######## design 1 ########
Figure 1. Cells coloured by class (design 1).
Drawn at 4 px/um. Fill, decap, tap and diode cells in grey.
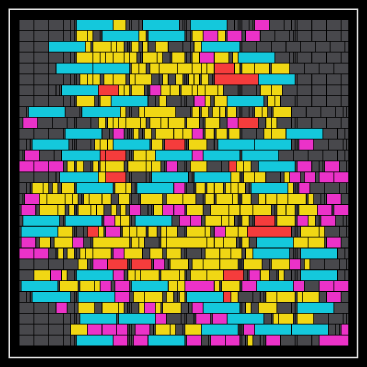
Figure 2. Clock network drawn from the DEF (design 1).
Drawn at 6 px/um.
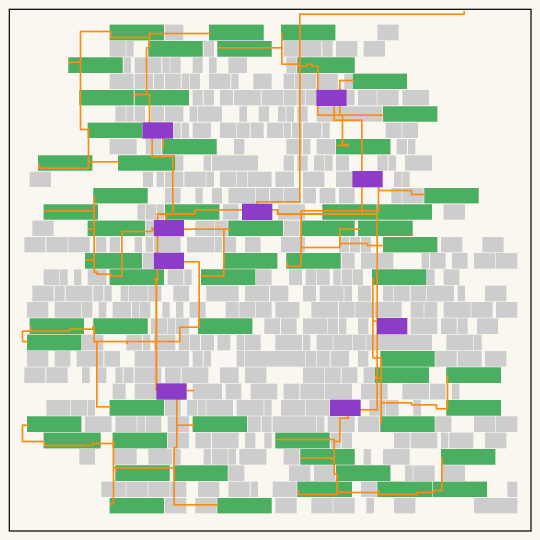
===== src/rtl/race_game_ctrl.sv =====
`timescale 1ns/1ps
`default_nettype none
// ============================================================================
// race_game_ctrl : start/run/crash/game-over sequencer with BCD score and HUD
// Rev 1.0
// ============================================================================
module race_game_ctrl #(
  parameter int LIVES       = 3,
  parameter int RESET_TICKS = 4,
  parameter int CRASH_TICKS = 120,
  parameter int SCORE_DIV   = 10,
  parameter int DEB_TICKS   = 3
) (
  input  logic        clk,
  input  logic        reset_n,
  input  logic        tick,
  input  logic        start,
  input  logic        collision,
  output logic        game_reset,
  output logic        run,
  output logic        crash_flash,
  output logic [2:0]  lives,
  output logic [15:0] score,
  output logic [15:0] hi_score,
  output logic [2:0]  state
);

  typedef enum logic [2:0] {
    S_IDLE  = 3'd0,
    S_ARM   = 3'd1,
    S_RUN   = 3'd2,
    S_CRASH = 3'd3,
    S_OVER  = 3'd4
  } state_t;

  localparam int c_max_a = (RESET_TICKS > CRASH_TICKS) ? RESET_TICKS : CRASH_TICKS;
  localparam int c_max_t = (c_max_a > SCORE_DIV) ? c_max_a : SCORE_DIV;
  localparam int c_cnt_w = $clog2(c_max_t + 1);
  localparam int c_deb_w = $clog2(DEB_TICKS + 1);
  localparam logic [c_cnt_w-1:0] c_arm_last   = c_cnt_w'(RESET_TICKS - 1);
  localparam logic [c_cnt_w-1:0] c_crash_last = c_cnt_w'(CRASH_TICKS - 1);
  localparam logic [c_cnt_w-1:0] c_div_last   = c_cnt_w'(SCORE_DIV - 1);
  localparam logic [c_deb_w-1:0] c_deb_last   = c_deb_w'(DEB_TICKS - 1);
  localparam logic [2:0]         c_lives      = 3'(LIVES);

  state_t               r_st;
  logic                 r_start_meta, r_start_sync;
  logic                 r_coll_meta, r_coll_sync;
  logic [c_deb_w-1:0]   r_deb_cnt;
  logic                 r_deb_armed;
  logic [c_cnt_w-1:0]   r_cnt;
  logic [2:0]           r_flash_cnt;
  logic                 w_start_ok;

  assign state      = r_st;
  assign w_start_ok = tick & r_start_sync & r_deb_armed & (r_deb_cnt == c_deb_last);

  // Saturating 4-digit BCD increment: 9999 holds, otherwise ripple carry per digit.
  function automatic logic [15:0] bcd_inc(input logic [15:0] v);
    logic [15:0] r;
    logic        carry;
    r     = v;
    carry = (v != 16'h9999);
    for (int i = 0; i < 4; i++) begin
      if (carry) begin
        if (r[4*i +: 4] == 4'd9) begin
          r[4*i +: 4] = 4'd0;
        end else begin
          r[4*i +: 4] = r[4*i +: 4] + 4'd1;
          carry       = 1'b0;
        end
      end
    end
    return r;
  endfunction

  always_ff @(posedge clk or negedge reset_n) begin
    if (!reset_n) begin
      r_start_meta <= 1'b0;
      r_start_sync <= 1'b0;
      r_coll_meta  <= 1'b0;
      r_coll_sync  <= 1'b0;
    end else begin
      r_start_meta <= start;
      r_start_sync <= r_start_meta;
      r_coll_meta  <= collision;
      r_coll_sync  <= r_coll_meta;
    end
  end

  // One accept per press: after firing, start must read low on a tick to re-arm.
  always_ff @(posedge clk or negedge reset_n) begin
    if (!reset_n) begin
      r_deb_cnt   <= '0;
      r_deb_armed <= 1'b1;
    end else if (tick) begin
      if (!r_start_sync) begin
        r_deb_cnt   <= '0;
        r_deb_armed <= 1'b1;
      end else if (r_deb_armed) begin
        if (r_deb_cnt == c_deb_last) begin
          r_deb_cnt   <= '0;
          r_deb_armed <= 1'b0;
        end else begin
          r_deb_cnt <= r_deb_cnt + 1'b1;
        end
      end
    end
  end

  always_ff @(posedge clk or negedge reset_n) begin
    if (!reset_n) begin
      r_st        <= S_IDLE;
      game_reset  <= 1'b1;
      run         <= 1'b0;
      crash_flash <= 1'b0;
      lives       <= c_lives;
      score       <= 16'h0000;
      hi_score    <= 16'h0000;
      r_cnt       <= '0;
      r_flash_cnt <= 3'd0;
    end else if (tick) begin
      case (r_st)
        S_IDLE, S_OVER: begin
          if (w_start_ok) begin
            r_st  <= S_ARM;
            lives <= c_lives;
            score <= 16'h0000;
            r_cnt <= '0;
          end
        end
        S_ARM: begin
          if (r_cnt == c_arm_last) begin
            r_st       <= S_RUN;
            game_reset <= 1'b0;
            run        <= 1'b1;
            r_cnt      <= '0;
          end else begin
            r_cnt <= r_cnt + 1'b1;
          end
        end
        S_RUN: begin
          if (r_coll_sync) begin
            r_st        <= S_CRASH;
            run         <= 1'b0;
            crash_flash <= 1'b0;
            r_cnt       <= '0;
            r_flash_cnt <= 3'd0;
            if (lives != 3'd0) lives <= lives - 1'b1;
          end else if (r_cnt == c_div_last) begin
            r_cnt <= '0;
            score <= bcd_inc(score);
          end else begin
            r_cnt <= r_cnt + 1'b1;
          end
        end
        S_CRASH: begin
          if (r_cnt == c_crash_last) begin
            r_cnt       <= '0;
            crash_flash <= 1'b0;
            game_reset  <= 1'b1;
            if (lives != 3'd0) begin
              r_st <= S_ARM;
            end else begin
              r_st <= S_OVER;
              if (score > hi_score) hi_score <= score;
            end
          end else begin
            r_cnt       <= r_cnt + 1'b1;
            r_flash_cnt <= r_flash_cnt + 1'b1;
            if (r_flash_cnt == 3'd7) crash_flash <= ~crash_flash;
          end
        end
        default: begin
          r_st        <= S_IDLE;
          game_reset  <= 1'b1;
          run         <= 1'b0;
          crash_flash <= 1'b0;
          r_cnt       <= '0;
        end
      endcase
    end
  end

endmodule
`default_nettype wire


===== config.mk =====
export PLATFORM = sky130hd
export DESIGN_NAME = race_game_ctrl
export DESIGN_NICKNAME = d
export VERILOG_FILES = /design/src/rtl/race_game_ctrl.sv
export SDC_FILE = /design/constraint.sdc
export NUM_CORES = 1
export LEC_CHECK = 0
export CORE_MARGIN = 2
export CORE_UTILIZATION = 50
export CTS_CLUSTER_DIAMETER = 50
export CTS_CLUSTER_SIZE = 30
export DETAILED_ROUTE_END_ITERATION = 12
export PLACE_DENSITY = 0.77
export SYNTH_ARGS = -nofsm -noshare
export SYNTH_HDL_FRONTEND = slang
export SYNTH_SLANG_ARGS = --single-unit

===== constraint.sdc =====
create_clock -name clk -period 2.55 [get_ports clk]
set_input_delay 0.3825 -clock clk [delete_from_list [all_inputs] [get_ports clk]]
set_output_delay 0.3825 -clock clk [all_outputs]
set_load 0.03 [all_outputs]

==> impl_metrics.yaml <==
# flow metrics
sta:
  slew_headroom_pct: 64.4
  whs_ps: 45.4
  setup_tns_ps: 0
pwr:
  seq_cell_power_w: 0.00113
setup_path:
  endpoint: "hi_score[7]"
cells_and_area:
  n_fill_cell: 506
  buffers: 81
  drive_above_1_share_pct: 19.8
  seq_share_pct: 32.6
  synthToLayoutAreaGrowth_pct: 30.8
  layoutNonFillerInstCount: 510
grt:
  track_usage_pct: 23.0
drt:
  wl_per_cell_um: 16.0
run_status:
  status: "finished clean"
synth:
  yosysSeqAreaShare_pct: 42.6
  ys_sh_adder_pct: 11.0
  synth_cell_types: 56
About Figure 1:
colour	class	cells	share of their area
magenta	other buffers and delay cells	81	17%
yellow	all other logic	275	45%
red	clock drivers and dummy loads	16	5.0%
cyan	flip-flops	58	33%

About Figure 2:
[orange] clock wires | length: 755 um
[purple] cells driving clock nets | count: 9
[green] flip-flops | count: 58
routed clock nets	10


######## design 2 ########
**src/rtl/instr_fetch_decode.sv**
```systemverilog
// Fetch/decode stage between the 24-bit program ROM and the execute stage.
// Optional macro FETCH_RETIRE_COUNT_EN adds the retired_cnt output.
//
// state   | meaning
// --------+---------------------------------------------------------------
// S_FETCH | pulse rom_enable, latch the ROM word, skip NOPs
// S_ISSUE | present latched instruction, wait for instr_ready
// S_HALTED| HALT issued or DEPTH words consumed; only rst leaves
module instr_fetch_decode #(
    parameter int         DEPTH       = 255,
    parameter logic [7:0] HALT_OPCODE = 8'hFF,
    parameter logic [7:0] NOP_OPCODE  = 8'h00
) (
    input  logic        clk,
    input  logic        rst,
    input  logic [23:0] rom_data,
    output logic        rom_enable,
    output logic        instr_valid,
    input  logic        instr_ready,
    output logic [7:0]  opcode,
    output logic [7:0]  op_a,
    output logic [7:0]  op_b,
    output logic        halted,
`ifdef FETCH_RETIRE_COUNT_EN
    output logic [15:0] retired_cnt,
`endif
    output logic        end_of_prog
);

    localparam logic [7:0] DEPTH_CNT = 8'(DEPTH);

    typedef enum logic [1:0] {
        S_FETCH  = 2'd0,
        S_ISSUE  = 2'd1,
        S_HALTED = 2'd2
    } state_t;

    state_t     state;
    state_t     state_nxt;
    logic [7:0] fetch_cnt;
    logic       latch_en;
    logic       eop_set;

    always_comb begin
        state_nxt   = state;
        rom_enable  = 1'b0;
        instr_valid = 1'b0;
        latch_en    = 1'b0;
        eop_set     = 1'b0;
        case (state)
            S_FETCH: begin
                if (fetch_cnt < DEPTH_CNT) begin
                    rom_enable = 1'b1;
                    latch_en   = 1'b1;
                    if (rom_data[23:16] == NOP_OPCODE) begin
                        state_nxt = S_FETCH;
                    end else begin
                        state_nxt = S_ISSUE;
                    end
                end else begin
                    state_nxt = S_HALTED;
                    eop_set   = 1'b1;
                end
            end
            S_ISSUE: begin
                instr_valid = 1'b1;
                if (instr_ready) begin
                    if (opcode == HALT_OPCODE) begin
                        state_nxt = S_HALTED;
                    end else begin
                        state_nxt = S_FETCH;
                    end
                end
            end
            S_HALTED: begin
                state_nxt = S_HALTED;
            end
            default: begin
                state_nxt = S_FETCH;
            end
        endcase
    end

    // fetch_cnt tracks the ROM pc exactly: both advance only on rom_enable.
    always_ff @(posedge clk) begin
        if (rst) begin
            state       <= S_FETCH;
            fetch_cnt   <= 8'd0;
            opcode      <= 8'd0;
            op_a        <= 8'd0;
            op_b        <= 8'd0;
            halted      <= 1'b0;
            end_of_prog <= 1'b0;
        end else begin
            state <= state_nxt;
            if (latch_en) begin
                opcode    <= rom_data[23:16];
                op_a      <= rom_data[15:8];
                op_b      <= rom_data[7:0];
                fetch_cnt <= fetch_cnt + 8'd1;
            end
            if (eop_set) begin
                end_of_prog <= 1'b1;
            end
            if (state == S_HALTED) begin
                halted <= 1'b1;
            end
        end
    end

`ifdef FETCH_RETIRE_COUNT_EN
    always_ff @(posedge clk) begin
        if (rst) begin
            retired_cnt <= 16'd0;
        end else if (instr_valid && instr_ready && (retired_cnt != 16'hFFFF)) begin
            retired_cnt <= retired_cnt + 16'd1;
        end
    end
`endif

endmodule

```
**config.mk**
```make
export PLATFORM = sky130hd
export DESIGN_NAME = instr_fetch_decode
export DESIGN_NICKNAME = d
export VERILOG_FILES = /design/src/rtl/instr_fetch_decode.sv
export SDC_FILE = /design/constraint.sdc
export NUM_CORES = 1
export LEC_CHECK = 0
export CORE_UTILIZATION = 38
export CTS_CLUSTER_DIAMETER = 150
export DETAILED_ROUTE_END_ITERATION = 10
export PLACE_DENSITY = 0.74
export SLEW_MARGIN = 20
export SYNTH_ARGS = -nofsm -noshare
export SYNTH_HDL_FRONTEND = slang
export SYNTH_SLANG_ARGS = --single-unit
```
**constraint.sdc**
```tcl
create_clock -name clk -period 1.8 [get_ports clk]
set_clock_uncertainty 0.05 [all_clocks]
set_input_delay 0.54 -clock clk [delete_from_list [all_inputs] [get_ports clk]]
set_output_delay 0.54 -clock clk [all_outputs]
set_load 0.05 [all_outputs]
```
Figure 3. The metal 2 layer (design 2).
Drawn at 8 px/um. Cells faint in the background.
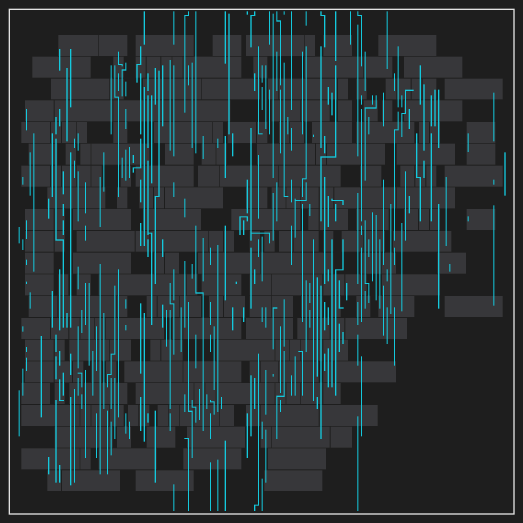
longest straight run	26.2 um
share of all routed wire	51%
main direction	vertical
nets with wire on the layer	217
wire length on this layer	1840 um
final WL: 3610 um
total vias in the final route: 1388
routing usage on met2: 34.0%

==> impl_metrics.yaml <==
# flow metrics
drt:
  dr.pass1.iters: 4
  drcViolationCount: 0
  viasPerCell: 4.90
clock_tree:
  cts-root-buf: "clkbuf_8"
  clk_latency_ps: 300
  cts_setup_buffers: 3
worst_hold_path:
  min_from: "op_a[5]"
  min_delay_path_depth: 2
  worstHoldPathType: "reg -> reg"
synth:
  yosysSeqAreaShare_pct: 51.1
  topCellsByArea: "dfxtp_1, nand2_1, a21oi_1"
  synth_flops: 36
  largest_area_cell: "dfxtp_1"
  synth-xor-area-share_pct: 1.24
  yosysChipArea_um2: 1410
  ys.flop_type: "dfxtp_1"
  synth_cell_types: 30
place:
  dpl_cell_area_um2: 2290
  dp_hpwl_um: 2500
  placed_cells: 272
cells_and_area:
  top_area_cell_class: "buffers"
  n_fill_cell: 255
  nNetsFinal: 264
sta:
  fin_ws_ps: -59.2
  finalSetupViolCount: 1
setup_path:
  worstReg2RegEnd: "fetch_cnt[5]"
  path_depth: 5
  slowest_stage: "dfxtp_4"
  required_ps: 1210
  crit_path_max_fanout: 3
  end_kind: "primary output"
  path_cells: "ha_4 -> nand3_4 -> o21ai_4 -> inv_2 -> buf_8"
grt:
  grt_busiest_layer: "met2"
  met1_usage_pct: 22.3
  grt_max_degree: 29
die:
  die_x_um: 62.9
run_status:
  status: "finished with violations"
  violations: "negative setup slack"
pwr:
  power_switching_w: 0.000792
  power_frac_seq_pct: 38.9
  power.density_nw_per_um2: 999
  p_total_w: 0.00246

######## design 3 ########
File: src/rtl/conv10_pkg.sv
// conv10 scheduler shared types and default dimensions.
package conv10_pkg;

  localparam int unsigned WOUT_DEF = 8;
  localparam int unsigned CHIN_DEF = 736;
  localparam int unsigned NPIX_DEF = WOUT_DEF * WOUT_DEF;

  typedef enum logic [2:0] {
    StIdle,
    StRun1,
    StDrain1,
    StRun2,
    StDrain2,
    StDone
  } state_e;

  // Group select: 0 = conv10_1, 1 = conv10_2
  typedef logic grp_t;

endpackage

File: src/rtl/conv10_addr_gen.sv
// conv10 ifm address generator: channel/pixel counters and pix*CHIN+ch address.
module conv10_addr_gen #(
  parameter int unsigned CHIN   = 4,
  parameter int unsigned NPIX   = 4,
  parameter int unsigned IFM_AW = 4
) (
  input  logic              clk,
  input  logic              rst,
  input  logic              adv,
  input  logic              clr,
  output logic              wrap_o,
  output logic [IFM_AW-1:0] ifm_addr_o
);

  localparam int unsigned CW = (CHIN > 1) ? $clog2(CHIN) : 1;
  localparam int unsigned PW = (NPIX > 1) ? $clog2(NPIX) : 1;

  logic [CW-1:0] ch_q;
  logic [PW-1:0] pix_q;

  assign wrap_o = (ch_q == CW'(CHIN - 1));

  // Advance one channel per issued read; last channel of a pixel steps the pixel
  always_ff @(posedge clk) begin
    if (rst || clr) begin
      ch_q  <= '0;
      pix_q <= '0;
    end else if (adv) begin
      if (wrap_o) begin
        ch_q  <= '0;
        pix_q <= (pix_q == PW'(NPIX - 1)) ? '0 : pix_q + PW'(1);
      end else begin
        ch_q <= ch_q + CW'(1);
      end
    end
  end

  assign ifm_addr_o = IFM_AW'(pix_q) * IFM_AW'(CHIN) + IFM_AW'(ch_q);

endmodule

File: src/rtl/conv10_sched.sv
// conv10 array sequencer: runs group 1 then group 2 over all output pixels.
// Optional build macro CONV10_SCHED_PERF_EN adds stall/drain cycle counters.
module conv10_sched
  import conv10_pkg::*;
#(
  parameter int unsigned WOUT      = WOUT_DEF,
  parameter int unsigned CHIN      = CHIN_DEF,
  parameter int unsigned DRAIN_MAX = 16,
  localparam int unsigned NPIX     = WOUT * WOUT,
  localparam int unsigned IFM_AW   = $clog2(NPIX * CHIN),
  localparam int unsigned OFM_AW   = $clog2(2 * NPIX)
) (
  input  logic              clk,
  input  logic              rst,
  input  logic              start_i,
  input  logic              ofm_ready_i,
  input  logic              sample_i,
  output logic              conv10_1_en_o,
  output logic              conv10_2_en_o,
  output logic [IFM_AW-1:0] ifm_addr_o,
  output logic              ifm_rd_o,
  output logic              ofm_we_o,
  output logic [OFM_AW-1:0] ofm_addr_o,
  output logic              busy_o,
  output logic              done_o,
  output logic              err_o
`ifdef CONV10_SCHED_PERF_EN
  ,
  output logic [31:0]       stall_cnt_o,
  output logic [31:0]       drain_cnt_o
`endif
);

  localparam int unsigned SW = $clog2(NPIX + 1);
  localparam int unsigned DW = $clog2(DRAIN_MAX + 2);
  localparam logic [IFM_AW-1:0] LastAddr = IFM_AW'(NPIX * CHIN - 1);

  state_e        state_q, state_d;
  logic          en1_q, en1_d, en2_q, en2_d;
  logic [SW-1:0] smp_q, smp_d, smp_nxt;
  grp_t          grp_q, grp_d;
  logic [DW-1:0] dcnt_q, dcnt_d;
  logic          err_q, err_d;
  logic          issue, wrap, last_issue, clr;
  logic          in_run, in_drain, smp_ok, hold_ok;

  assign issue      = en1_q | en2_q;
  assign last_issue = issue && (ifm_addr_o == LastAddr);
  assign in_run     = (state_q == StRun1) || (state_q == StRun2);
  assign in_drain   = (state_q == StDrain1) || (state_q == StDrain2);
  assign smp_ok     = sample_i && (in_run || in_drain) && (smp_q != SW'(NPIX));
  assign smp_nxt    = smp_q + SW'(smp_ok);
  // Next cycle sits on a pixel boundary unless mid-pixel; stalled cycles are always at ch 0
  assign hold_ok    = (issue && !wrap) || ofm_ready_i;

  conv10_addr_gen #(
    .CHIN   (CHIN),
    .NPIX   (NPIX),
    .IFM_AW (IFM_AW)
  ) u_addr_gen (
    .clk        (clk),
    .rst        (rst),
    .adv        (issue),
    .clr        (clr),
    .wrap_o     (wrap),
    .ifm_addr_o (ifm_addr_o)
  );

  // Next-state, registered-enable and bookkeeping decode
  always_comb begin
    state_d = state_q;
    en1_d   = 1'b0;
    en2_d   = 1'b0;
    grp_d   = grp_q;
    smp_d   = smp_nxt;
    dcnt_d  = '0;
    err_d   = err_q;
    clr     = 1'b0;
    unique case (state_q)
      StIdle: begin
        if (start_i) begin
          state_d = StRun1;
          clr     = 1'b1;
          smp_d   = '0;
          grp_d   = 1'b0;
          en1_d   = ofm_ready_i;
        end
      end
      StRun1: begin
        if (last_issue) state_d = StDrain1;
        else            en1_d   = hold_ok;
      end
      StDrain1: begin
        dcnt_d = dcnt_q + DW'(dcnt_q != '1);
        // Group mux switches only once every group-1 result has landed
        if (smp_nxt == SW'(NPIX)) begin
          state_d = StRun2;
          clr     = 1'b1;
          smp_d   = '0;
          grp_d   = 1'b1;
          en2_d   = ofm_ready_i;
        end
      end
      StRun2: begin
        if (last_issue) state_d = StDrain2;
        else            en2_d   = hold_ok;
      end
      StDrain2: begin
        dcnt_d = dcnt_q + DW'(dcnt_q != '1);
        if (smp_nxt == SW'(NPIX)) state_d = StDone;
      end
      StDone: begin
        state_d = StIdle;
        smp_d   = '0;
        grp_d   = 1'b0;
      end
      default: state_d = StIdle;
    endcase
    if (start_i && (state_q != StIdle)) err_d = 1'b1;
    if (sample_i && !smp_ok)            err_d = 1'b1;
    if (in_drain && (dcnt_q >= DW'(DRAIN_MAX))) err_d = 1'b1;
  end

  // State and counter registers
  always_ff @(posedge clk) begin
    if (rst) begin
      state_q <= StIdle;
      en1_q   <= 1'b0;
      en2_q   <= 1'b0;
      smp_q   <= '0;
      grp_q   <= 1'b0;
      dcnt_q  <= '0;
      err_q   <= 1'b0;
    end else begin
      state_q <= state_d;
      en1_q   <= en1_d;
      en2_q   <= en2_d;
      smp_q   <= smp_d;
      grp_q   <= grp_d;
      dcnt_q  <= dcnt_d;
      err_q   <= err_d;
    end
  end

  assign conv10_1_en_o = en1_q;
  assign conv10_2_en_o = en2_q;
  assign ifm_rd_o      = issue;
  assign ofm_we_o      = smp_ok;
  assign ofm_addr_o    = OFM_AW'(grp_q) * OFM_AW'(NPIX) + OFM_AW'(smp_q);
  assign busy_o        = (state_q != StIdle);
  assign done_o        = (state_q == StDone);
  assign err_o         = err_q;

`ifdef CONV10_SCHED_PERF_EN
  logic [31:0] stall_q, drain_q;

  // Saturating stall/drain cycle counters, restarted by any start_i
  always_ff @(posedge clk) begin
    if (rst || start_i) begin
      stall_q <= '0;
      drain_q <= '0;
    end else begin
      if (in_run && !issue && (stall_q != '1)) stall_q <= stall_q + 32'd1;
      if (in_drain && (drain_q != '1))         drain_q <= drain_q + 32'd1;
    end
  end

  assign stall_cnt_o = stall_q;
  assign drain_cnt_o = drain_q;
`endif

endmodule

File: config.mk
export PLATFORM = sky130hd
export DESIGN_NAME = conv10_sched
export DESIGN_NICKNAME = d
export VERILOG_FILES = /design/src/rtl/conv10_pkg.sv /design/src/rtl/conv10_addr_gen.sv /design/src/rtl/conv10_sched.sv
export SDC_FILE = /design/constraint.sdc
export NUM_CORES = 1
export LEC_CHECK = 0
export ABC_AREA = 1
export CAP_MARGIN = 20
export CORE_MARGIN = 4
export CORE_UTILIZATION = 55
export CTS_CLUSTER_DIAMETER = 200
export DETAILED_ROUTE_END_ITERATION = 7
export GPL_ROUTABILITY_DRIVEN = 0
export MAX_ROUTING_LAYER = met4
export PLACE_DENSITY = 0.79
export REMOVE_ABC_BUFFERS = 1
export SYNTH_ARGS = -nofsm -noshare
export SYNTH_HDL_FRONTEND = slang
export SYNTH_SLANG_ARGS = --single-unit
File: constraint.sdc
create_clock -name clk -period 7.3 [get_ports clk]
set_input_delay 1.46 -clock clk [delete_from_list [all_inputs] [get_ports clk]]
set_output_delay 1.46 -clock clk [all_outputs]
set_load 0.01 [all_outputs]
Figure 4. The metal 2 layer (design 3).
Drawn at 6 px/um. Cells faint in the background.
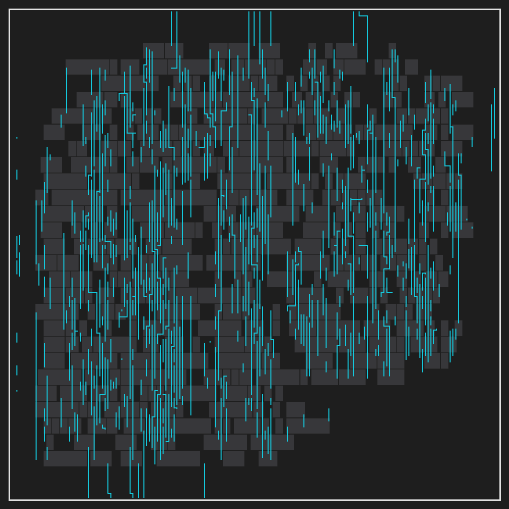
main direction	vertical
share of all routed wire	50%
final WL: 6100 um
routing usage on met2: 38.0%
total vias in the final route: 2635

Figure 5. Clock network drawn from the DEF (design 3).
Drawn at 6 px/um.
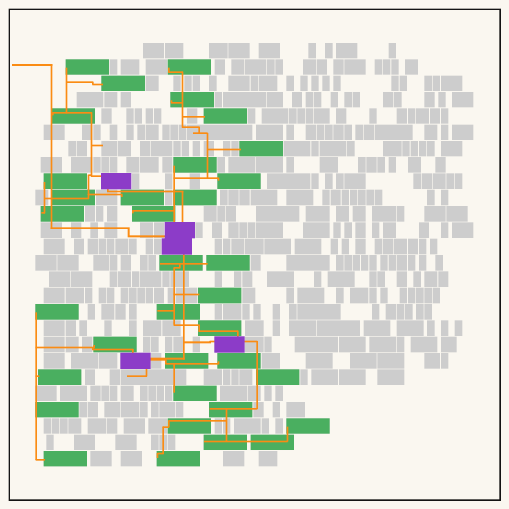
[purple] cells driving clock nets | count: 5
[orange] clock wires | length: 420 um
[green] flip-flops | count: 35
routed clock nets	6
Clk power: 0.000207 W
Worst-Skew Late Latency: 280 ps
clk_skew: 6.88 ps

Figure 6. Cells coloured by class (design 3).
Drawn at 4 px/um. Fill, decap, tap and diode cells in grey.
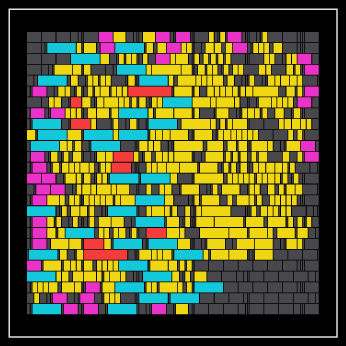
colour	class	cells	share of their area
cyan	flip-flops	35	21%
red	clock drivers and dummy loads	8	4.1%
yellow	all other logic	378	65%
magenta	other buffers and delay cells	34	10%

==> impl_metrics.yaml <==
# flow metrics
drt:
  viasPerCell: 5.02
  top_layer: "met4"
cells_and_area:
  drive_above_1_share_pct: 8.57
  comb_cells: 302
  buffers: 34
  num_antenna_cells: 0
  num-nonclk-inverters: 76
  nFlopsAndLatches: 35
  largest_reg_flops: 10
  seq_share_pct: 20.3
  clock_buffers: 5
  comb_share_pct: 55.0
  clkCellAreaFrac_pct: 3.96
pwr:
  seq_cell_power_w: 0.000218
  swShare_pct: 31.6
  internal_power_w: 0.000407
  combPwrFrac_pct: 28.6
synth:
  ys_cells: 426
  synth_area_um2: 2980
  ys.flop_type: "dfxtp_1"
  largest_area_cell: "dfxtp_1"
  syn_avg_cell_area_um2: 6.99
  edf_count: 0
  synth-async-reset-ratio_pct: 0
  ys_top_cells_by_count: "nand2_1, inv_1, nor2_1"
place:
  placed_cells: 517
  dp_hpwl_um: 4780
setup_path:
  worstReg2RegEnd: "state_q[1]"
  startpoint_type: "flop"
  required_ps: 5840
  end_kind: "primary output"
die:
  taps: 70
clock_tree:
  cts_resized: 0
worst_hold_path:
  min_from: "grp_q"
  min_delay_path_depth: 2
grt:
  grt_overflow_total: 0
  track_usage_pct: 21.1
  grt_max_degree: 13
run_status:
  status: "finished clean"
sta:
  slew_headroom_pct: 60.9
  period_needed_ps: 5620

######## design 4 ########
Figure 7. Clock network drawn from the DEF (design 4).
Drawn at 6 px/um.
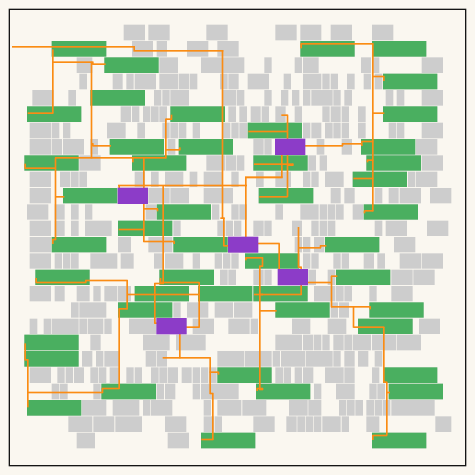
Figure 8. Cells coloured by class (design 4).
Drawn at 4 px/um. Fill, decap, tap and diode cells in grey.
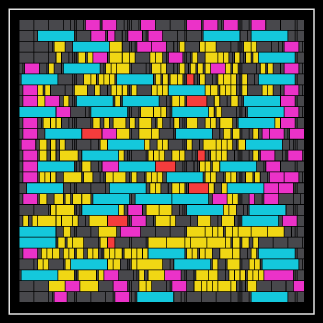
Figure 9. I/O nets highlighted (design 4).
Drawn at 4 px/um.
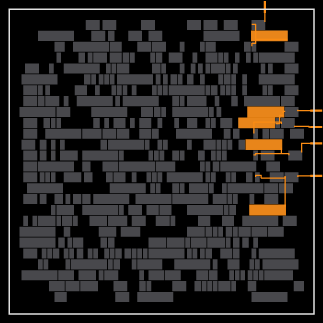
[src/rtl/maxnet_feeder_pkg.sv]
// Shared definitions for the maxnet front end and the maxfinder stage.
package maxnet_pkg;

  localparam int unsigned DW        = 5;
  localparam int unsigned FRAME_LEN = 4;
  localparam int unsigned CW        = 3;

  typedef logic [DW-1:0] sample_t;
  typedef logic [1:0]    state_t;

  localparam state_t ST_FILL  = 2'd0;
  localparam state_t ST_START = 2'd1;
  localparam state_t ST_WAIT  = 2'd2;
  localparam state_t ST_OUT   = 2'd3;

endpackage

[src/rtl/maxnet_feeder_if.sv]
// Bundle of the upstream, maxfinder and consumer handshakes of the feeder.
interface maxnet_feeder_if;
  import maxnet_pkg::*;

  logic    in_valid;
  logic    in_ready;
  sample_t in_data;
  sample_t eps_in;
  logic    mf_start;
  sample_t mf_x1;
  sample_t mf_x2;
  sample_t mf_x3;
  sample_t mf_x4;
  sample_t mf_eps;
  logic    mf_done;
  sample_t mf_result;
  logic    out_valid;
  logic    out_ready;
  sample_t out_data;
  logic [1:0] out_idx;
  logic    out_nomatch;
  logic    err_timeout;

  // Feeder side.
  modport slave (
    input  in_valid, in_data, eps_in, mf_done, mf_result, out_ready,
    output in_ready, mf_start, mf_x1, mf_x2, mf_x3, mf_x4, mf_eps,
    output out_valid, out_data, out_idx, out_nomatch, err_timeout
  );

  // Environment side (upstream, maxfinder and consumer).
  modport master (
    output in_valid, in_data, eps_in, mf_done, mf_result, out_ready,
    input  in_ready, mf_start, mf_x1, mf_x2, mf_x3, mf_x4, mf_eps,
    input  out_valid, out_data, out_idx, out_nomatch, err_timeout
  );

endinterface

[src/rtl/maxnet_feeder_argmax.sv]
// Finds the lowest frame slot holding a given value (bitwise equality only).
module maxnet_argmax
  import maxnet_pkg::*;
(
  input  sample_t    x1,
  input  sample_t    x2,
  input  sample_t    x3,
  input  sample_t    x4,
  input  sample_t    v,
  output logic [1:0] idx,
  output logic       nomatch
);

  // Priority search from slot 0 upward; no match reports index 0.
  always_comb begin
    idx     = 2'd0;
    nomatch = 1'b0;
    if (x1 == v) begin
      idx = 2'd0;
    end else if (x2 == v) begin
      idx = 2'd1;
    end else if (x3 == v) begin
      idx = 2'd2;
    end else if (x4 == v) begin
      idx = 2'd3;
    end else begin
      idx     = 2'd0;
      nomatch = 1'b1;
    end
  end

endmodule

[src/rtl/maxnet_feeder.sv]
// Frames 4-sample groups for maxfinder, runs one start/done exchange per
// frame and returns the winner with its slot index over valid/ready.
module maxnet_feeder
  import maxnet_pkg::*;
#(
  parameter int unsigned TIMEOUT = 255
) (
  input  logic            clk,
  input  logic            rst_n,
  maxnet_feeder_if.slave  bus
);

  localparam int unsigned WW = (TIMEOUT < 2) ? 1 : $clog2(TIMEOUT);
  // The wait counter is cleared in START and steps once per WAIT cycle; the
  // abandon decision is taken when it reaches TIMEOUT-2 so that the
  // registered err_timeout pulse lands exactly TIMEOUT cycles after START.
  localparam logic [WW-1:0] TO_LAST  = WW'((TIMEOUT < 2) ? 0 : TIMEOUT - 2);
  localparam logic [CW-1:0] CNT_FULL = CW'(FRAME_LEN);

  state_t        state_q, state_d;
  logic [CW-1:0] cnt_q, cnt_d;
  logic [WW-1:0] wait_q, wait_d;
  sample_t       slot_q [4];
  sample_t       slot_d [4];
  sample_t       eps_q, eps_d;
  sample_t       res_q, res_d;
  logic [1:0]    idx_q, idx_d;
  logic          nomatch_q, nomatch_d;
  logic          err_q, err_d;
  logic          in_ready_s;
  logic          accept_s;
  logic [1:0]    am_idx_s;
  logic          am_nomatch_s;

  maxnet_argmax u_argmax (
    .x1      (slot_q[0]),
    .x2      (slot_q[1]),
    .x3      (slot_q[2]),
    .x4      (slot_q[3]),
    .v       (bus.mf_result),
    .idx     (am_idx_s),
    .nomatch (am_nomatch_s)
  );

  // Upstream backpressure: open while filling or prefilling, held low in reset.
  always_comb begin
    in_ready_s = 1'b0;
    if ((state_q == ST_FILL) || (state_q == ST_OUT)) begin
      in_ready_s = rst_n & (cnt_q < CNT_FULL);
    end else begin
      in_ready_s = 1'b0;
    end
  end

  // Next-state, slot capture and result capture.
  always_comb begin
    state_d   = state_q;
    cnt_d     = cnt_q;
    wait_d    = wait_q;
    slot_d    = slot_q;
    eps_d     = eps_q;
    res_d     = res_q;
    idx_d     = idx_q;
    nomatch_d = nomatch_q;
    err_d     = 1'b0;
    accept_s  = bus.in_valid & in_ready_s;

    if (accept_s) begin
      slot_d[cnt_q[1:0]] = bus.in_data;
      cnt_d              = cnt_q + 3'd1;
      if (cnt_q == 3'd0) begin
        eps_d = bus.eps_in;
      end else begin
        eps_d = eps_q;
      end
    end else begin
      cnt_d = cnt_q;
    end

    case (state_q)
      ST_FILL: begin
        if (cnt_d == CNT_FULL) begin
          state_d = ST_START;
        end else begin
          state_d = ST_FILL;
        end
      end
      ST_START: begin
        wait_d  = '0;
        state_d = ST_WAIT;
      end
      ST_WAIT: begin
        if (bus.mf_done) begin
          res_d     = bus.mf_result;
          idx_d     = am_idx_s;
          nomatch_d = am_nomatch_s;
          cnt_d     = 3'd0;
          state_d   = ST_OUT;
        end else if (wait_q == TO_LAST) begin
          err_d   = 1'b1;
          cnt_d   = 3'd0;
          state_d = ST_FILL;
        end else begin
          wait_d  = wait_q + WW'(1);
          state_d = ST_WAIT;
        end
      end
      ST_OUT: begin
        if (bus.out_ready) begin
          if (cnt_d == CNT_FULL) begin
            state_d = ST_START;
          end else begin
            state_d = ST_FILL;
          end
        end else begin
          state_d = ST_OUT;
        end
      end
      default: begin
        state_d = ST_FILL;
      end
    endcase
  end

  // State and datapath registers, cleared asynchronously.
  always_ff @(posedge clk or negedge rst_n) begin
    if (!rst_n) begin
      state_q   <= ST_FILL;
      cnt_q     <= '0;
      wait_q    <= '0;
      for (int i = 0; i < 4; i++) begin
        slot_q[i] <= '0;
      end
      eps_q     <= '0;
      res_q     <= '0;
      idx_q     <= 2'd0;
      nomatch_q <= 1'b0;
      err_q     <= 1'b0;
    end else begin
      state_q   <= state_d;
      cnt_q     <= cnt_d;
      wait_q    <= wait_d;
      slot_q    <= slot_d;
      eps_q     <= eps_d;
      res_q     <= res_d;
      idx_q     <= idx_d;
      nomatch_q <= nomatch_d;
      err_q     <= err_d;
    end
  end

  assign bus.in_ready    = in_ready_s;
  assign bus.mf_start    = (state_q == ST_START);
  assign bus.mf_x1       = slot_q[0];
  assign bus.mf_x2       = slot_q[1];
  assign bus.mf_x3       = slot_q[2];
  assign bus.mf_x4       = slot_q[3];
  assign bus.mf_eps      = eps_q;
  assign bus.out_valid   = (state_q == ST_OUT);
  assign bus.out_data    = res_q;
  assign bus.out_idx     = idx_q;
  assign bus.out_nomatch = nomatch_q;
  assign bus.err_timeout = err_q;

endmodule

[src/flat_wrapper.sv]
// flat-port wrapper written by rule: the top's interface ports become plain ports
module maxnet_feeder_flat import maxnet_pkg::*;
#(
  parameter int unsigned TIMEOUT = 255
)
  (clk, rst_n, bus_in_valid, bus_in_data, bus_eps_in, bus_mf_done, bus_mf_result, bus_out_ready, bus_in_ready, bus_mf_start, bus_mf_x1, bus_mf_x2, bus_mf_x3, bus_mf_x4, bus_mf_eps, bus_out_valid, bus_out_data, bus_out_idx, bus_out_nomatch, bus_err_timeout);
  maxnet_feeder_if bus_i ();
  input  logic clk;
  input  logic rst_n;
  input wire logic [$bits(bus_i.in_valid)-1:0] bus_in_valid;
  input wire logic [$bits(bus_i.in_data)-1:0] bus_in_data;
  input wire logic [$bits(bus_i.eps_in)-1:0] bus_eps_in;
  input wire logic [$bits(bus_i.mf_done)-1:0] bus_mf_done;
  input wire logic [$bits(bus_i.mf_result)-1:0] bus_mf_result;
  input wire logic [$bits(bus_i.out_ready)-1:0] bus_out_ready;
  output wire logic [$bits(bus_i.in_ready)-1:0] bus_in_ready;
  output wire logic [$bits(bus_i.mf_start)-1:0] bus_mf_start;
  output wire logic [$bits(bus_i.mf_x1)-1:0] bus_mf_x1;
  output wire logic [$bits(bus_i.mf_x2)-1:0] bus_mf_x2;
  output wire logic [$bits(bus_i.mf_x3)-1:0] bus_mf_x3;
  output wire logic [$bits(bus_i.mf_x4)-1:0] bus_mf_x4;
  output wire logic [$bits(bus_i.mf_eps)-1:0] bus_mf_eps;
  output wire logic [$bits(bus_i.out_valid)-1:0] bus_out_valid;
  output wire logic [$bits(bus_i.out_data)-1:0] bus_out_data;
  output wire logic [$bits(bus_i.out_idx)-1:0] bus_out_idx;
  output wire logic [$bits(bus_i.out_nomatch)-1:0] bus_out_nomatch;
  output wire logic [$bits(bus_i.err_timeout)-1:0] bus_err_timeout;
  assign bus_i.in_valid = bus_in_valid;
  assign bus_i.in_data = bus_in_data;
  assign bus_i.eps_in = bus_eps_in;
  assign bus_i.mf_done = bus_mf_done;
  assign bus_i.mf_result = bus_mf_result;
  assign bus_i.out_ready = bus_out_ready;
  assign bus_in_ready = bus_i.in_ready;
  assign bus_mf_start = bus_i.mf_start;
  assign bus_mf_x1 = bus_i.mf_x1;
  assign bus_mf_x2 = bus_i.mf_x2;
  assign bus_mf_x3 = bus_i.mf_x3;
  assign bus_mf_x4 = bus_i.mf_x4;
  assign bus_mf_eps = bus_i.mf_eps;
  assign bus_out_valid = bus_i.out_valid;
  assign bus_out_data = bus_i.out_data;
  assign bus_out_idx = bus_i.out_idx;
  assign bus_out_nomatch = bus_i.out_nomatch;
  assign bus_err_timeout = bus_i.err_timeout;
  maxnet_feeder #(.TIMEOUT(TIMEOUT)) u_core (.clk(clk), .rst_n(rst_n), .bus(bus_i));
endmodule
[config.mk]
export PLATFORM = sky130hd
export DESIGN_NAME = maxnet_feeder_flat
export DESIGN_NICKNAME = d
export VERILOG_FILES = /design/src/rtl/maxnet_feeder_pkg.sv /design/src/rtl/maxnet_feeder_if.sv /design/src/rtl/maxnet_feeder_argmax.sv /design/src/rtl/maxnet_feeder.sv /design/src/flat_wrapper.sv
export SDC_FILE = /design/constraint.sdc
export NUM_CORES = 1
export LEC_CHECK = 0
export ABC_AREA = 1
export CORE_MARGIN = 2
export CORE_UTILIZATION = 50
export CTS_CLUSTER_SIZE = 8
export DETAILED_ROUTE_END_ITERATION = 7
export GPL_ROUTABILITY_DRIVEN = 0
export GPL_TIMING_DRIVEN = 0
export PLACE_DENSITY_LB_ADDON = 0.05
export SKIP_LAST_GASP = 1
export SLEW_MARGIN = 10
export SYNTH_ARGS = -nofsm -noshare
export SYNTH_HDL_FRONTEND = slang
export SYNTH_SLANG_ARGS = --single-unit
[constraint.sdc]
create_clock -name clk -period 2.1 [get_ports clk]
set_input_delay 0.42 -clock clk [delete_from_list [all_inputs] [get_ports clk]]
set_output_delay 0.42 -clock clk [all_outputs]
set_load 0.02 [all_outputs]
==> impl_metrics.yaml <==
# flow metrics
grt:
  grt_max_degree: 29
  grt_pass1_vias: 1963
  met1_usage_pct: 28.8
sta:
  setup_tns_ps: 0
  rsz0062_at_grt: "false"
synth:
  ys_warn_count: 0
  topCellsByArea: "dfrtp_1, nand2_1, inv_1"
  ys_cells: 314
  synth_area_um2: 2580
clock_tree:
  htreeDepth: 2
  cts_setup_buffers: 0
  clock-sinks: 47
  cts_buffers: 5
  clk_pin_slew_worst_paths_ps: 90
cells_and_area:
  lay_top_count: "nand2_1"
  final_layout_top_logic_cells: "nand2_1, clkdlybuf4s50_1, dfrtp_1"
  post-route-util_pct: 66.0
  drive_above_1_share_pct: 10.6
  comb_share_pct: 35.4
  n_fill_cell: 460
place:
  pre_cts_ws_ps: -313
  port_buffers: 54
run_status:
  status: "finished clean"
die:
  die_x_um: 75.8
  die-height_um: 75.8
drt:
  wl_per_cell_um: 12.0
  route.met2.wl_um: 2540
  ant_nets: 0
setup_path:
  critPathBufInv: 2
  path_cells: "inv_1 -> ha_1 -> nor2_4 -> dlygate4sd2_1"
pwr:
  power_frac_seq_pct: 35.4
About Figure 7:
[orange] clock wires | length: 598 um
[green] flip-flops | count: 47
[purple] cells driving clock nets | count: 5
flops lie	widely spread
routed clock nets	6

About Figure 8:
colour	class	cells	share of their area
yellow	all other logic	261	42%
cyan	flip-flops	47	36%
red	clock drivers and dummy loads	8	2.6%
magenta	other buffers and delay cells	63	19%

About Figure 9:
colour	port	bits	direction	end cells	buffers	wire
orange	bus_out_data	5	output	5	5	75.9 um


######## design 5 ########
Figure 10. I/O nets highlighted (design 5).
Drawn at 2 px/um.
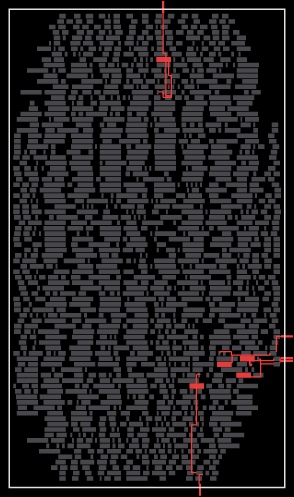
--- src/rtl/vwb_pkg.sv ---
// Shared types for the lane writeback stage: the execute result bundle,
// the queued ALU entry and the writeback FSM states.
package vstructs;

    localparam int VW_DW = 64;

    typedef struct packed {
        logic [4:0]       destination_out;
        logic [VW_DW-1:0] result_out;
        logic             masked_write_back_out;
        logic [2:0]       sew_out;
        logic             write_back_enable_out;
        logic [VW_DW-1:0] operand_3;
    } to_writeback;

    typedef struct packed {
        logic [4:0]       dest;
        logic [VW_DW-1:0] data;
        logic [2:0]       sew;
    } vwb_entry_t;

    typedef enum logic {
        VWB_RUN,
        VWB_HOLD
    } vwb_state_t;

    // A masked element keeps its old value, which execute hands over as operand_3.
    function automatic vwb_entry_t wb_to_entry(input to_writeback w);
        vwb_entry_t e;
        e.dest = w.destination_out;
        e.data = w.masked_write_back_out ? w.operand_3 : w.result_out;
        e.sew  = w.sew_out;
        return e;
    endfunction

endpackage

--- src/rtl/vwb_if.sv ---
// Execute / load-return / register-file signals of the writeback stage.
// master = upstream+RF side, slave = the vwb stage.
interface vwb_if #(
    parameter int DATA_WIDTH = vstructs::VW_DW
);
    vstructs::to_writeback  wb_in;
    logic                   wait_load_in;
    logic [4:0]             load_dest_in;
    logic                   ld_valid;
    logic [4:0]             ld_dest;
    logic [DATA_WIDTH-1:0]  ld_data;
    logic                   rf_we;
    logic [4:0]             rf_waddr;
    logic [DATA_WIDTH-1:0]  rf_wdata;
    logic                   stall_out;
    logic                   ovf_err;

    modport master (
        output wb_in, wait_load_in, load_dest_in, ld_valid, ld_dest, ld_data,
        input  rf_we, rf_waddr, rf_wdata, stall_out, ovf_err
    );

    modport slave (
        input  wb_in, wait_load_in, load_dest_in, ld_valid, ld_dest, ld_data,
        output rf_we, rf_waddr, rf_wdata, stall_out, ovf_err
    );
endinterface

--- src/rtl/vwb_fifo.sv ---
// In-order queue of ALU results; wrap-bit pointers distinguish full from empty.
// A push while full is ignored unless a pop frees the slot in the same cycle.
module vwb_fifo
    import vstructs::*;
#(
    parameter int DEPTH = 4
) (
    input  logic                     clk,
    input  logic                     rst_n,
    input  logic                     push,
    input  logic                     pop,
    input  vwb_entry_t               wr_entry,
    output vwb_entry_t               rd_entry,
    output logic                     full,
    output logic                     empty,
    output logic [$clog2(DEPTH):0]   free_cnt
);
    localparam int AW = $clog2(DEPTH);

    logic [AW:0] wr_ptr, rd_ptr;
    vwb_entry_t  mem [DEPTH];
    logic        do_push, do_pop;

    assign empty    = (wr_ptr == rd_ptr);
    assign full     = (wr_ptr[AW] != rd_ptr[AW]) && (wr_ptr[AW-1:0] == rd_ptr[AW-1:0]);
    assign free_cnt = (AW+1)'(DEPTH) - (wr_ptr - rd_ptr);
    assign do_pop   = pop && !empty;
    assign do_push  = push && (!full || do_pop);
    assign rd_entry = mem[rd_ptr[AW-1:0]];

    always_ff @(posedge clk) begin
        if (!rst_n) begin
            wr_ptr <= '0;
            rd_ptr <= '0;
        end else begin
            if (do_push) wr_ptr <= wr_ptr + 1'b1;
            if (do_pop)  rd_ptr <= rd_ptr + 1'b1;
        end
    end

    always_ff @(posedge clk) begin
        if (do_push) mem[wr_ptr[AW-1:0]] <= wr_entry;
    end

endmodule

--- src/rtl/vwb.sv ---
// vwb: lane writeback stage -- loads, then queued ALU results, then direct ALU bypass
// share one registered RF write port. Optional forwarding outputs under `define VWB_BYPASS_EN.
module vwb
    import vstructs::*;
#(
    parameter int DATA_WIDTH = VW_DW,
    parameter int FIFO_DEPTH = 4,
    parameter int AFULL_LVL  = 2
) (
    input  logic                  clk,
    input  logic                  rst_n,
`ifdef VWB_BYPASS_EN
    output logic                  byp_valid,
    output logic [4:0]            byp_dest,
    output logic [DATA_WIDTH-1:0] byp_data,
`endif
    vwb_if.slave                  bus
);
    localparam int          AW        = $clog2(FIFO_DEPTH);
    localparam logic [AW:0] AFULL_CNT = (AW+1)'(AFULL_LVL);

    vwb_state_t            state, state_nxt;
    logic                  wait_q, pend_valid;
    logic [4:0]            pend_dest;
    logic                  ovf_q, we_q;
    logic [4:0]            waddr_q;
    logic [DATA_WIDTH-1:0] wdata_q;

    vwb_entry_t            head, wb_entry, cand;
    logic                  fifo_full, fifo_empty;
    logic [AW:0]           free_cnt;
    logic                  wb_valid, cand_valid, conflict;
    logic                  pop, direct, push, drop, pend_set, pend_clr;
    logic                  unused_sew;

    assign wb_valid   = bus.wb_in.write_back_enable_out;
    assign wb_entry   = wb_to_entry(bus.wb_in);
    assign unused_sew = ^head.sew;

    // Only the first transition of wait_load_in is captured; one load is tracked at a time.
    assign pend_set = bus.wait_load_in && !wait_q && !pend_valid;
    assign pend_clr = bus.ld_valid && pend_valid && (bus.ld_dest == pend_dest);

    always_comb begin
        state_nxt  = state;
        pop        = 1'b0;
        direct     = 1'b0;
        cand       = fifo_empty ? wb_entry : head;
        cand_valid = !fifo_empty || wb_valid;
        conflict   = pend_valid && cand_valid && (cand.dest == pend_dest);
        case (state)
            VWB_RUN: begin
                if (conflict)
                    state_nxt = VWB_HOLD;
                else if (!bus.ld_valid) begin
                    if (!fifo_empty) pop    = 1'b1;
                    else if (wb_valid) direct = 1'b1;
                end
            end
            VWB_HOLD: begin
                if (!pend_valid) state_nxt = VWB_RUN;
            end
            default: state_nxt = VWB_RUN;
        endcase
        push = wb_valid && !direct;
        drop = push && fifo_full && !pop;
    end

    vwb_fifo #(.DEPTH(FIFO_DEPTH)) u_fifo (
        .clk      (clk),
        .rst_n    (rst_n),
        .push     (push),
        .pop      (pop),
        .wr_entry (wb_entry),
        .rd_entry (head),
        .full     (fifo_full),
        .empty    (fifo_empty),
        .free_cnt (free_cnt)
    );

    always_ff @(posedge clk) begin
        if (!rst_n) begin
            state      <= VWB_RUN;
            wait_q     <= 1'b0;
            pend_valid <= 1'b0;
            pend_dest  <= '0;
            ovf_q      <= 1'b0;
            we_q       <= 1'b0;
            waddr_q    <= '0;
            wdata_q    <= '0;
        end else begin
            state  <= state_nxt;
            wait_q <= bus.wait_load_in;
            if (pend_set) begin
                pend_valid <= 1'b1;
                pend_dest  <= bus.load_dest_in;
            end else if (pend_clr) begin
                pend_valid <= 1'b0;
            end
            if (drop) ovf_q <= 1'b1;
            we_q <= bus.ld_valid || pop || direct;
            if (bus.ld_valid) begin
                waddr_q <= bus.ld_dest;
                wdata_q <= bus.ld_data;
            end else if (pop) begin
                waddr_q <= head.dest;
                wdata_q <= head.data;
            end else if (direct) begin
                waddr_q <= wb_entry.dest;
                wdata_q <= wb_entry.data;
            end
        end
    end

    assign bus.rf_we     = we_q;
    assign bus.rf_waddr  = waddr_q;
    assign bus.rf_wdata  = wdata_q;
    assign bus.ovf_err   = ovf_q;
    assign bus.stall_out = (free_cnt <= AFULL_CNT) || (state == VWB_HOLD);

`ifdef VWB_BYPASS_EN
    assign byp_valid = we_q;
    assign byp_dest  = waddr_q;
    assign byp_data  = wdata_q;
`endif

endmodule

--- src/flat_wrapper.sv ---
// flat-port wrapper written by rule: the top's interface ports become plain ports
module vwb_flat import vstructs::*;
#(
    parameter int DATA_WIDTH = VW_DW,
    parameter int FIFO_DEPTH = 4,
    parameter int AFULL_LVL  = 2
)
  (clk, rst_n, bus_wb_in, bus_wait_load_in, bus_load_dest_in, bus_ld_valid, bus_ld_dest, bus_ld_data, bus_rf_we, bus_rf_waddr, bus_rf_wdata, bus_stall_out, bus_ovf_err);
  vwb_if #(.DATA_WIDTH(DATA_WIDTH)) bus_i ();
  input  logic clk;
  input  logic rst_n;
  input wire logic [$bits(bus_i.wb_in)-1:0] bus_wb_in;
  input wire logic [$bits(bus_i.wait_load_in)-1:0] bus_wait_load_in;
  input wire logic [$bits(bus_i.load_dest_in)-1:0] bus_load_dest_in;
  input wire logic [$bits(bus_i.ld_valid)-1:0] bus_ld_valid;
  input wire logic [$bits(bus_i.ld_dest)-1:0] bus_ld_dest;
  input wire logic [$bits(bus_i.ld_data)-1:0] bus_ld_data;
  output wire logic [$bits(bus_i.rf_we)-1:0] bus_rf_we;
  output wire logic [$bits(bus_i.rf_waddr)-1:0] bus_rf_waddr;
  output wire logic [$bits(bus_i.rf_wdata)-1:0] bus_rf_wdata;
  output wire logic [$bits(bus_i.stall_out)-1:0] bus_stall_out;
  output wire logic [$bits(bus_i.ovf_err)-1:0] bus_ovf_err;
  assign bus_i.wb_in = bus_wb_in;
  assign bus_i.wait_load_in = bus_wait_load_in;
  assign bus_i.load_dest_in = bus_load_dest_in;
  assign bus_i.ld_valid = bus_ld_valid;
  assign bus_i.ld_dest = bus_ld_dest;
  assign bus_i.ld_data = bus_ld_data;
  assign bus_rf_we = bus_i.rf_we;
  assign bus_rf_waddr = bus_i.rf_waddr;
  assign bus_rf_wdata = bus_i.rf_wdata;
  assign bus_stall_out = bus_i.stall_out;
  assign bus_ovf_err = bus_i.ovf_err;
  vwb #(.DATA_WIDTH(DATA_WIDTH), .FIFO_DEPTH(FIFO_DEPTH), .AFULL_LVL(AFULL_LVL)) u_core (.clk(clk), .rst_n(rst_n), .bus(bus_i));
endmodule
--- config.mk ---
export PLATFORM = sky130hd
export DESIGN_NAME = vwb_flat
export DESIGN_NICKNAME = d
export VERILOG_FILES = /design/src/rtl/vwb_pkg.sv /design/src/rtl/vwb_if.sv /design/src/rtl/vwb_fifo.sv /design/src/rtl/vwb.sv /design/src/flat_wrapper.sv
export SDC_FILE = /design/constraint.sdc
export NUM_CORES = 1
export LEC_CHECK = 0
export CAP_MARGIN = 5
export CELL_PAD_IN_SITES_DETAIL_PLACEMENT = 1
export CELL_PAD_IN_SITES_GLOBAL_PLACEMENT = 1
export CORE_ASPECT_RATIO = 1.75
export CORE_MARGIN = 1
export CORE_UTILIZATION = 49
export CTS_BUF_LIST = sky130_fd_sc_hd__clkbuf_8
export DETAILED_ROUTE_END_ITERATION = 6
export GPL_TIMING_DRIVEN = 0
export PLACE_DENSITY = 0.94
export SLEW_MARGIN = 25
export SYNTH_ARGS = -nofsm -noshare
export SYNTH_HDL_FRONTEND = slang
export SYNTH_SLANG_ARGS = --single-unit
--- constraint.sdc ---
create_clock -name clk -period 21.8 [get_ports clk]
set_input_delay 3.27 -clock clk [delete_from_list [all_inputs] [get_ports clk]]
set_output_delay 3.27 -clock clk [all_outputs]
set_load 0.01 [all_outputs]
==> impl_metrics.yaml <==
# flow metrics
pwr:
  pg_comb_w: 0.000830
  power.density_nw_per_um2: 113
  power_leader: "registers"
die:
  die-height_um: 238
  die_x_um: 137
setup_path:
  r2r_slack_ps: 17720
  r2r-start: "u_core.u_fifo.wr_ptr[1]"
  end_kind: "flop"
  crit_path_max_fanout: 36
synth:
  ys.flop_type: "edfxtp_1"
  syn_avg_cell_area_um2: 16.4
  edf_count: 276
  top_cell: "edfxtp_1"
  ys_sh_adder_pct: 0.640
  synth_cell_types: 42
  top_area_share_pct: 53.0
drt:
  wl_per_cell_um: 28.8
  drcViolationCount: 0
  route.vias.total: 10800
cells_and_area:
  combGateArea_um2: 5210
  synthToLayoutAreaGrowth_pct: 29.1
  buffers: 371
grt:
  antenna_found_initial: 3
clock_tree:
  cts_tree: "done"
  clk_latency_ps: 610
sta:
  rsz0062_at_grt: "false"
  whs_ps: 516
run_status:
  status: "finished clean"
## Picture notes: Figure 10
colour	port	bits	direction	end cells	buffers	wire
red	bus_rf_waddr	5	output	5	5	231 um
IO Pins: 288
I/O Buffers: 282


######## design 6 ########
Figure 11. Clock network drawn from the DEF (design 6).
Drawn at 4 px/um.
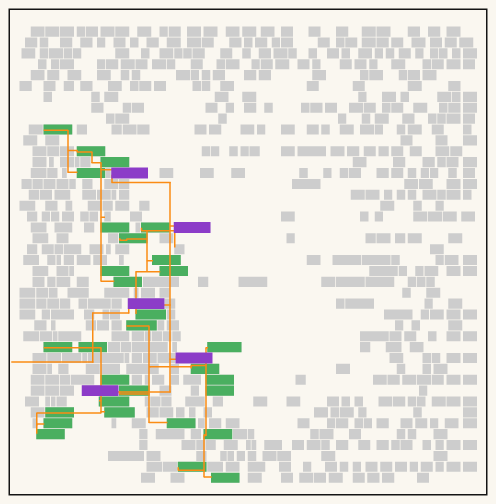
Figure 12. Clock routing (design 6).
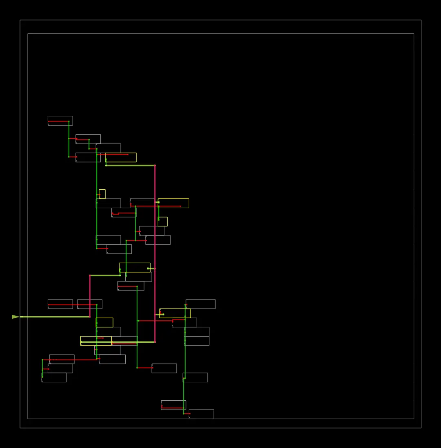
Figure 13. The metal 2 layer (design 6).
Drawn at 4 px/um. Cells faint in the background.
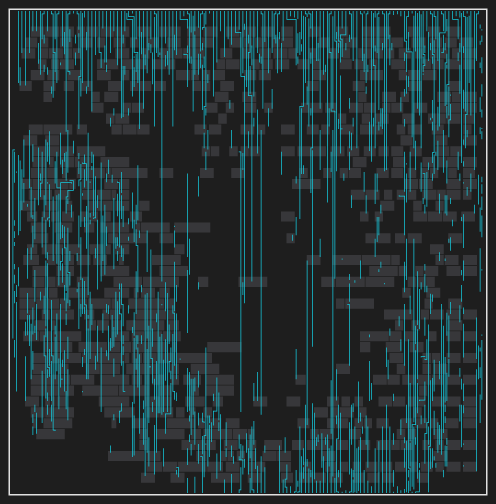
File: config.mk
export PLATFORM = sky130hd
export DESIGN_NAME = weight_fetch
export DESIGN_NICKNAME = d
export VERILOG_FILES = /design/src/rtl/weight_fetch_pkg.sv /design/src/rtl/weight_fetch_addr_gen.sv /design/src/rtl/weight_fetch.sv
export SDC_FILE = /design/constraint.sdc
export NUM_CORES = 1
export LEC_CHECK = 0
export CAP_MARGIN = 20
export CORE_AREA = 2 2 117 119
export CTS_CLUSTER_DIAMETER = 80
export DETAILED_ROUTE_END_ITERATION = 6
export DIE_AREA = 0 0 119 121
export PLACE_DENSITY = 0.64
export SLEW_MARGIN = 0
export SYNTH_ARGS = -nofsm -noshare
export SYNTH_HDL_FRONTEND = slang
export SYNTH_HIERARCHICAL = 1
export SYNTH_SLANG_ARGS = --single-unit
File: constraint.sdc
create_clock -name clk -period 1.9 [get_ports clk]
set_input_delay 0.285 -clock clk [delete_from_list [all_inputs] [get_ports clk]]
set_output_delay 0.285 -clock clk [all_outputs]
set_load 0.02 [all_outputs]
File: src/rtl/weight_fetch_pkg.sv
// Shared types and helpers for the weight_fetch block (FSM state encoding, widths).
// Optional build macro used by this slice: WEIGHT_FETCH_ROW_REVERSE_EN.
package weight_fetch_pkg;

    typedef enum logic [1:0] {
        IDLE      = 2'd0,
        FETCH     = 2'd1,
        START     = 2'd2,
        WAIT_DONE = 2'd3
    } state_t;

    localparam int FIFO_WIDTH_DEFAULT = 16;
    localparam int ROW_IDX_W          = $clog2(FIFO_WIDTH_DEFAULT);

    function automatic int row_data_w(input int fifo_width, input int data_width);
        return fifo_width * data_width;
    endfunction

endpackage

File: src/rtl/weight_fetch_addr_gen.sv
// Base-address register and row counter for weight_fetch; produces the memory row address.
// With WEIGHT_FETCH_ROW_REVERSE_EN defined, rows are read bottom-up (base+N-1 first).
module weight_fetch_addr_gen
    import weight_fetch_pkg::*;
#(
    parameter int FIFO_WIDTH = 16,
    parameter int ADDR_WIDTH = 16,
    parameter int ROW_W      = ROW_IDX_W
) (
    input  logic                  clk,
    input  logic                  reset,
    input  logic                  load,
    input  logic [ADDR_WIDTH-1:0] load_addr,
    input  logic                  advance,
    output logic [ADDR_WIDTH-1:0] addr,
    output logic [ROW_W-1:0]      row,
    output logic                  last
);

    localparam logic [ROW_W-1:0] LAST_ROW = ROW_W'(FIFO_WIDTH - 1);

    logic [ADDR_WIDTH-1:0] base_reg;
    logic [ROW_W-1:0]      cnt_reg;
    logic [ADDR_WIDTH-1:0] offset;

    always_ff @(posedge clk) begin
        if (reset) begin
            base_reg <= '0;
            cnt_reg  <= '0;
        end else if (load) begin
            base_reg <= load_addr;
            cnt_reg  <= '0;
        end else if (advance) begin
            cnt_reg <= last ? '0 : cnt_reg + ROW_W'(1);
        end
    end

`ifdef WEIGHT_FETCH_ROW_REVERSE_EN
    assign offset = ADDR_WIDTH'(LAST_ROW) - ADDR_WIDTH'(cnt_reg);
`else
    assign offset = ADDR_WIDTH'(cnt_reg);
`endif

    // Sum is truncated to ADDR_WIDTH, so the address wraps modulo 2^ADDR_WIDTH.
    assign addr = base_reg + offset;
    assign row  = cnt_reg;
    assign last = (cnt_reg == LAST_ROW);

endmodule

File: src/rtl/weight_fetch.sv
// Weight-load feeder: reads FIFO_WIDTH rows from weight memory into the weight FIFO,
// then starts the FIFO controller and waits for it. Build option: WEIGHT_FETCH_ROW_REVERSE_EN.
module weight_fetch
    import weight_fetch_pkg::*;
#(
    parameter int FIFO_WIDTH = 16,
    parameter int DATA_WIDTH = 8,
    parameter int ADDR_WIDTH = 16
) (
    input  logic                             clk,
    input  logic                             reset,
    input  logic                             cmd_valid,
    output logic                             cmd_ready,
    input  logic [ADDR_WIDTH-1:0]            cmd_addr,
    input  logic                             cmd_stagger,
    output logic                             mem_rd_en,
    output logic [ADDR_WIDTH-1:0]            mem_addr,
    input  logic [FIFO_WIDTH*DATA_WIDTH-1:0] mem_rd_data,
    output logic                             wr_valid,
    output logic [$clog2(FIFO_WIDTH)-1:0]    wr_row,
    output logic [FIFO_WIDTH*DATA_WIDTH-1:0] wr_data,
    output logic                             ctrl_active,
    output logic                             ctrl_stagger,
    input  logic                             ctrl_done,
    output logic                             busy
);

    localparam int ROW_W  = $clog2(FIFO_WIDTH);
    localparam int ROW_DW = row_data_w(FIFO_WIDTH, DATA_WIDTH);

    state_t state_reg, state_next;

    logic                  cmd_ready_reg;
    logic                  stagger_reg;
    logic                  guard_reg;
    logic                  pend_valid_reg;
    logic [ROW_W-1:0]      pend_row_reg;

    logic                  accept;
    logic                  fetch_c;
    logic                  start_c;
    logic                  busy_c;
    logic                  hold_stagger_c;
    logic [ADDR_WIDTH-1:0] gen_addr;
    logic [ROW_W-1:0]      gen_row;
    logic                  gen_last;
    logic [ROW_DW-1:0]     wr_data_c;

    // cmd_ready_reg is only ever set when the FSM is heading into IDLE.
    assign accept = cmd_valid & cmd_ready_reg;

    weight_fetch_addr_gen #(
        .FIFO_WIDTH (FIFO_WIDTH),
        .ADDR_WIDTH (ADDR_WIDTH),
        .ROW_W      (ROW_W)
    ) u_addr_gen (
        .clk       (clk),
        .reset     (reset),
        .load      (accept),
        .load_addr (cmd_addr),
        .advance   (fetch_c),
        .addr      (gen_addr),
        .row       (gen_row),
        .last      (gen_last)
    );

    always_comb begin
        state_next     = state_reg;
        fetch_c        = 1'b0;
        start_c        = 1'b0;
        busy_c         = 1'b1;
        hold_stagger_c = 1'b0;
        case (state_reg)
            IDLE: begin
                busy_c = 1'b0;
                if (accept) state_next = FETCH;
            end
            FETCH: begin
                fetch_c = 1'b1;
                if (gen_last) state_next = START;
            end
            START: begin
                start_c        = 1'b1;
                hold_stagger_c = 1'b1;
                state_next     = WAIT_DONE;
            end
            WAIT_DONE: begin
                hold_stagger_c = 1'b1;
                // The controller only sees the start pulse a cycle later, so its
                // first-cycle done level is stale.
                if (!guard_reg && ctrl_done) state_next = IDLE;
            end
            default: state_next = IDLE;
        endcase
    end

    always_ff @(posedge clk) begin
        if (reset) begin
            state_reg      <= IDLE;
            cmd_ready_reg  <= 1'b0;
            stagger_reg    <= 1'b0;
            guard_reg      <= 1'b0;
            pend_valid_reg <= 1'b0;
            pend_row_reg   <= '0;
        end else begin
            state_reg      <= state_next;
            cmd_ready_reg  <= (state_next == IDLE);
            guard_reg      <= (state_reg == START);
            pend_valid_reg <= fetch_c;
            pend_row_reg   <= fetch_c ? gen_row : '0;
            if (accept) stagger_reg <= cmd_stagger;
        end
    end

    // The memory read port is itself registered; the lane gating only masks
    // the data outside a pending read.
    for (genvar gi = 0; gi < FIFO_WIDTH; gi++) begin : g_lane
        assign wr_data_c[gi*DATA_WIDTH +: DATA_WIDTH] =
            pend_valid_reg ? mem_rd_data[gi*DATA_WIDTH +: DATA_WIDTH] : '0;
    end

    assign cmd_ready    = cmd_ready_reg;
    assign mem_rd_en    = fetch_c;
    assign mem_addr     = fetch_c ? gen_addr : '0;
    assign wr_valid     = pend_valid_reg;
    assign wr_row       = pend_row_reg;
    assign wr_data      = wr_data_c;
    assign ctrl_active  = start_c;
    assign ctrl_stagger = stagger_reg & hold_stagger_c;
    assign busy         = busy_c;

endmodule

==> impl_metrics.yaml <==
# flow metrics
cells_and_area:
  n_fill_cell: 1285
  buf_share_pct: 53.2
  largest_reg_flops: 16
  combGateArea_um2: 1880
grt:
  track_usage_pct: 20.3
  grt_busiest_layer: "met2"
  grt_overflow_total: 0
sta:
  finalSetupViolCount: 13
  setup_tns_ps: -3900
  fin_ws_ps: -364
drt:
  top_layer: "met5"
  route.vias.total: 3307
synth:
  largest_area_cell: "and2_1"
  synth_flops: 30
  yosysSeqAreaShare_pct: 24.7
pwr:
  power.density_nw_per_um2: 380
clock_tree:
  cts-root-buf: "clkbuf_16"
  htreeDepth: 2
setup_path:
  critPathBufInv: 1
  endpoint: "mem_addr[5]"
worst_hold_path:
  worstHoldPathType: "reg -> reg"
run_status:
  status: "finished with violations"
  violations: "negative setup slack"
Notes on Figure 11 above:
[green] flip-flops | count: 30
[orange] clock wires | length: 427 um
[purple] cells driving clock nets | count: 5
routed clock nets	6
clk_skew: 6.74 ps
Worst-Skew Late Latency: 280 ps
Clk power: 0.000795 W
clock share of power: 34.2%

Notes on Figure 12 above:
flop count: 30
CTS sink cnt: 30
clock buffers: 6
Num CTS Buffers: 5

Notes on Figure 13 above:
longest straight run	86.5 um
wire length on this layer	7110 um
main direction	vertical
nets with wire on the layer	683
share of all routed wire	46%


######## design 7 ########
## src/rtl/mdio_pkg.sv

```systemverilog
// Shared types and constants for the Clause 22 MDIO responder.
// Frame field widths and opcodes live here so the FSM and any checkers agree on them.
package mdio_pkg;

    typedef enum logic [2:0] {
        IDLE  = 3'd0,
        ST    = 3'd1,
        OP    = 3'd2,
        PHYAD = 3'd3,
        REGAD = 3'd4,
        TA    = 3'd5,
        DATA  = 3'd6,
        SKIP  = 3'd7
    } mdio_state_e;

    localparam logic [1:0]  OP_READ   = 2'b10;
    localparam logic [1:0]  OP_WRITE  = 2'b01;
    localparam int unsigned TA_BITS   = 2;
    localparam int unsigned DATA_BITS = 16;

    function automatic logic is_valid_op(input logic [1:0] op);
        return (op == OP_READ) || (op == OP_WRITE);
    endfunction

endpackage

```

## src/rtl/mdio_responder_if.sv

```systemverilog
// MDIO pin pair plus the internal register port and status flags of the responder.
// The master modport is the manager/register-bank side, slave is the responder.
interface mdio_responder_if;
    logic        mdc;
    logic        mdio_i;
    logic        mdio_o;
    logic        mdio_t;
    logic [4:0]  reg_addr;
    logic        reg_rd_en;
    logic [15:0] reg_rd_data;
    logic        reg_wr_en;
    logic [15:0] reg_wr_data;
    logic        busy;
    logic        frame_err;

    modport master (
        output mdc, mdio_i, reg_rd_data,
        input  mdio_o, mdio_t, reg_addr, reg_rd_en, reg_wr_en, reg_wr_data, busy, frame_err
    );

    modport slave (
        input  mdc, mdio_i, reg_rd_data,
        output mdio_o, mdio_t, reg_addr, reg_rd_en, reg_wr_en, reg_wr_data, busy, frame_err
    );
endinterface

```

## src/rtl/mdio_sync_edge.sv

```systemverilog
// Brings MDC/MDIO into the system clock domain and flags each MDC rising edge.
// The MDIO bit is registered alongside the tick so both refer to the same MDC edge.
module mdio_sync_edge (
    input  logic clock,
    input  logic reset,
    input  logic mdc,
    input  logic mdio_i,
    output logic tick,
    output logic mdio_bit
);

    logic [1:0] mdc_sync_r;
    logic [1:0] mdio_sync_r;
    logic       mdc_prev_r;
    logic       tick_r;
    logic       mdio_bit_r;

    // Synchronizers reset high so an idle-high MDC does not fake a rising edge.
    always_ff @(posedge clock) begin
        if (reset) begin
            mdc_sync_r  <= 2'b11;
            mdio_sync_r <= 2'b11;
            mdc_prev_r  <= 1'b1;
            tick_r      <= 1'b0;
            mdio_bit_r  <= 1'b1;
        end else begin
            mdc_sync_r  <= {mdc_sync_r[0], mdc};
            mdio_sync_r <= {mdio_sync_r[0], mdio_i};
            mdc_prev_r  <= mdc_sync_r[1];
            tick_r      <= mdc_sync_r[1] & ~mdc_prev_r;
            mdio_bit_r  <= mdio_sync_r[1];
        end
    end

    assign tick     = tick_r;
    assign mdio_bit = mdio_bit_r;

endmodule

```

## src/rtl/mdio_responder.sv

```systemverilog
// Clause 22 MDIO target: decodes frames for PHY_ADDR and maps them onto a simple
// register port, driving read data back through the tristate pair mdio_o/mdio_t.
module mdio_responder
    import mdio_pkg::*;
#(
    parameter logic [4:0]  PHY_ADDR     = 5'd1,
    parameter int unsigned PREAMBLE_MIN = 32
) (
    input  logic             clock,
    input  logic             reset,
    mdio_responder_if.slave  bus
);

    logic        tick_s;
    logic        bit_s;
    mdio_state_e state_r;
    logic [5:0]  pre_cnt_r;
    logic [3:0]  bit_cnt_r;
    logic [4:0]  skip_cnt_r;
    logic [1:0]  op_r;
    logic [15:0] shift_r;
    logic        latch_r;
    logic        mdio_o_r;
    logic        mdio_t_r;
    logic [4:0]  reg_addr_r;
    logic        reg_rd_en_r;
    logic        reg_wr_en_r;
    logic [15:0] reg_wr_data_r;
    logic        busy_r;
    logic        frame_err_r;

    mdio_sync_edge u_sync (
        .clock    (clock),
        .reset    (reset),
        .mdc      (bus.mdc),
        .mdio_i   (bus.mdio_i),
        .tick     (tick_s),
        .mdio_bit (bit_s)
    );

    // Frame decoder: all state advances on MDC ticks, strobes are single-cycle.
    always_ff @(posedge clock) begin
        if (reset) begin
            state_r       <= IDLE;
            pre_cnt_r     <= 6'd0;
            bit_cnt_r     <= 4'd0;
            skip_cnt_r    <= 5'd0;
            op_r          <= 2'b00;
            shift_r       <= 16'd0;
            latch_r       <= 1'b0;
            mdio_o_r      <= 1'b1;
            mdio_t_r      <= 1'b1;
            reg_addr_r    <= 5'd0;
            reg_rd_en_r   <= 1'b0;
            reg_wr_en_r   <= 1'b0;
            reg_wr_data_r <= 16'd0;
            busy_r        <= 1'b0;
            frame_err_r   <= 1'b0;
        end else begin
            reg_rd_en_r <= 1'b0;
            reg_wr_en_r <= 1'b0;
            frame_err_r <= 1'b0;
            latch_r     <= reg_rd_en_r;
            // Read data arrives the cycle after the strobe; no tick can land here.
            if (latch_r) begin
                shift_r <= bus.reg_rd_data;
            end
            if (tick_s) begin
                case (state_r)
                    IDLE: begin
                        if (bit_s) begin
                            if (pre_cnt_r != 6'd63) begin
                                pre_cnt_r <= pre_cnt_r + 6'd1;
                            end
                        end else begin
                            if (pre_cnt_r >= 6'(PREAMBLE_MIN)) begin
                                state_r <= ST;
                                busy_r  <= 1'b1;
                            end
                            pre_cnt_r <= 6'd0;
                        end
                    end
                    ST: begin
                        if (bit_s) begin
                            state_r   <= OP;
                            bit_cnt_r <= 4'd1;
                        end else begin
                            frame_err_r <= 1'b1;
                            busy_r      <= 1'b0;
                            state_r     <= IDLE;
                        end
                    end
                    OP: begin
                        op_r <= {op_r[0], bit_s};
                        if (bit_cnt_r != 4'd0) begin
                            bit_cnt_r <= bit_cnt_r - 4'd1;
                        end else if (is_valid_op({op_r[0], bit_s})) begin
                            state_r   <= PHYAD;
                            bit_cnt_r <= 4'd4;
                        end else begin
                            frame_err_r <= 1'b1;
                            busy_r      <= 1'b0;
                            state_r     <= IDLE;
                        end
                    end
                    PHYAD: begin
                        shift_r <= {shift_r[14:0], bit_s};
                        if (bit_cnt_r != 4'd0) begin
                            bit_cnt_r <= bit_cnt_r - 4'd1;
                        end else begin
                            state_r   <= REGAD;
                            bit_cnt_r <= 4'd4;
                        end
                    end
                    REGAD: begin
                        shift_r <= {shift_r[14:0], bit_s};
                        if (bit_cnt_r != 4'd0) begin
                            bit_cnt_r <= bit_cnt_r - 4'd1;
                        end else if (shift_r[8:4] == PHY_ADDR) begin
                            // PHYAD sits four bits up, REGAD[4:1] below it.
                            reg_addr_r  <= {shift_r[3:0], bit_s};
                            reg_rd_en_r <= (op_r == OP_READ);
                            state_r     <= TA;
                            bit_cnt_r   <= 4'(TA_BITS - 1);
                        end else begin
                            state_r    <= SKIP;
                            skip_cnt_r <= 5'(TA_BITS + DATA_BITS - 1);
                        end
                    end
                    TA: begin
                        if (bit_cnt_r != 4'd0) begin
                            bit_cnt_r <= bit_cnt_r - 4'd1;
                            if (op_r == OP_READ) begin
                                mdio_t_r <= 1'b0;
                                mdio_o_r <= 1'b0;
                            end
                        end else begin
                            state_r   <= DATA;
                            bit_cnt_r <= 4'(DATA_BITS - 1);
                            if (op_r == OP_READ) begin
                                mdio_o_r <= shift_r[15];
                                shift_r  <= {shift_r[14:0], 1'b0};
                            end
                        end
                    end
                    DATA: begin
                        if (op_r == OP_READ) begin
                            if (bit_cnt_r != 4'd0) begin
                                mdio_o_r <= shift_r[15];
                                shift_r  <= {shift_r[14:0], 1'b0};
                            end else begin
                                mdio_o_r <= 1'b1;
                                mdio_t_r <= 1'b1;
                            end
                        end else begin
                            shift_r <= {shift_r[14:0], bit_s};
                            if (bit_cnt_r == 4'd0) begin
                                reg_wr_data_r <= {shift_r[14:0], bit_s};
                                reg_wr_en_r   <= 1'b1;
                            end
                        end
                        if (bit_cnt_r != 4'd0) begin
                            bit_cnt_r <= bit_cnt_r - 4'd1;
                        end else begin
                            state_r   <= IDLE;
                            busy_r    <= 1'b0;
                            pre_cnt_r <= 6'd0;
                        end
                    end
                    SKIP: begin
                        if (skip_cnt_r != 5'd0) begin
                            skip_cnt_r <= skip_cnt_r - 5'd1;
                        end else begin
                            state_r   <= IDLE;
                            busy_r    <= 1'b0;
                            pre_cnt_r <= 6'd0;
                        end
                    end
                    default: begin
                        state_r  <= IDLE;
                        busy_r   <= 1'b0;
                        mdio_t_r <= 1'b1;
                        mdio_o_r <= 1'b1;
                    end
                endcase
            end
        end
    end

    assign bus.mdio_o      = mdio_o_r;
    assign bus.mdio_t      = mdio_t_r;
    assign bus.reg_addr    = reg_addr_r;
    assign bus.reg_rd_en   = reg_rd_en_r;
    assign bus.reg_wr_en   = reg_wr_en_r;
    assign bus.reg_wr_data = reg_wr_data_r;
    assign bus.busy        = busy_r;
    assign bus.frame_err   = frame_err_r;

endmodule
```

## src/flat_wrapper.sv

```systemverilog
// flat-port wrapper written by rule: the top's interface ports become plain ports
module mdio_responder_flat import mdio_pkg::*;
#(
    parameter logic [4:0]  PHY_ADDR     = 5'd1,
    parameter int unsigned PREAMBLE_MIN = 32
)
  (clock, reset, bus_mdc, bus_mdio_i, bus_reg_rd_data, bus_mdio_o, bus_mdio_t, bus_reg_addr, bus_reg_rd_en, bus_reg_wr_en, bus_reg_wr_data, bus_busy, bus_frame_err);
  mdio_responder_if bus_i ();
  input  logic clock;
  input  logic reset;
  input wire logic [$bits(bus_i.mdc)-1:0] bus_mdc;
  input wire logic [$bits(bus_i.mdio_i)-1:0] bus_mdio_i;
  input wire logic [$bits(bus_i.reg_rd_data)-1:0] bus_reg_rd_data;
  output wire logic [$bits(bus_i.mdio_o)-1:0] bus_mdio_o;
  output wire logic [$bits(bus_i.mdio_t)-1:0] bus_mdio_t;
  output wire logic [$bits(bus_i.reg_addr)-1:0] bus_reg_addr;
  output wire logic [$bits(bus_i.reg_rd_en)-1:0] bus_reg_rd_en;
  output wire logic [$bits(bus_i.reg_wr_en)-1:0] bus_reg_wr_en;
  output wire logic [$bits(bus_i.reg_wr_data)-1:0] bus_reg_wr_data;
  output wire logic [$bits(bus_i.busy)-1:0] bus_busy;
  output wire logic [$bits(bus_i.frame_err)-1:0] bus_frame_err;
  assign bus_i.mdc = bus_mdc;
  assign bus_i.mdio_i = bus_mdio_i;
  assign bus_i.reg_rd_data = bus_reg_rd_data;
  assign bus_mdio_o = bus_i.mdio_o;
  assign bus_mdio_t = bus_i.mdio_t;
  assign bus_reg_addr = bus_i.reg_addr;
  assign bus_reg_rd_en = bus_i.reg_rd_en;
  assign bus_reg_wr_en = bus_i.reg_wr_en;
  assign bus_reg_wr_data = bus_i.reg_wr_data;
  assign bus_busy = bus_i.busy;
  assign bus_frame_err = bus_i.frame_err;
  mdio_responder #(.PHY_ADDR(PHY_ADDR), .PREAMBLE_MIN(PREAMBLE_MIN)) u_core (.clock(clock), .reset(reset), .bus(bus_i));
endmodule
```

## config.mk

```make
export PLATFORM = sky130hd
export DESIGN_NAME = mdio_responder_flat
export DESIGN_NICKNAME = d
export VERILOG_FILES = /design/src/rtl/mdio_pkg.sv /design/src/rtl/mdio_responder_if.sv /design/src/rtl/mdio_sync_edge.sv /design/src/rtl/mdio_responder.sv /design/src/flat_wrapper.sv
export SDC_FILE = /design/constraint.sdc
export NUM_CORES = 1
export LEC_CHECK = 0
export ABC_AREA = 1
export CAP_MARGIN = 20
export CORE_ASPECT_RATIO = 1.4
export CORE_UTILIZATION = 39
export DETAILED_ROUTE_END_ITERATION = 10
export GPL_TIMING_DRIVEN = 0
export PLACE_DENSITY_LB_ADDON = 0.15
export SYNTH_ARGS = -nofsm -noshare
export SYNTH_HDL_FRONTEND = slang
export SYNTH_SLANG_ARGS = --single-unit
```

## constraint.sdc

```tcl
create_clock -name clock -period 2 [get_ports clock]
set_input_delay 0.4 -clock clock [delete_from_list [all_inputs] [get_ports clock]]
set_output_delay 0.4 -clock clock [all_outputs]
set_load 0.1 [all_outputs]
```

Figure 14. The metal 2 layer (design 7).
Drawn at 4 px/um. Cells faint in the background.
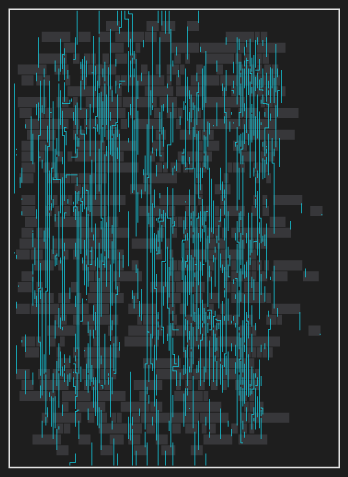
longest straight run	60.3 um
main direction	vertical
share of all routed wire	53%
nets with wire on the layer	459
wire length on this layer	4770 um
final WL: 8940 um
routing usage on met2: 38.5%

Figure 15. Cells coloured by class (design 7).
Drawn at 3 px/um. Fill, decap, tap and diode cells in grey.
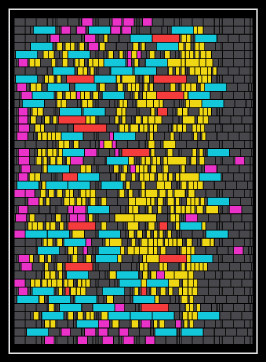
colour	class	cells	share of their area
cyan	flip-flops	71	33%
magenta	other buffers and delay cells	68	13%
red	clock drivers and dummy loads	16	7.6%
yellow	all other logic	394	46%

Figure 16. I/O nets highlighted (design 7).
Drawn at 3 px/um.
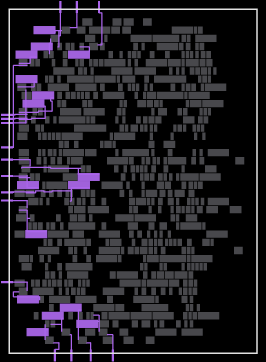
colour	port	bits	direction	end cells	buffers	wire
purple	bus_reg_wr_data	16	output	16	16	350 um
IO Pins: 47
I/O Buffers: 46

==> impl_metrics.yaml <==
# flow metrics
run_status:
  status: "finished clean"
pwr:
  p_total_w: 0.00326
  leakagePower_nw: 1.84
  clockPowerShare_pct: 53.5
synth:
  ys_sh_adder_pct: 1.43
  synth_cell_types: 31
  yosysChipArea_um2: 3500
  synth_area_um2: 3500
  synth-xor-area-share_pct: 0.750
cells_and_area:
  finalInstanceArea_um2: 4390
  drive_above_1_share_pct: 12.4
  layoutNonFillerInstCount: 654
  comb_share_pct: 39.9
  regArea_um2: 1420
sta:
  rsz0062_at_grt: "false"
  hold_violations: 0
  fmax_mhz: 515
  whs_ps: 391
  fin_ws_ps: 58.9
  period_needed_ps: 1940
drt:
  wl_per_cell_um: 13.7
die:
  die_x_um: 82.1
  fp_util_pct: 40.5
  die_area_um2: 9370
run:
  maxCapViolCount: 0
  warning_count: 28
setup_path:
  slowest_stage: "dlygate4sd2_1"
  path_cells: "dlygate4sd2_1"
  crit_path_max_fanout: 2
  worstReg2RegEnd: "u_core.bit_cnt_r[1]"
  endpoint: "bus_reg_wr_data[15]"
place:
  pre_cts_ws_ps: -67.8
grt:
  grt_pass1_wl_um: 15200
clock_tree:
  cts_buffers: 9
  clock-sinks: 71

######## design 8 ########
## config.mk

```make
export PLATFORM = sky130hd
export DESIGN_NAME = dac_cmd_sched
export DESIGN_NICKNAME = d
export VERILOG_FILES = /design/src/rtl/dac_cmd_sched.sv
export SDC_FILE = /design/constraint.sdc
export NUM_CORES = 1
export LEC_CHECK = 0
export CAP_MARGIN = 20
export CORE_AREA = 2 2 101 103
export CTS_BUF_LIST = sky130_fd_sc_hd__clkbuf_4 sky130_fd_sc_hd__clkbuf_8
export DETAILED_ROUTE_END_ITERATION = 10
export DIE_AREA = 0 0 103 105
export GPL_ROUTABILITY_DRIVEN = 1
export PLACE_DENSITY = 0.55
export SYNTH_ARGS = -nofsm -noshare
export SYNTH_HDL_FRONTEND = slang
export SYNTH_SLANG_ARGS = --single-unit
```

## constraint.sdc

```tcl
create_clock -name dac_clk_in -period 2.3 [get_ports dac_clk_in]
set_input_delay 0.23 -clock dac_clk_in [delete_from_list [all_inputs] [get_ports dac_clk_in]]
set_output_delay 0.23 -clock dac_clk_in [all_outputs]
set_load 0.02 [all_outputs]
```

## src/rtl/dac_cmd_sched.sv

```systemverilog
// Byte-stream command parser that configures and gates the DAC waveform controller.
// Frames are HDR, CMD, ARG, CHK; reconfiguring while running forces a restart gap.
module dac_cmd_sched #(
    parameter logic [7:0] HDR        = 8'hAA,
    parameter int         GAP_CYCLES = 16,
    parameter int         TIMEOUT    = 50000
) (
    input  logic       dac_clk_in,
    input  logic       reset_n,
    input  logic [7:0] rx_data,
    input  logic       rx_valid,
    output logic       rx_ready,
    output logic [7:0] signal_select,
    output logic [7:0] clk_select,
    output logic       ctl_data_val,
    output logic       busy,
    output logic       err_pulse
);

    localparam int TW = $clog2(TIMEOUT + 1);

    typedef enum logic [2:0] {
        IDLE,
        GET_CMD,
        GET_ARG,
        GET_CHK,
        GAP
    } state_t;

    state_t        state_q;
    logic [7:0]    cmd_q;
    logic [7:0]    arg_q;
    logic [7:0]    sig_q;
    logic [7:0]    clk_q;
    logic          cval_q;
    logic          run_q;
    logic          err_q;
    logic [7:0]    gap_q;
    logic [TW-1:0] to_q;

    logic accept;
    logic to_hit;
    logic is_clk;
    logic is_sig;
    logic is_start;
    logic is_stop;
    logic frame_ok;

    assign rx_ready      = (state_q != GAP);
    assign busy          = (state_q != IDLE);
    assign accept        = rx_valid && rx_ready;
    assign to_hit        = (to_q == TW'(TIMEOUT - 1));
    assign signal_select = sig_q;
    assign clk_select    = clk_q;
    assign ctl_data_val  = cval_q;
    assign err_pulse     = err_q;

    // Frame verdict, evaluated on the cycle the checksum byte is accepted.
    always_comb begin
        is_clk   = (cmd_q == 8'h01);
        is_sig   = (cmd_q == 8'h02);
        is_start = (cmd_q == 8'h03);
        is_stop  = (cmd_q == 8'h04);
        frame_ok = (rx_data == (cmd_q ^ arg_q))
                 && ((is_clk && (arg_q inside {[8'h20:8'h24]}))
                  || (is_sig && (arg_q != 8'h00))
                  || is_start
                  || is_stop);
    end

    always_ff @(posedge dac_clk_in or negedge reset_n) begin
        if (!reset_n) begin
            state_q <= IDLE;
            cmd_q   <= 8'h00;
            arg_q   <= 8'h00;
            sig_q   <= 8'h01;
            clk_q   <= 8'h20;
            cval_q  <= 1'b0;
            run_q   <= 1'b0;
            err_q   <= 1'b0;
            gap_q   <= 8'h00;
            to_q    <= '0;
        end else begin
            err_q <= 1'b0;
            unique case (state_q)
                IDLE: begin
                    to_q <= '0;
                    if (accept && rx_data == HDR) begin
                        state_q <= GET_CMD;
                    end
                end
                GET_CMD, GET_ARG: begin
                    if (accept) begin
                        to_q <= '0;
                        if (state_q == GET_CMD) begin
                            cmd_q   <= rx_data;
                            state_q <= GET_ARG;
                        end else begin
                            arg_q   <= rx_data;
                            state_q <= GET_CHK;
                        end
                    end else if (to_hit) begin
                        to_q    <= '0;
                        err_q   <= 1'b1;
                        state_q <= IDLE;
                    end else begin
                        to_q <= to_q + 1'b1;
                    end
                end
                GET_CHK: begin
                    if (accept) begin
                        to_q    <= '0;
                        state_q <= IDLE;
                        if (!frame_ok) begin
                            err_q <= 1'b1;
                        end else begin
                            unique case (1'b1)
                                is_clk, is_sig: begin
                                    if (is_clk) clk_q <= arg_q;
                                    else        sig_q <= arg_q;
                                    // Output must drop before the new setting is seen.
                                    if (run_q) begin
                                        cval_q  <= 1'b0;
                                        gap_q   <= 8'(GAP_CYCLES - 1);
                                        state_q <= GAP;
                                    end
                                end
                                is_start: begin
                                    run_q  <= 1'b1;
                                    cval_q <= 1'b1;
                                end
                                is_stop: begin
                                    run_q  <= 1'b0;
                                    cval_q <= 1'b0;
                                end
                            endcase
                        end
                    end else if (to_hit) begin
                        to_q    <= '0;
                        err_q   <= 1'b1;
                        state_q <= IDLE;
                    end else begin
                        to_q <= to_q + 1'b1;
                    end
                end
                GAP: begin
                    if (gap_q == 8'h00) begin
                        cval_q  <= 1'b1;
                        state_q <= IDLE;
                    end else begin
                        gap_q <= gap_q - 8'h01;
                    end
                end
                default: state_q <= IDLE;
            endcase
        end
    end

endmodule
```

Figure 17. I/O nets highlighted (design 8).
Drawn at 4 px/um.
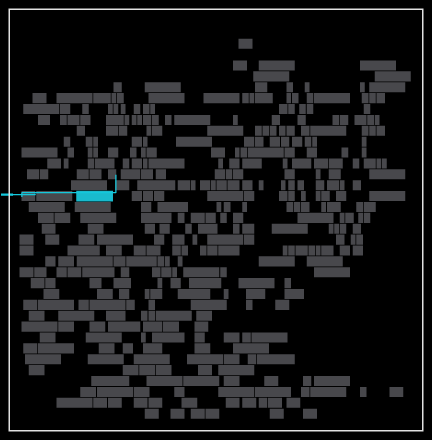
colour	port	bits	direction	end cells	buffers	wire
cyan	ctl_data_val	1	output	1	1	34.8 um
IO Pins: 31
I/O Buffers: 30

Figure 18. The metal 2 layer (design 8).
Drawn at 4 px/um. Cells faint in the background.
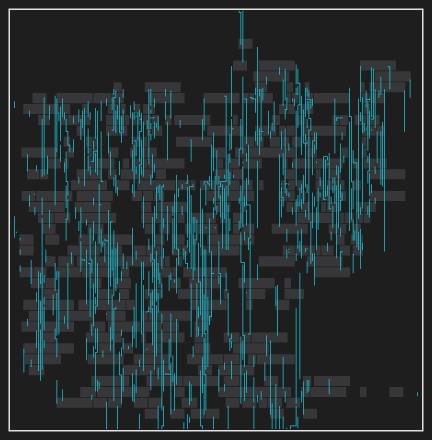
share of all routed wire	46%
wire length on this layer	3500 um
routing usage on met2: 22.7%
final WL: 7550 um

==> impl_metrics.yaml <==
# flow metrics
run_status:
  status: "finished clean"
synth:
  top_cell: "dfrtp_1"
  synth_flops: 62
  ys_sh_adder_pct: 1.13
  synth-async-reset-ratio_pct: 100
  top_area_share_pct: 45.4
  synthCells: 309
  synth_area_um2: 3310
pwr:
  seq_cell_power_w: 0.00127
die:
  die-height_um: 105
clock_tree:
  cts_resized: 0
  cts-root-buf: "clkbuf_8"
sta:
  slew_headroom_pct: 67.5
  fmax_mhz: 463
  fin_crit_sh_pct: 93.9
  period_needed_ps: 2160
drt:
  ant_nets: 0
  wl_met1_um: 3680
  route.vias.total: 2531
cells_and_area:
  nFlopsAndLatches: 62
  regArea_um2: 1550
  top_register: "to_q"
  finalInstanceArea_um2: 4120
  clock_buffers: 11
setup_path:
  r2r_slack_ps: 140
  required_ps: 2520
  end_kind: "flop"
  critPathMaxStageDelay_ps: 470
grt:
  grt_pass1_vias: 2549
  grt_busiest_layer: "met2"

######## design 9 ########
Figure 19. I/O nets highlighted (design 9).
Drawn at 3 px/um.
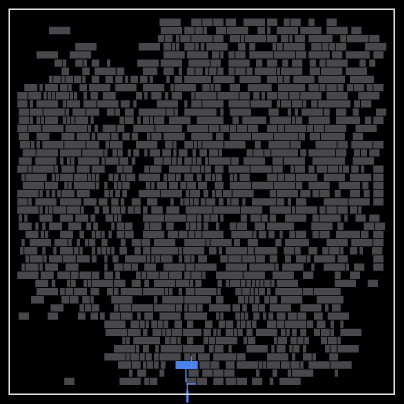
Figure 20. The metal 2 layer (design 9).
Drawn at 4 px/um. Cells faint in the background.
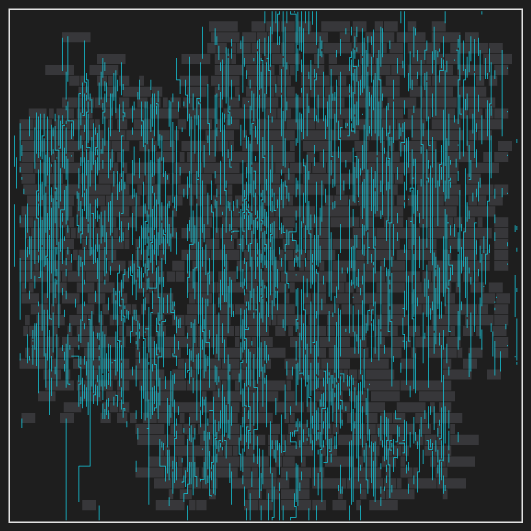
===== src/rtl/adc_seq_pkg.sv =====
// Shared widths, constants and FSM encoding for the ADC channel sequencer.
package adc_seq_pkg;

    localparam int ADC_CODE_W    = 12;
    localparam int MV_W          = 13;
    localparam int CH_W          = 5;
    localparam int ADC_FULL_CODE = 4095;
    localparam int NUM_W         = 25;
    localparam int DIV_STEPS     = 25;

    typedef enum logic [2:0] {
        ST_IDLE,
        ST_WAIT_TICK,
        ST_ISSUE,
        ST_AWAIT_RSP,
        ST_SCALE,
        ST_NEXT
    } seq_state_t;

endpackage


===== src/rtl/adc_mv_scaler.sv =====
// Converts a 12-bit ADC code to millivolts: floor(code*FULL_MV/4095),
// one multiply at start then a fixed 25-step restoring divide.
module adc_mv_scaler
    import adc_seq_pkg::*;
#(
    parameter int FULL_MV = 5000
) (
    input  logic                  i_clk,
    input  logic                  i_reset_n,
    input  logic                  i_start,
    input  logic [ADC_CODE_W-1:0] i_code,
    output logic                  o_busy,
    output logic                  o_done,
    output logic [MV_W-1:0]       o_mv
);

    localparam logic [MV_W-1:0] DIVISOR = MV_W'(ADC_FULL_CODE);

    logic [NUM_W-1:0]      r_num;
    logic [MV_W-1:0]       r_quo;
    logic [ADC_CODE_W-1:0] r_rem;
    logic [4:0]            r_step;
    logic                  r_busy;
    logic                  r_done;

    logic [MV_W-1:0]       w_rem_sh;
    logic                  w_fit;

    // Only the low MV_W quotient bits are kept: the final result never exceeds FULL_MV.
    assign w_rem_sh = {r_rem, r_num[NUM_W-1]};
    assign w_fit    = (w_rem_sh >= DIVISOR);

    always_ff @(posedge i_clk) begin
        if (!i_reset_n) begin
            r_num  <= '0;
            r_quo  <= '0;
            r_rem  <= '0;
            r_step <= '0;
            r_busy <= 1'b0;
            r_done <= 1'b0;
        end else begin
            r_done <= 1'b0;
            if (i_start && !r_busy) begin
                r_num  <= NUM_W'(i_code) * NUM_W'(FULL_MV);
                r_quo  <= '0;
                r_rem  <= '0;
                r_step <= '0;
                r_busy <= 1'b1;
            end else if (r_busy) begin
                r_num  <= {r_num[NUM_W-2:0], 1'b0};
                r_rem  <= ADC_CODE_W'(w_fit ? (w_rem_sh - DIVISOR) : w_rem_sh);
                r_quo  <= {r_quo[MV_W-2:0], w_fit};
                r_step <= r_step + 5'd1;
                if (r_step == 5'(DIV_STEPS - 1)) begin
                    r_busy <= 1'b0;
                    r_done <= 1'b1;
                end
            end
        end
    end

    assign o_busy = r_busy;
    assign o_done = r_done;
    assign o_mv   = r_quo;

endmodule


===== src/rtl/adc_channel_sequencer.sv =====
// Round-robin command/response sequencer for the modular ADC: issues one
// command per slot, scales each matched response to mV and keeps a result bank.
module adc_channel_sequencer
    import adc_seq_pkg::*;
#(
    parameter int NUM_CH    = 4,
    parameter int FIRST_CH  = 1,
    parameter int SWEEP_DIV = 5000,
    parameter int TIMEOUT   = 1023,
    parameter int FULL_MV   = 5000
) (
    input  logic                  clk,
    input  logic                  reset_n,
    input  logic                  enable,
    output logic                  cmd_valid,
    output logic [CH_W-1:0]       cmd_channel,
    output logic                  cmd_sop,
    output logic                  cmd_eop,
    input  logic                  cmd_ready,
    input  logic                  rsp_valid,
    input  logic [CH_W-1:0]       rsp_channel,
    input  logic [ADC_CODE_W-1:0] rsp_data,
    input  logic [2:0]            rd_sel,
    output logic [MV_W-1:0]       rd_mv,
    output logic                  sample_valid,
    output logic [2:0]            sample_slot,
    output logic [MV_W-1:0]       sample_mv,
    output logic                  sweep_done,
    output logic                  timeout_err,
    output logic                  chan_err
);

    localparam int SW_W = $clog2(SWEEP_DIV);
    localparam int TO_W = $clog2(TIMEOUT + 1);
    localparam logic [2:0] LAST_SLOT = 3'(NUM_CH - 1);

    seq_state_t      r_state;
    seq_state_t      w_next;

    logic [2:0]      r_slot;
    logic [SW_W-1:0] r_sweep_cnt;
    logic [TO_W-1:0] r_to_cnt;
    logic [MV_W-1:0] r_bank [8];
    logic            r_sample_valid;
    logic [2:0]      r_sample_slot;
    logic [MV_W-1:0] r_sample_mv;
    logic            r_sweep_done;
    logic            r_timeout_err;
    logic            r_chan_err;

    logic [CH_W-1:0] w_exp_ch;
    logic            w_tick;
    logic            w_last;
    logic            w_to_hit;
    logic            w_start;
    logic            w_bank_we;
    logic            w_slot_inc;
    logic            w_slot_clr;
    logic            w_done_pulse;
    logic            w_set_to;
    logic            w_rsp_stray;
    logic            w_div_busy;
    logic            w_div_done;
    logic [MV_W-1:0] w_div_mv;

    assign w_exp_ch = CH_W'(FIRST_CH) + CH_W'(r_slot);
    assign w_tick   = (r_sweep_cnt == SW_W'(SWEEP_DIV - 1));
    assign w_last   = (r_slot == LAST_SLOT);
    assign w_to_hit = (r_to_cnt == TO_W'(TIMEOUT - 1));

    always_comb begin
        w_next       = r_state;
        w_start      = 1'b0;
        w_bank_we    = 1'b0;
        w_slot_inc   = 1'b0;
        w_slot_clr   = 1'b0;
        w_done_pulse = 1'b0;
        w_set_to     = 1'b0;
        w_rsp_stray  = rsp_valid;
        cmd_valid    = 1'b0;
        case (r_state)
            ST_IDLE: begin
                if (enable) begin
                    w_slot_clr = 1'b1;
                    w_next     = ST_ISSUE;
                end
            end
            ST_WAIT_TICK: begin
                if (!enable)     w_next = ST_IDLE;
                else if (w_tick) w_next = ST_ISSUE;
            end
            ST_ISSUE: begin
                cmd_valid = 1'b1;
                if (cmd_ready) w_next = ST_AWAIT_RSP;
            end
            ST_AWAIT_RSP: begin
                // A matching response wins over a timeout landing on the same cycle.
                if (rsp_valid && (rsp_channel == w_exp_ch) && !w_div_busy) begin
                    w_rsp_stray = 1'b0;
                    w_start     = 1'b1;
                    w_next      = ST_SCALE;
                end else if (w_to_hit) begin
                    w_set_to = 1'b1;
                    w_next   = ST_NEXT;
                end
            end
            ST_SCALE: begin
                if (w_div_done) begin
                    w_bank_we = 1'b1;
                    w_next    = ST_NEXT;
                end
            end
            ST_NEXT: begin
                if (enable && !w_last) begin
                    w_slot_inc = 1'b1;
                    w_next     = ST_ISSUE;
                end else begin
                    w_slot_clr   = 1'b1;
                    w_done_pulse = w_last;
                    w_next       = enable ? ST_WAIT_TICK : ST_IDLE;
                end
            end
            default: w_next = ST_IDLE;
        endcase
    end

    always_ff @(posedge clk) begin
        if (!reset_n) r_state <= ST_IDLE;
        else          r_state <= w_next;
    end

    always_ff @(posedge clk) begin
        if (!reset_n) begin
            r_slot         <= '0;
            r_sweep_cnt    <= '0;
            r_to_cnt       <= '0;
            r_bank         <= '{default: '0};
            r_sample_valid <= 1'b0;
            r_sample_slot  <= '0;
            r_sample_mv    <= '0;
            r_sweep_done   <= 1'b0;
            r_timeout_err  <= 1'b0;
            r_chan_err     <= 1'b0;
        end else begin
            r_sample_valid <= w_bank_we;
            r_sweep_done   <= w_done_pulse;

            if (w_slot_clr)      r_slot <= '0;
            else if (w_slot_inc) r_slot <= r_slot + 3'd1;

            // Held at zero in IDLE so the first sweep after enable starts a fresh period.
            if ((r_state == ST_IDLE) || w_tick) r_sweep_cnt <= '0;
            else                                r_sweep_cnt <= r_sweep_cnt + SW_W'(1);

            if (r_state == ST_AWAIT_RSP) r_to_cnt <= r_to_cnt + TO_W'(1);
            else                         r_to_cnt <= '0;

            if (w_bank_we) begin
                r_bank[r_slot] <= w_div_mv;
                r_sample_slot  <= r_slot;
                r_sample_mv    <= w_div_mv;
            end

            if (w_set_to)    r_timeout_err <= 1'b1;
            if (w_rsp_stray) r_chan_err    <= 1'b1;
        end
    end

    adc_mv_scaler #(
        .FULL_MV (FULL_MV)
    ) u_scaler (
        .i_clk     (clk),
        .i_reset_n (reset_n),
        .i_start   (w_start),
        .i_code    (rsp_data),
        .o_busy    (w_div_busy),
        .o_done    (w_div_done),
        .o_mv      (w_div_mv)
    );

    assign cmd_channel  = cmd_valid ? w_exp_ch : '0;
    assign cmd_sop      = cmd_valid;
    assign cmd_eop      = cmd_valid;
    assign rd_mv        = (rd_sel <= LAST_SLOT) ? r_bank[rd_sel] : '0;
    assign sample_valid = r_sample_valid;
    assign sample_slot  = r_sample_slot;
    assign sample_mv    = r_sample_mv;
    assign sweep_done   = r_sweep_done;
    assign timeout_err  = r_timeout_err;
    assign chan_err     = r_chan_err;

endmodule


===== config.mk =====
export PLATFORM = sky130hd
export DESIGN_NAME = adc_channel_sequencer
export DESIGN_NICKNAME = d
export VERILOG_FILES = /design/src/rtl/adc_seq_pkg.sv /design/src/rtl/adc_mv_scaler.sv /design/src/rtl/adc_channel_sequencer.sv
export SDC_FILE = /design/constraint.sdc
export NUM_CORES = 1
export LEC_CHECK = 0
export CORE_MARGIN = 2
export CORE_UTILIZATION = 59
export CTS_CLUSTER_SIZE = 10
export DETAILED_ROUTE_END_ITERATION = 6
export PLACE_DENSITY = 0.82
export SYNTH_ARGS = -nofsm -noshare
export SYNTH_HDL_FRONTEND = slang
export SYNTH_SLANG_ARGS = --single-unit

===== constraint.sdc =====
create_clock -name clk -period 7.4 [get_ports clk]
set_input_delay 2.22 -clock clk [delete_from_list [all_inputs] [get_ports clk]]
set_output_delay 2.22 -clock clk [all_outputs]
set_load 0.005 [all_outputs]

==> impl_metrics.yaml <==
# flow metrics
setup_path:
  crit_start: "rsp_data[4]"
  worstReg2RegEnd: "u_scaler.r_rem[6]"
  crit_path_max_fanout: 5
  end_kind: "flop"
  slowest_stage: "fa_1"
  startpoint_type: "primary input"
grt:
  grt_pass1_vias: 6646
  grt_overflow_total: 0
  grtUsageMet2_pct: 43.7
clock_tree:
  clk_pin_slew_worst_paths_ps: 60
  cts_buffers: 17
  cts.path.max_buffers: 2
synth:
  synth_cell_types: 59
  ys_cells: 987
  synth-xor-area-share_pct: 4.06
  ys_top_cells_by_count: "dfxtp_1, inv_1, nand2_1, nor2_1"
  ys_warn_count: 0
  synthTopLogicFamily: "simple AND/OR/NAND/NOR gates"
  largest_area_cell: "dfxtp_1"
  top_cell: "dfxtp_1"
  ys.flop_type: "dfxtp_1"
place:
  place_congestion: 0.873
  placed_cells: 1180
sta:
  finalSetupViolCount: 0
  rsz0062_at_grt: "false"
drt:
  dr.pass1.iters: 4
  route.vias.total: 6750
cells_and_area:
  top_area_cell_class: "multi-input combinational cells"
  num_antenna_cells: 0
  num-nonclk-inverters: 82
  final_layout_top_logic_cells: "dfxtp_1, inv_1, nor2_1, nand2_1"
die:
  taps: 188
  core_um2: 15100
run_status:
  status: "finished clean"
About Figure 19:
colour	port	bits	direction	end cells	buffers	wire
blue	chan_err	1	output	1	1	17.8 um
IO Pins: 66
I/O Buffers: 64

About Figure 20:
share of all routed wire	52%
wire length on this layer	9610 um
longest straight run	75.6 um
nets with wire on the layer	929


######## design 10 ########
<file path="config.mk">
export PLATFORM = sky130hd
export DESIGN_NAME = alu_cmd_issuer
export DESIGN_NICKNAME = d
export VERILOG_FILES = /design/src/rtl/alu_cmd_issuer.sv
export SDC_FILE = /design/constraint.sdc
export NUM_CORES = 1
export LEC_CHECK = 0
export ABC_AREA = 1
export CORE_ASPECT_RATIO = 1.75
export CORE_UTILIZATION = 40
export CTS_BUF_LIST = sky130_fd_sc_hd__clkbuf_8
export DETAILED_ROUTE_END_ITERATION = 8
export PLACE_DENSITY = 0.6
export SETUP_SLACK_MARGIN = 0.1
export SYNTH_ARGS = -nofsm -noshare
export SYNTH_HDL_FRONTEND = slang
export SYNTH_SLANG_ARGS = --single-unit
</file>
<file path="constraint.sdc">
create_clock -name clk -period 3.37 [get_ports clk]
set_clock_uncertainty 0.2 [all_clocks]
set_input_delay 0.5055 -clock clk [delete_from_list [all_inputs] [get_ports clk]]
set_output_delay 0.5055 -clock clk [all_outputs]
set_load 0.05 [all_outputs]
</file>
<file path="src/rtl/alu_cmd_issuer.sv">
// alu_cmd_issuer
//   Queues operand/opcode commands from an upstream valid/ready source and
//   issues them one at a time to an ALU that uses a start/busy/done
//   handshake. Operands are held stable for the whole operation. Result and
//   flags are captured on done, or a timeout response is forced if done never
//   arrives. Each response is offered downstream on a valid/ready port.
//
// Ports
//   clk, rst_n                     clock, async active-low reset
//   cmd_valid/cmd_ready            upstream command handshake
//   cmd_a, cmd_b, cmd_opcode       command payload
//   alu_start                      one-cycle start pulse to the ALU
//   alu_A, alu_B, alu_opcode       operands held for the ALU
//   alu_result, alu_Z/N/C/V        ALU registered result and flags
//   alu_busy, alu_done             ALU status
//   rsp_valid/rsp_ready            downstream response handshake
//   rsp_result, rsp_flags          captured result and flags {Z,N,C,V}
//   rsp_timeout                    response was forced by timeout
//   fifo_count                     command FIFO occupancy
module alu_cmd_issuer #(
  parameter int FIFO_DEPTH = 4,
  parameter int CNT_W      = 3,
  parameter int TIMEOUT    = 15
) (
  input  logic             clk,
  input  logic             rst_n,
  input  logic             cmd_valid,
  output logic             cmd_ready,
  input  logic [7:0]       cmd_a,
  input  logic [7:0]       cmd_b,
  input  logic [3:0]       cmd_opcode,
  output logic             alu_start,
  output logic [7:0]       alu_A,
  output logic [7:0]       alu_B,
  output logic [3:0]       alu_opcode,
  input  logic [7:0]       alu_result,
  input  logic             alu_Z,
  input  logic             alu_N,
  input  logic             alu_C,
  input  logic             alu_V,
  input  logic             alu_busy,
  input  logic             alu_done,
  output logic             rsp_valid,
  input  logic             rsp_ready,
  output logic [7:0]       rsp_result,
  output logic [3:0]       rsp_flags,
  output logic             rsp_timeout,
  output logic [CNT_W-1:0] fifo_count
);

  localparam int PTR_W = $clog2(FIFO_DEPTH);
  localparam int TMO_W = $clog2(TIMEOUT);
  localparam logic [CNT_W-1:0] FULL_CNT = CNT_W'(FIFO_DEPTH);
  localparam logic [TMO_W-1:0] TMO_LAST = TMO_W'(TIMEOUT - 1);

  typedef enum logic [1:0] {S_IDLE, S_ISSUE, S_WAIT, S_RESP} state_t;

  typedef struct packed {
    logic [7:0] a;
    logic [7:0] b;
    logic [3:0] op;
  } cmd_t;

  // ---------------------------------------------------------------------------
  // Command FIFO
  // ---------------------------------------------------------------------------
  cmd_t             r_mem [FIFO_DEPTH];
  logic [PTR_W-1:0] r_wr_ptr;
  logic [PTR_W-1:0] r_rd_ptr;
  logic [CNT_W-1:0] r_count;
  state_t           r_state;

  logic w_push;
  logic w_pop;
  cmd_t w_head;

  // Ready comes from the registered count only, so a same-cycle pop never
  // opens a slot while full.
  assign cmd_ready = (r_count != FULL_CNT);
  assign w_push    = cmd_valid && cmd_ready;
  // A done or busy left over from before a reset blocks issue until it clears.
  assign w_pop     = (r_state == S_IDLE) && (r_count != '0) && !alu_busy && !alu_done;
  assign w_head    = r_mem[r_rd_ptr];
  assign fifo_count = r_count;

  // NOTE: storage has no reset; entries are only read when the count says
  // they were written, so clearing them would buy nothing.
  always_ff @(posedge clk) begin
    if (w_push) r_mem[r_wr_ptr] <= {cmd_a, cmd_b, cmd_opcode};
  end

  // NOTE: non-blocking assignments for all state so every register samples
  // pre-edge values regardless of statement order.
  always_ff @(posedge clk or negedge rst_n) begin
    if (!rst_n) begin
      r_wr_ptr <= '0;
      r_rd_ptr <= '0;
      r_count  <= '0;
    end else begin
      if (w_push) r_wr_ptr <= r_wr_ptr + 1'b1;
      if (w_pop)  r_rd_ptr <= r_rd_ptr + 1'b1;
      case ({w_push, w_pop})
        2'b10:   r_count <= r_count + 1'b1;
        2'b01:   r_count <= r_count - 1'b1;
        default: r_count <= r_count;
      endcase
    end
  end

  // ---------------------------------------------------------------------------
  // Issue FSM with registered outputs
  // ---------------------------------------------------------------------------
  logic             r_alu_start;
  logic [7:0]       r_alu_a;
  logic [7:0]       r_alu_b;
  logic [3:0]       r_alu_op;
  logic             r_rsp_valid;
  logic [7:0]       r_rsp_result;
  logic [3:0]       r_rsp_flags;
  logic             r_rsp_timeout;
  logic [TMO_W-1:0] r_tmo_cnt;

  always_ff @(posedge clk or negedge rst_n) begin
    if (!rst_n) begin
      r_state       <= S_IDLE;
      r_alu_start   <= 1'b0;
      r_alu_a       <= '0;
      r_alu_b       <= '0;
      r_alu_op      <= '0;
      r_rsp_valid   <= 1'b0;
      r_rsp_result  <= '0;
      r_rsp_flags   <= '0;
      r_rsp_timeout <= 1'b0;
      r_tmo_cnt     <= '0;
    end else begin
      case (r_state)
        S_IDLE: begin
          if (w_pop) begin
            r_alu_a     <= w_head.a;
            r_alu_b     <= w_head.b;
            r_alu_op    <= w_head.op;
            r_alu_start <= 1'b1;
            r_state     <= S_ISSUE;
          end
        end
        S_ISSUE: begin
          r_alu_start <= 1'b0;
          r_tmo_cnt   <= '0;
          r_state     <= S_WAIT;
        end
        S_WAIT: begin
          if (alu_done) begin
            r_rsp_result  <= alu_result;
            r_rsp_flags   <= {alu_Z, alu_N, alu_C, alu_V};
            r_rsp_timeout <= 1'b0;
            r_rsp_valid   <= 1'b1;
            r_state       <= S_RESP;
          end else if (r_tmo_cnt == TMO_LAST) begin
            // Counter started at 0 on the first WAIT cycle, so this is the
            // TIMEOUT-th WAIT cycle without done.
            r_rsp_result  <= '0;
            r_rsp_flags   <= '0;
            r_rsp_timeout <= 1'b1;
            r_rsp_valid   <= 1'b1;
            r_state       <= S_RESP;
          end else begin
            r_tmo_cnt <= r_tmo_cnt + 1'b1;
          end
        end
        S_RESP: begin
          if (rsp_ready) begin
            r_rsp_valid <= 1'b0;
            r_state     <= S_IDLE;
          end
        end
        default: r_state <= S_IDLE;
      endcase
    end
  end

  assign alu_start   = r_alu_start;
  assign alu_A       = r_alu_a;
  assign alu_B       = r_alu_b;
  assign alu_opcode  = r_alu_op;
  assign rsp_valid   = r_rsp_valid;
  assign rsp_result  = r_rsp_result;
  assign rsp_flags   = r_rsp_flags;
  assign rsp_timeout = r_rsp_timeout;

endmodule

</file>
Figure 21. Clock routing (design 10).
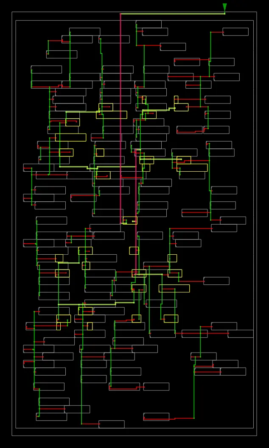
flop count: 128
Num CTS Buffers: 17
Worst-Skew Late Latency: 420 ps

==> impl_metrics.yaml <==
# flow metrics
pwr:
  p_total_w: 0.00631
  clockPowerShare_pct: 21.9
  powerClk_w: 0.00139
synth:
  synth-async-reset-ratio_pct: 37.5
  floorplan.nets: 516
  synthCells: 465
  synth_flops: 128
  syn_avg_cell_area_um2: 11.2
  ys.flop_type: "edfxtp_1"
  yosysChipArea_um2: 5190
  ys_sh_adder_pct: 3.28
sta:
  period_needed_ps: 2560
  fin_ws_ps: 809
  finalSetupViolCount: 0
  worst_pin_slew_ps: 762
clock_tree:
  cts-root-buf: "clkbuf_8"
  cts_setup_buffers: 0
  ctsHoldBuffers: 1
drt:
  route.met2.wl_um: 5830
  wl_met3_um: 438
  dr.pass1.iters: 5
  viasPerCell: 4.79
grt:
  grt_pass1_wl_um: 17100
  grt_use_met3_pct: 4.77
  grt_overflow_total: 0
cells_and_area:
  top_register: "r_mem"
  buffers: 86
  top_area_cell_class: "registers"
  comb_share_pct: 21.0
worst_hold_path:
  worstHoldPathType: "reg -> reg"
setup_path:
  path_depth: 3
  crit_start: "fifo_count[0]"
  arrival_ps: 1860
die:
  rows: 54
  ios: 77
run_status:
  status: "finished clean"
place:
  port_buffers: 76
  pre_cts_ws_ps: 710

######## design 11 ########
Figure 22. Clock routing (design 11).
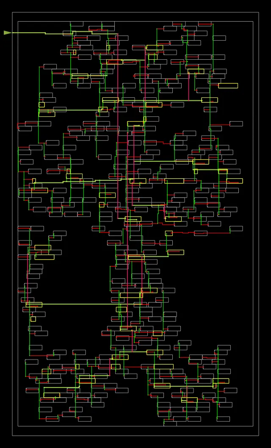
Figure 23. I/O nets highlighted (design 11).
Drawn at 2 px/um.
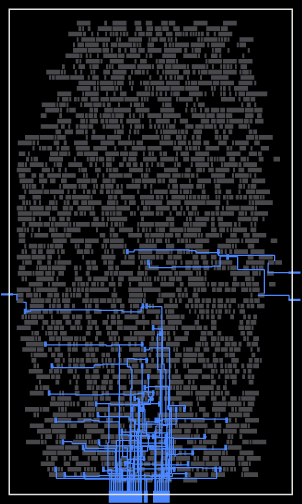
Figure 24. The metal 2 layer (design 11).
Drawn at 2 px/um. Cells faint in the background.
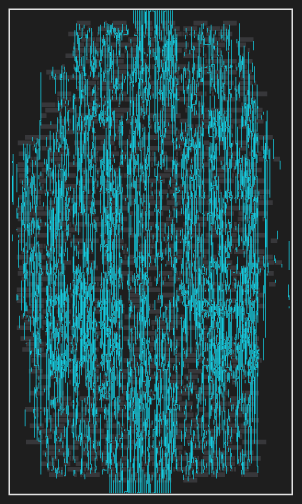
### src/rtl/tick_gen.sv
// Per-channel programmable clock-enable / square-wave generator with glitch-free ratio updates.
// Latency: tick and wave are registered, one cycle behind the counter state that produces them.
// Backpressure: cfg_ready drops while any channel holds an unapplied update; requests are refused until it lands.
// Optional feature: define TICK_GEN_PHASE_ALIGN_EN to let sync zero all enabled counters at once.
module tick_gen #(
    parameter int              NCH       = 2,
    parameter int              CW        = 32,
    parameter logic [CW-1:0]   DIV_RESET = CW'(1000)
) (
    input  logic              clk,
    input  logic              rst,
    input  logic [NCH-1:0]    en,
    input  logic              cfg_valid,
    output logic              cfg_ready,
    input  logic [2:0]        cfg_ch,
    input  logic [CW-1:0]     cfg_div,
    input  logic [CW-1:0]     cfg_duty,
    input  logic              sync,
    output logic [NCH-1:0]    tick,
    output logic [NCH-1:0]    wave
);

    localparam logic [CW-1:0] DUTY_RESET = DIV_RESET >> 1;
    localparam logic [CW-1:0] ONE        = {{(CW-1){1'b0}}, 1'b1};

    // Live counter and active ratio per channel
    logic [CW-1:0]  cnt_q   [NCH];
    logic [CW-1:0]  cnt_d   [NCH];
    logic [CW-1:0]  div_q   [NCH];
    logic [CW-1:0]  div_d   [NCH];
    logic [CW-1:0]  duty_q  [NCH];
    logic [CW-1:0]  duty_d  [NCH];

    // Pending slot: holds an accepted update until the channel reaches a safe point
    logic [CW-1:0]  pdiv_q  [NCH];
    logic [CW-1:0]  pdiv_d  [NCH];
    logic [CW-1:0]  pduty_q [NCH];
    logic [CW-1:0]  pduty_d [NCH];
    logic [NCH-1:0] pend_q;
    logic [NCH-1:0] pend_d;

    // Registered outputs
    logic [NCH-1:0] tick_q;
    logic [NCH-1:0] tick_d;
    logic [NCH-1:0] wave_q;
    logic [NCH-1:0] wave_d;
    logic           cfg_ready_q;
    logic           cfg_ready_d;

    logic           cfg_acc;
    logic           sync_hit;

`ifdef TICK_GEN_PHASE_ALIGN_EN
    assign sync_hit = sync;
`else
    // Without phase alignment the strobe has no effect; channels drift independently.
    logic unused_sync;
    assign unused_sync = sync;
    assign sync_hit    = 1'b0;
`endif

    // A request is taken only while ready; out-of-range channels match no slot and vanish.
    always_comb begin
        cfg_acc = cfg_valid && cfg_ready_q;
    end

    // Per-channel next state: count, wrap, swap in pending ratio at a period boundary, capture new config.
    always_comb begin
        logic [CW-1:0] div_eff;
        logic          last;
        logic          sel;
        logic          apply;
        div_eff = ONE;
        last    = 1'b0;
        sel     = 1'b0;
        apply   = 1'b0;
        for (int i = 0; i < NCH; i++) begin
            // A zero ratio behaves as one: the channel wraps every cycle.
            div_eff = (div_q[i] == '0) ? ONE : div_q[i];
            last    = (cnt_q[i] == (div_eff - ONE));
            sel     = cfg_acc && (cfg_ch == 3'(i));
            apply   = 1'b0;

            cnt_d[i]   = cnt_q[i];
            div_d[i]   = div_q[i];
            duty_d[i]  = duty_q[i];
            pdiv_d[i]  = pdiv_q[i];
            pduty_d[i] = pduty_q[i];
            pend_d[i]  = pend_q[i];
            tick_d[i]  = 1'b0;
            wave_d[i]  = 1'b0;

            if (!en[i]) begin
                // Idle channel parks at zero, so a pending update can land right away.
                cnt_d[i] = '0;
                apply    = pend_q[i];
            end else if (sync_hit) begin
                // Phase align: restart from zero, no tick, treat as a boundary for updates.
                cnt_d[i]  = '0;
                wave_d[i] = (cnt_q[i] < duty_q[i]);
                apply     = pend_q[i];
            end else begin
                cnt_d[i]  = last ? '0 : (cnt_q[i] + ONE);
                tick_d[i] = last;
                wave_d[i] = (cnt_q[i] < duty_q[i]);
                apply     = last && pend_q[i];
            end

            if (apply) begin
                div_d[i]  = pdiv_q[i];
                duty_d[i] = pduty_q[i];
                pend_d[i] = 1'b0;
            end

            // Capture uses the registered pend, so an update taken on a wrap cycle
            // waits for the following wrap. Accept and apply never coincide because
            // accept requires every pend bit to be clear.
            if (sel) begin
                pend_d[i]  = 1'b1;
                pdiv_d[i]  = cfg_div;
                pduty_d[i] = cfg_duty;
            end
        end
        cfg_ready_d = ~|pend_d;
    end

    // State registers with synchronous reset; reset drops any pending update.
    always_ff @(posedge clk) begin
        if (rst) begin
            for (int i = 0; i < NCH; i++) begin
                cnt_q[i]   <= '0;
                div_q[i]   <= DIV_RESET;
                duty_q[i]  <= DUTY_RESET;
                pdiv_q[i]  <= '0;
                pduty_q[i] <= '0;
            end
            pend_q      <= '0;
            tick_q      <= '0;
            wave_q      <= '0;
            cfg_ready_q <= 1'b1;
        end else begin
            for (int i = 0; i < NCH; i++) begin
                cnt_q[i]   <= cnt_d[i];
                div_q[i]   <= div_d[i];
                duty_q[i]  <= duty_d[i];
                pdiv_q[i]  <= pdiv_d[i];
                pduty_q[i] <= pduty_d[i];
            end
            pend_q      <= pend_d;
            tick_q      <= tick_d;
            wave_q      <= wave_d;
            cfg_ready_q <= cfg_ready_d;
        end
    end

    assign tick      = tick_q;
    assign wave      = wave_q;
    assign cfg_ready = cfg_ready_q;

endmodule

### config.mk
export PLATFORM = sky130hd
export DESIGN_NAME = tick_gen
export DESIGN_NICKNAME = d
export VERILOG_FILES = /design/src/rtl/tick_gen.sv
export SDC_FILE = /design/constraint.sdc
export NUM_CORES = 1
export LEC_CHECK = 0
export CAP_MARGIN = 20
export CORE_ASPECT_RATIO = 1.75
export CORE_MARGIN = 3
export CORE_UTILIZATION = 50
export DETAILED_ROUTE_END_ITERATION = 8
export GPL_ROUTABILITY_DRIVEN = 0
export PLACE_DENSITY = 0.68
export SYNTH_ARGS = -nofsm -noshare
export SYNTH_HDL_FRONTEND = slang
export SYNTH_SLANG_ARGS = --single-unit
### constraint.sdc
create_clock -name clk -period 6.15 [get_ports clk]
set_clock_uncertainty 0.05 [all_clocks]
set_input_delay 0.615 -clock clk [delete_from_list [all_inputs] [get_ports clk]]
set_output_delay 0.615 -clock clk [all_outputs]
set_load 0.1 [all_outputs]
==> impl_metrics.yaml <==
# flow metrics
run_status:
  status: "finished clean"
sta:
  finalMaxSlewViolations: 0
  rsz0062_at_grt: "false"
synth:
  ys_cells: 1904
  top_area_share_pct: 41.2
  ys_top_cells_by_count: "dfxtp_1, nand2_1, nor2_1"
  topCellsByArea: "dfxtp_1, nand2_1, mux2i_1"
  simple_gate_area_share_pct: 22.8
  synth_cell_types: 72
cells_and_area:
  comb_cells: 1399
  n_fill_cell: 2845
  synthToLayoutAreaGrowth_pct: 13.0
pwr:
  power.density_nw_per_um2: 243
  power_switching_w: 0.000965
  leakagePower_nw: 7.09
setup_path:
  end_kind: "flop"
  slowest_stage: "nor4_1"
  r2r_slack_ps: 1170
  cp_common_cell: "nand4_1"
die:
  die_area_um2: 34000
  fp_util_pct: 51.2
  die-height_um: 242
clock_tree:
  cts_setup_buffers: 0
  htreeDepth: 1
  clock-sinks: 327
place:
  dp_hpwl_um: 32000
drt:
  viasPerCell: 5.72
  ant_nets: 0
grt:
  grt_use_met3_pct: 2.53
Notes on Figure 22 above:
Clk power: 0.00201 W
clock buffers: 39
Num CTS Buffers: 30

Notes on Figure 23 above:
colour	port	bits	direction	end cells	buffers	wire
blue	cfg_div	32	input	64	32	2510 um
IO Pins: 78
I/O Buffers: 76

Notes on Figure 24 above:
nets with wire on the layer	1704
wire length on this layer	22.7 mm
longest straight run	88.4 um
share of all routed wire	53%
main direction	vertical
total vias in the final route: 13400
final WL: 43200 um
routing usage on met2: 45.5%



==> screenshots <==
Clock routing.
Plate I
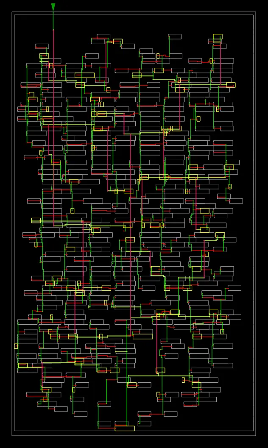
Plate II
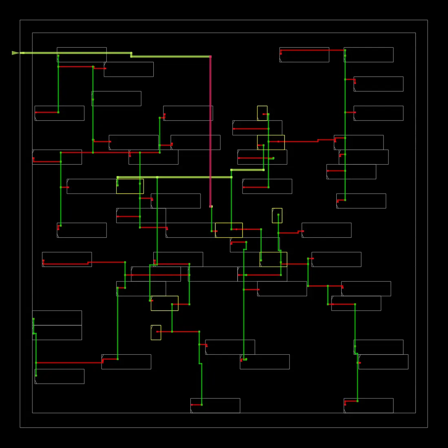
Plate III
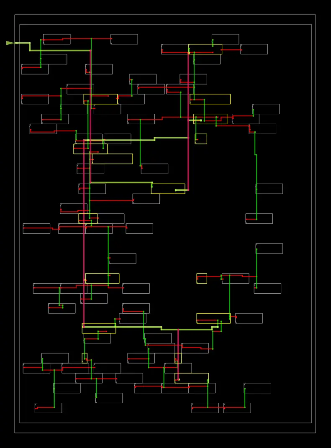
Plate IV
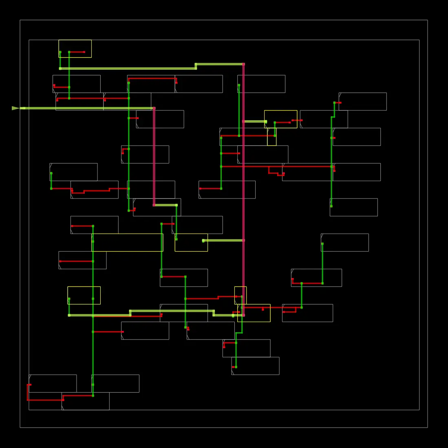
Plate V
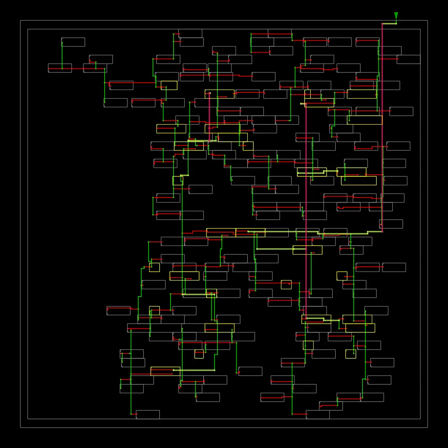
Plate VI
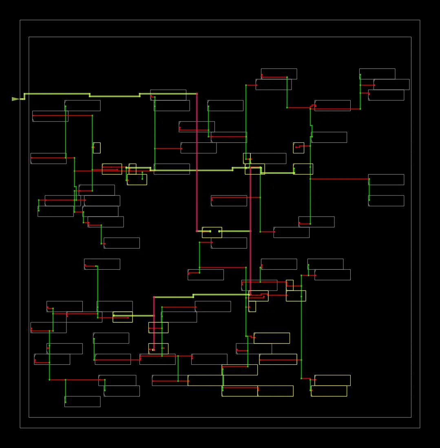
The one with the most clock buffers is Plate I.
| from | picture |
|---|---|
| design 5 | Plate I |
| design 9 | Plate V |
| design 2 | Plate IV |
| design 7 | Plate III |
| design 4 | Plate II |
| design 8 | Plate VI |


==> notes/layouts.md <==
Pictures saved along the way, in no particular order.

Cells coloured by class.
shot_01.png
Drawn at 2 px/um. Fill, decap, tap and diode cells in grey.
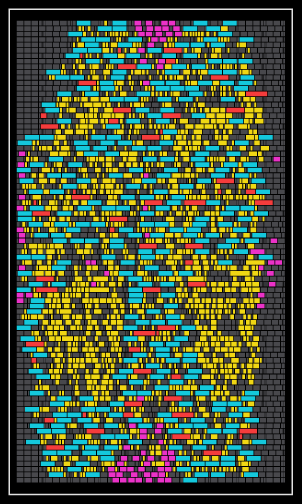
shot_02.png
Drawn at 3 px/um. Fill, decap, tap and diode cells in grey.
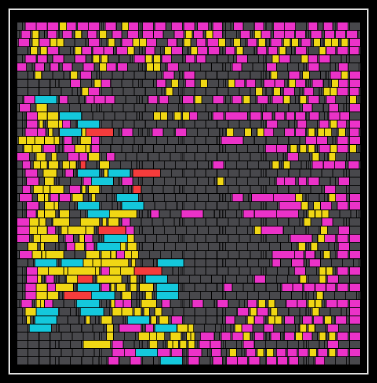
shot_03.png
Drawn at 4 px/um. Fill, decap, tap and diode cells in grey.
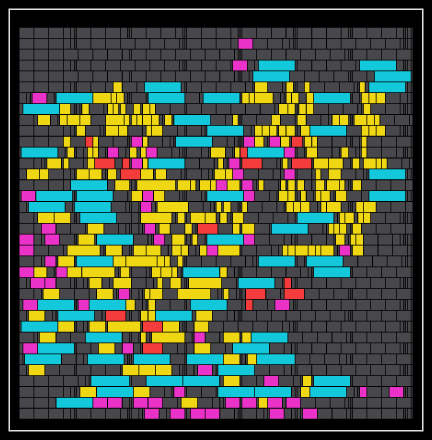
shot_04.png
Drawn at 3 px/um. Fill, decap, tap and diode cells in grey.
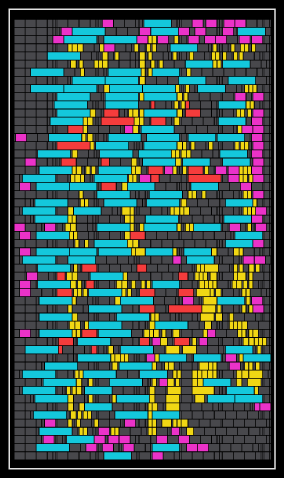
shot_05.png
Drawn at 6 px/um. Fill, decap, tap and diode cells in grey.
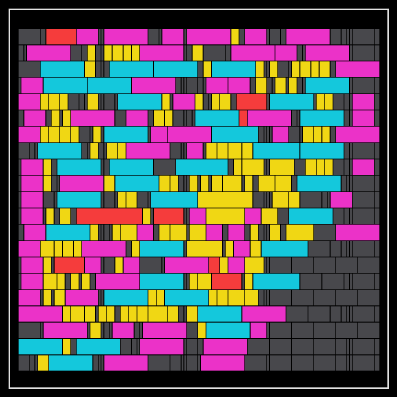
shot_06.png
Drawn at 2 px/um. Fill, decap, tap and diode cells in grey.
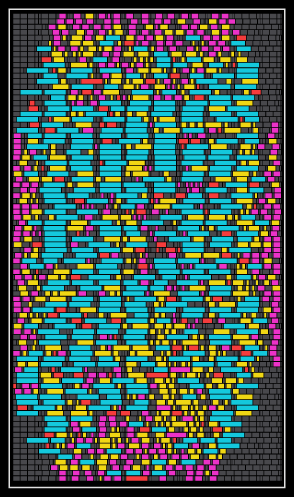
| picture | from |
|---|---|
| shot_01.png | design 11 |
| shot_03.png | design 8 |
| shot_04.png | design 10 |
| shot_06.png | design 5 |
| shot_02.png | design 6 |
| shot_05.png | design 2 |
Of these, fewest cells: shot_05.png
Of these, smallest die: shot_05.png

No activity file was given, so power comes from the tool's default toggle rates.
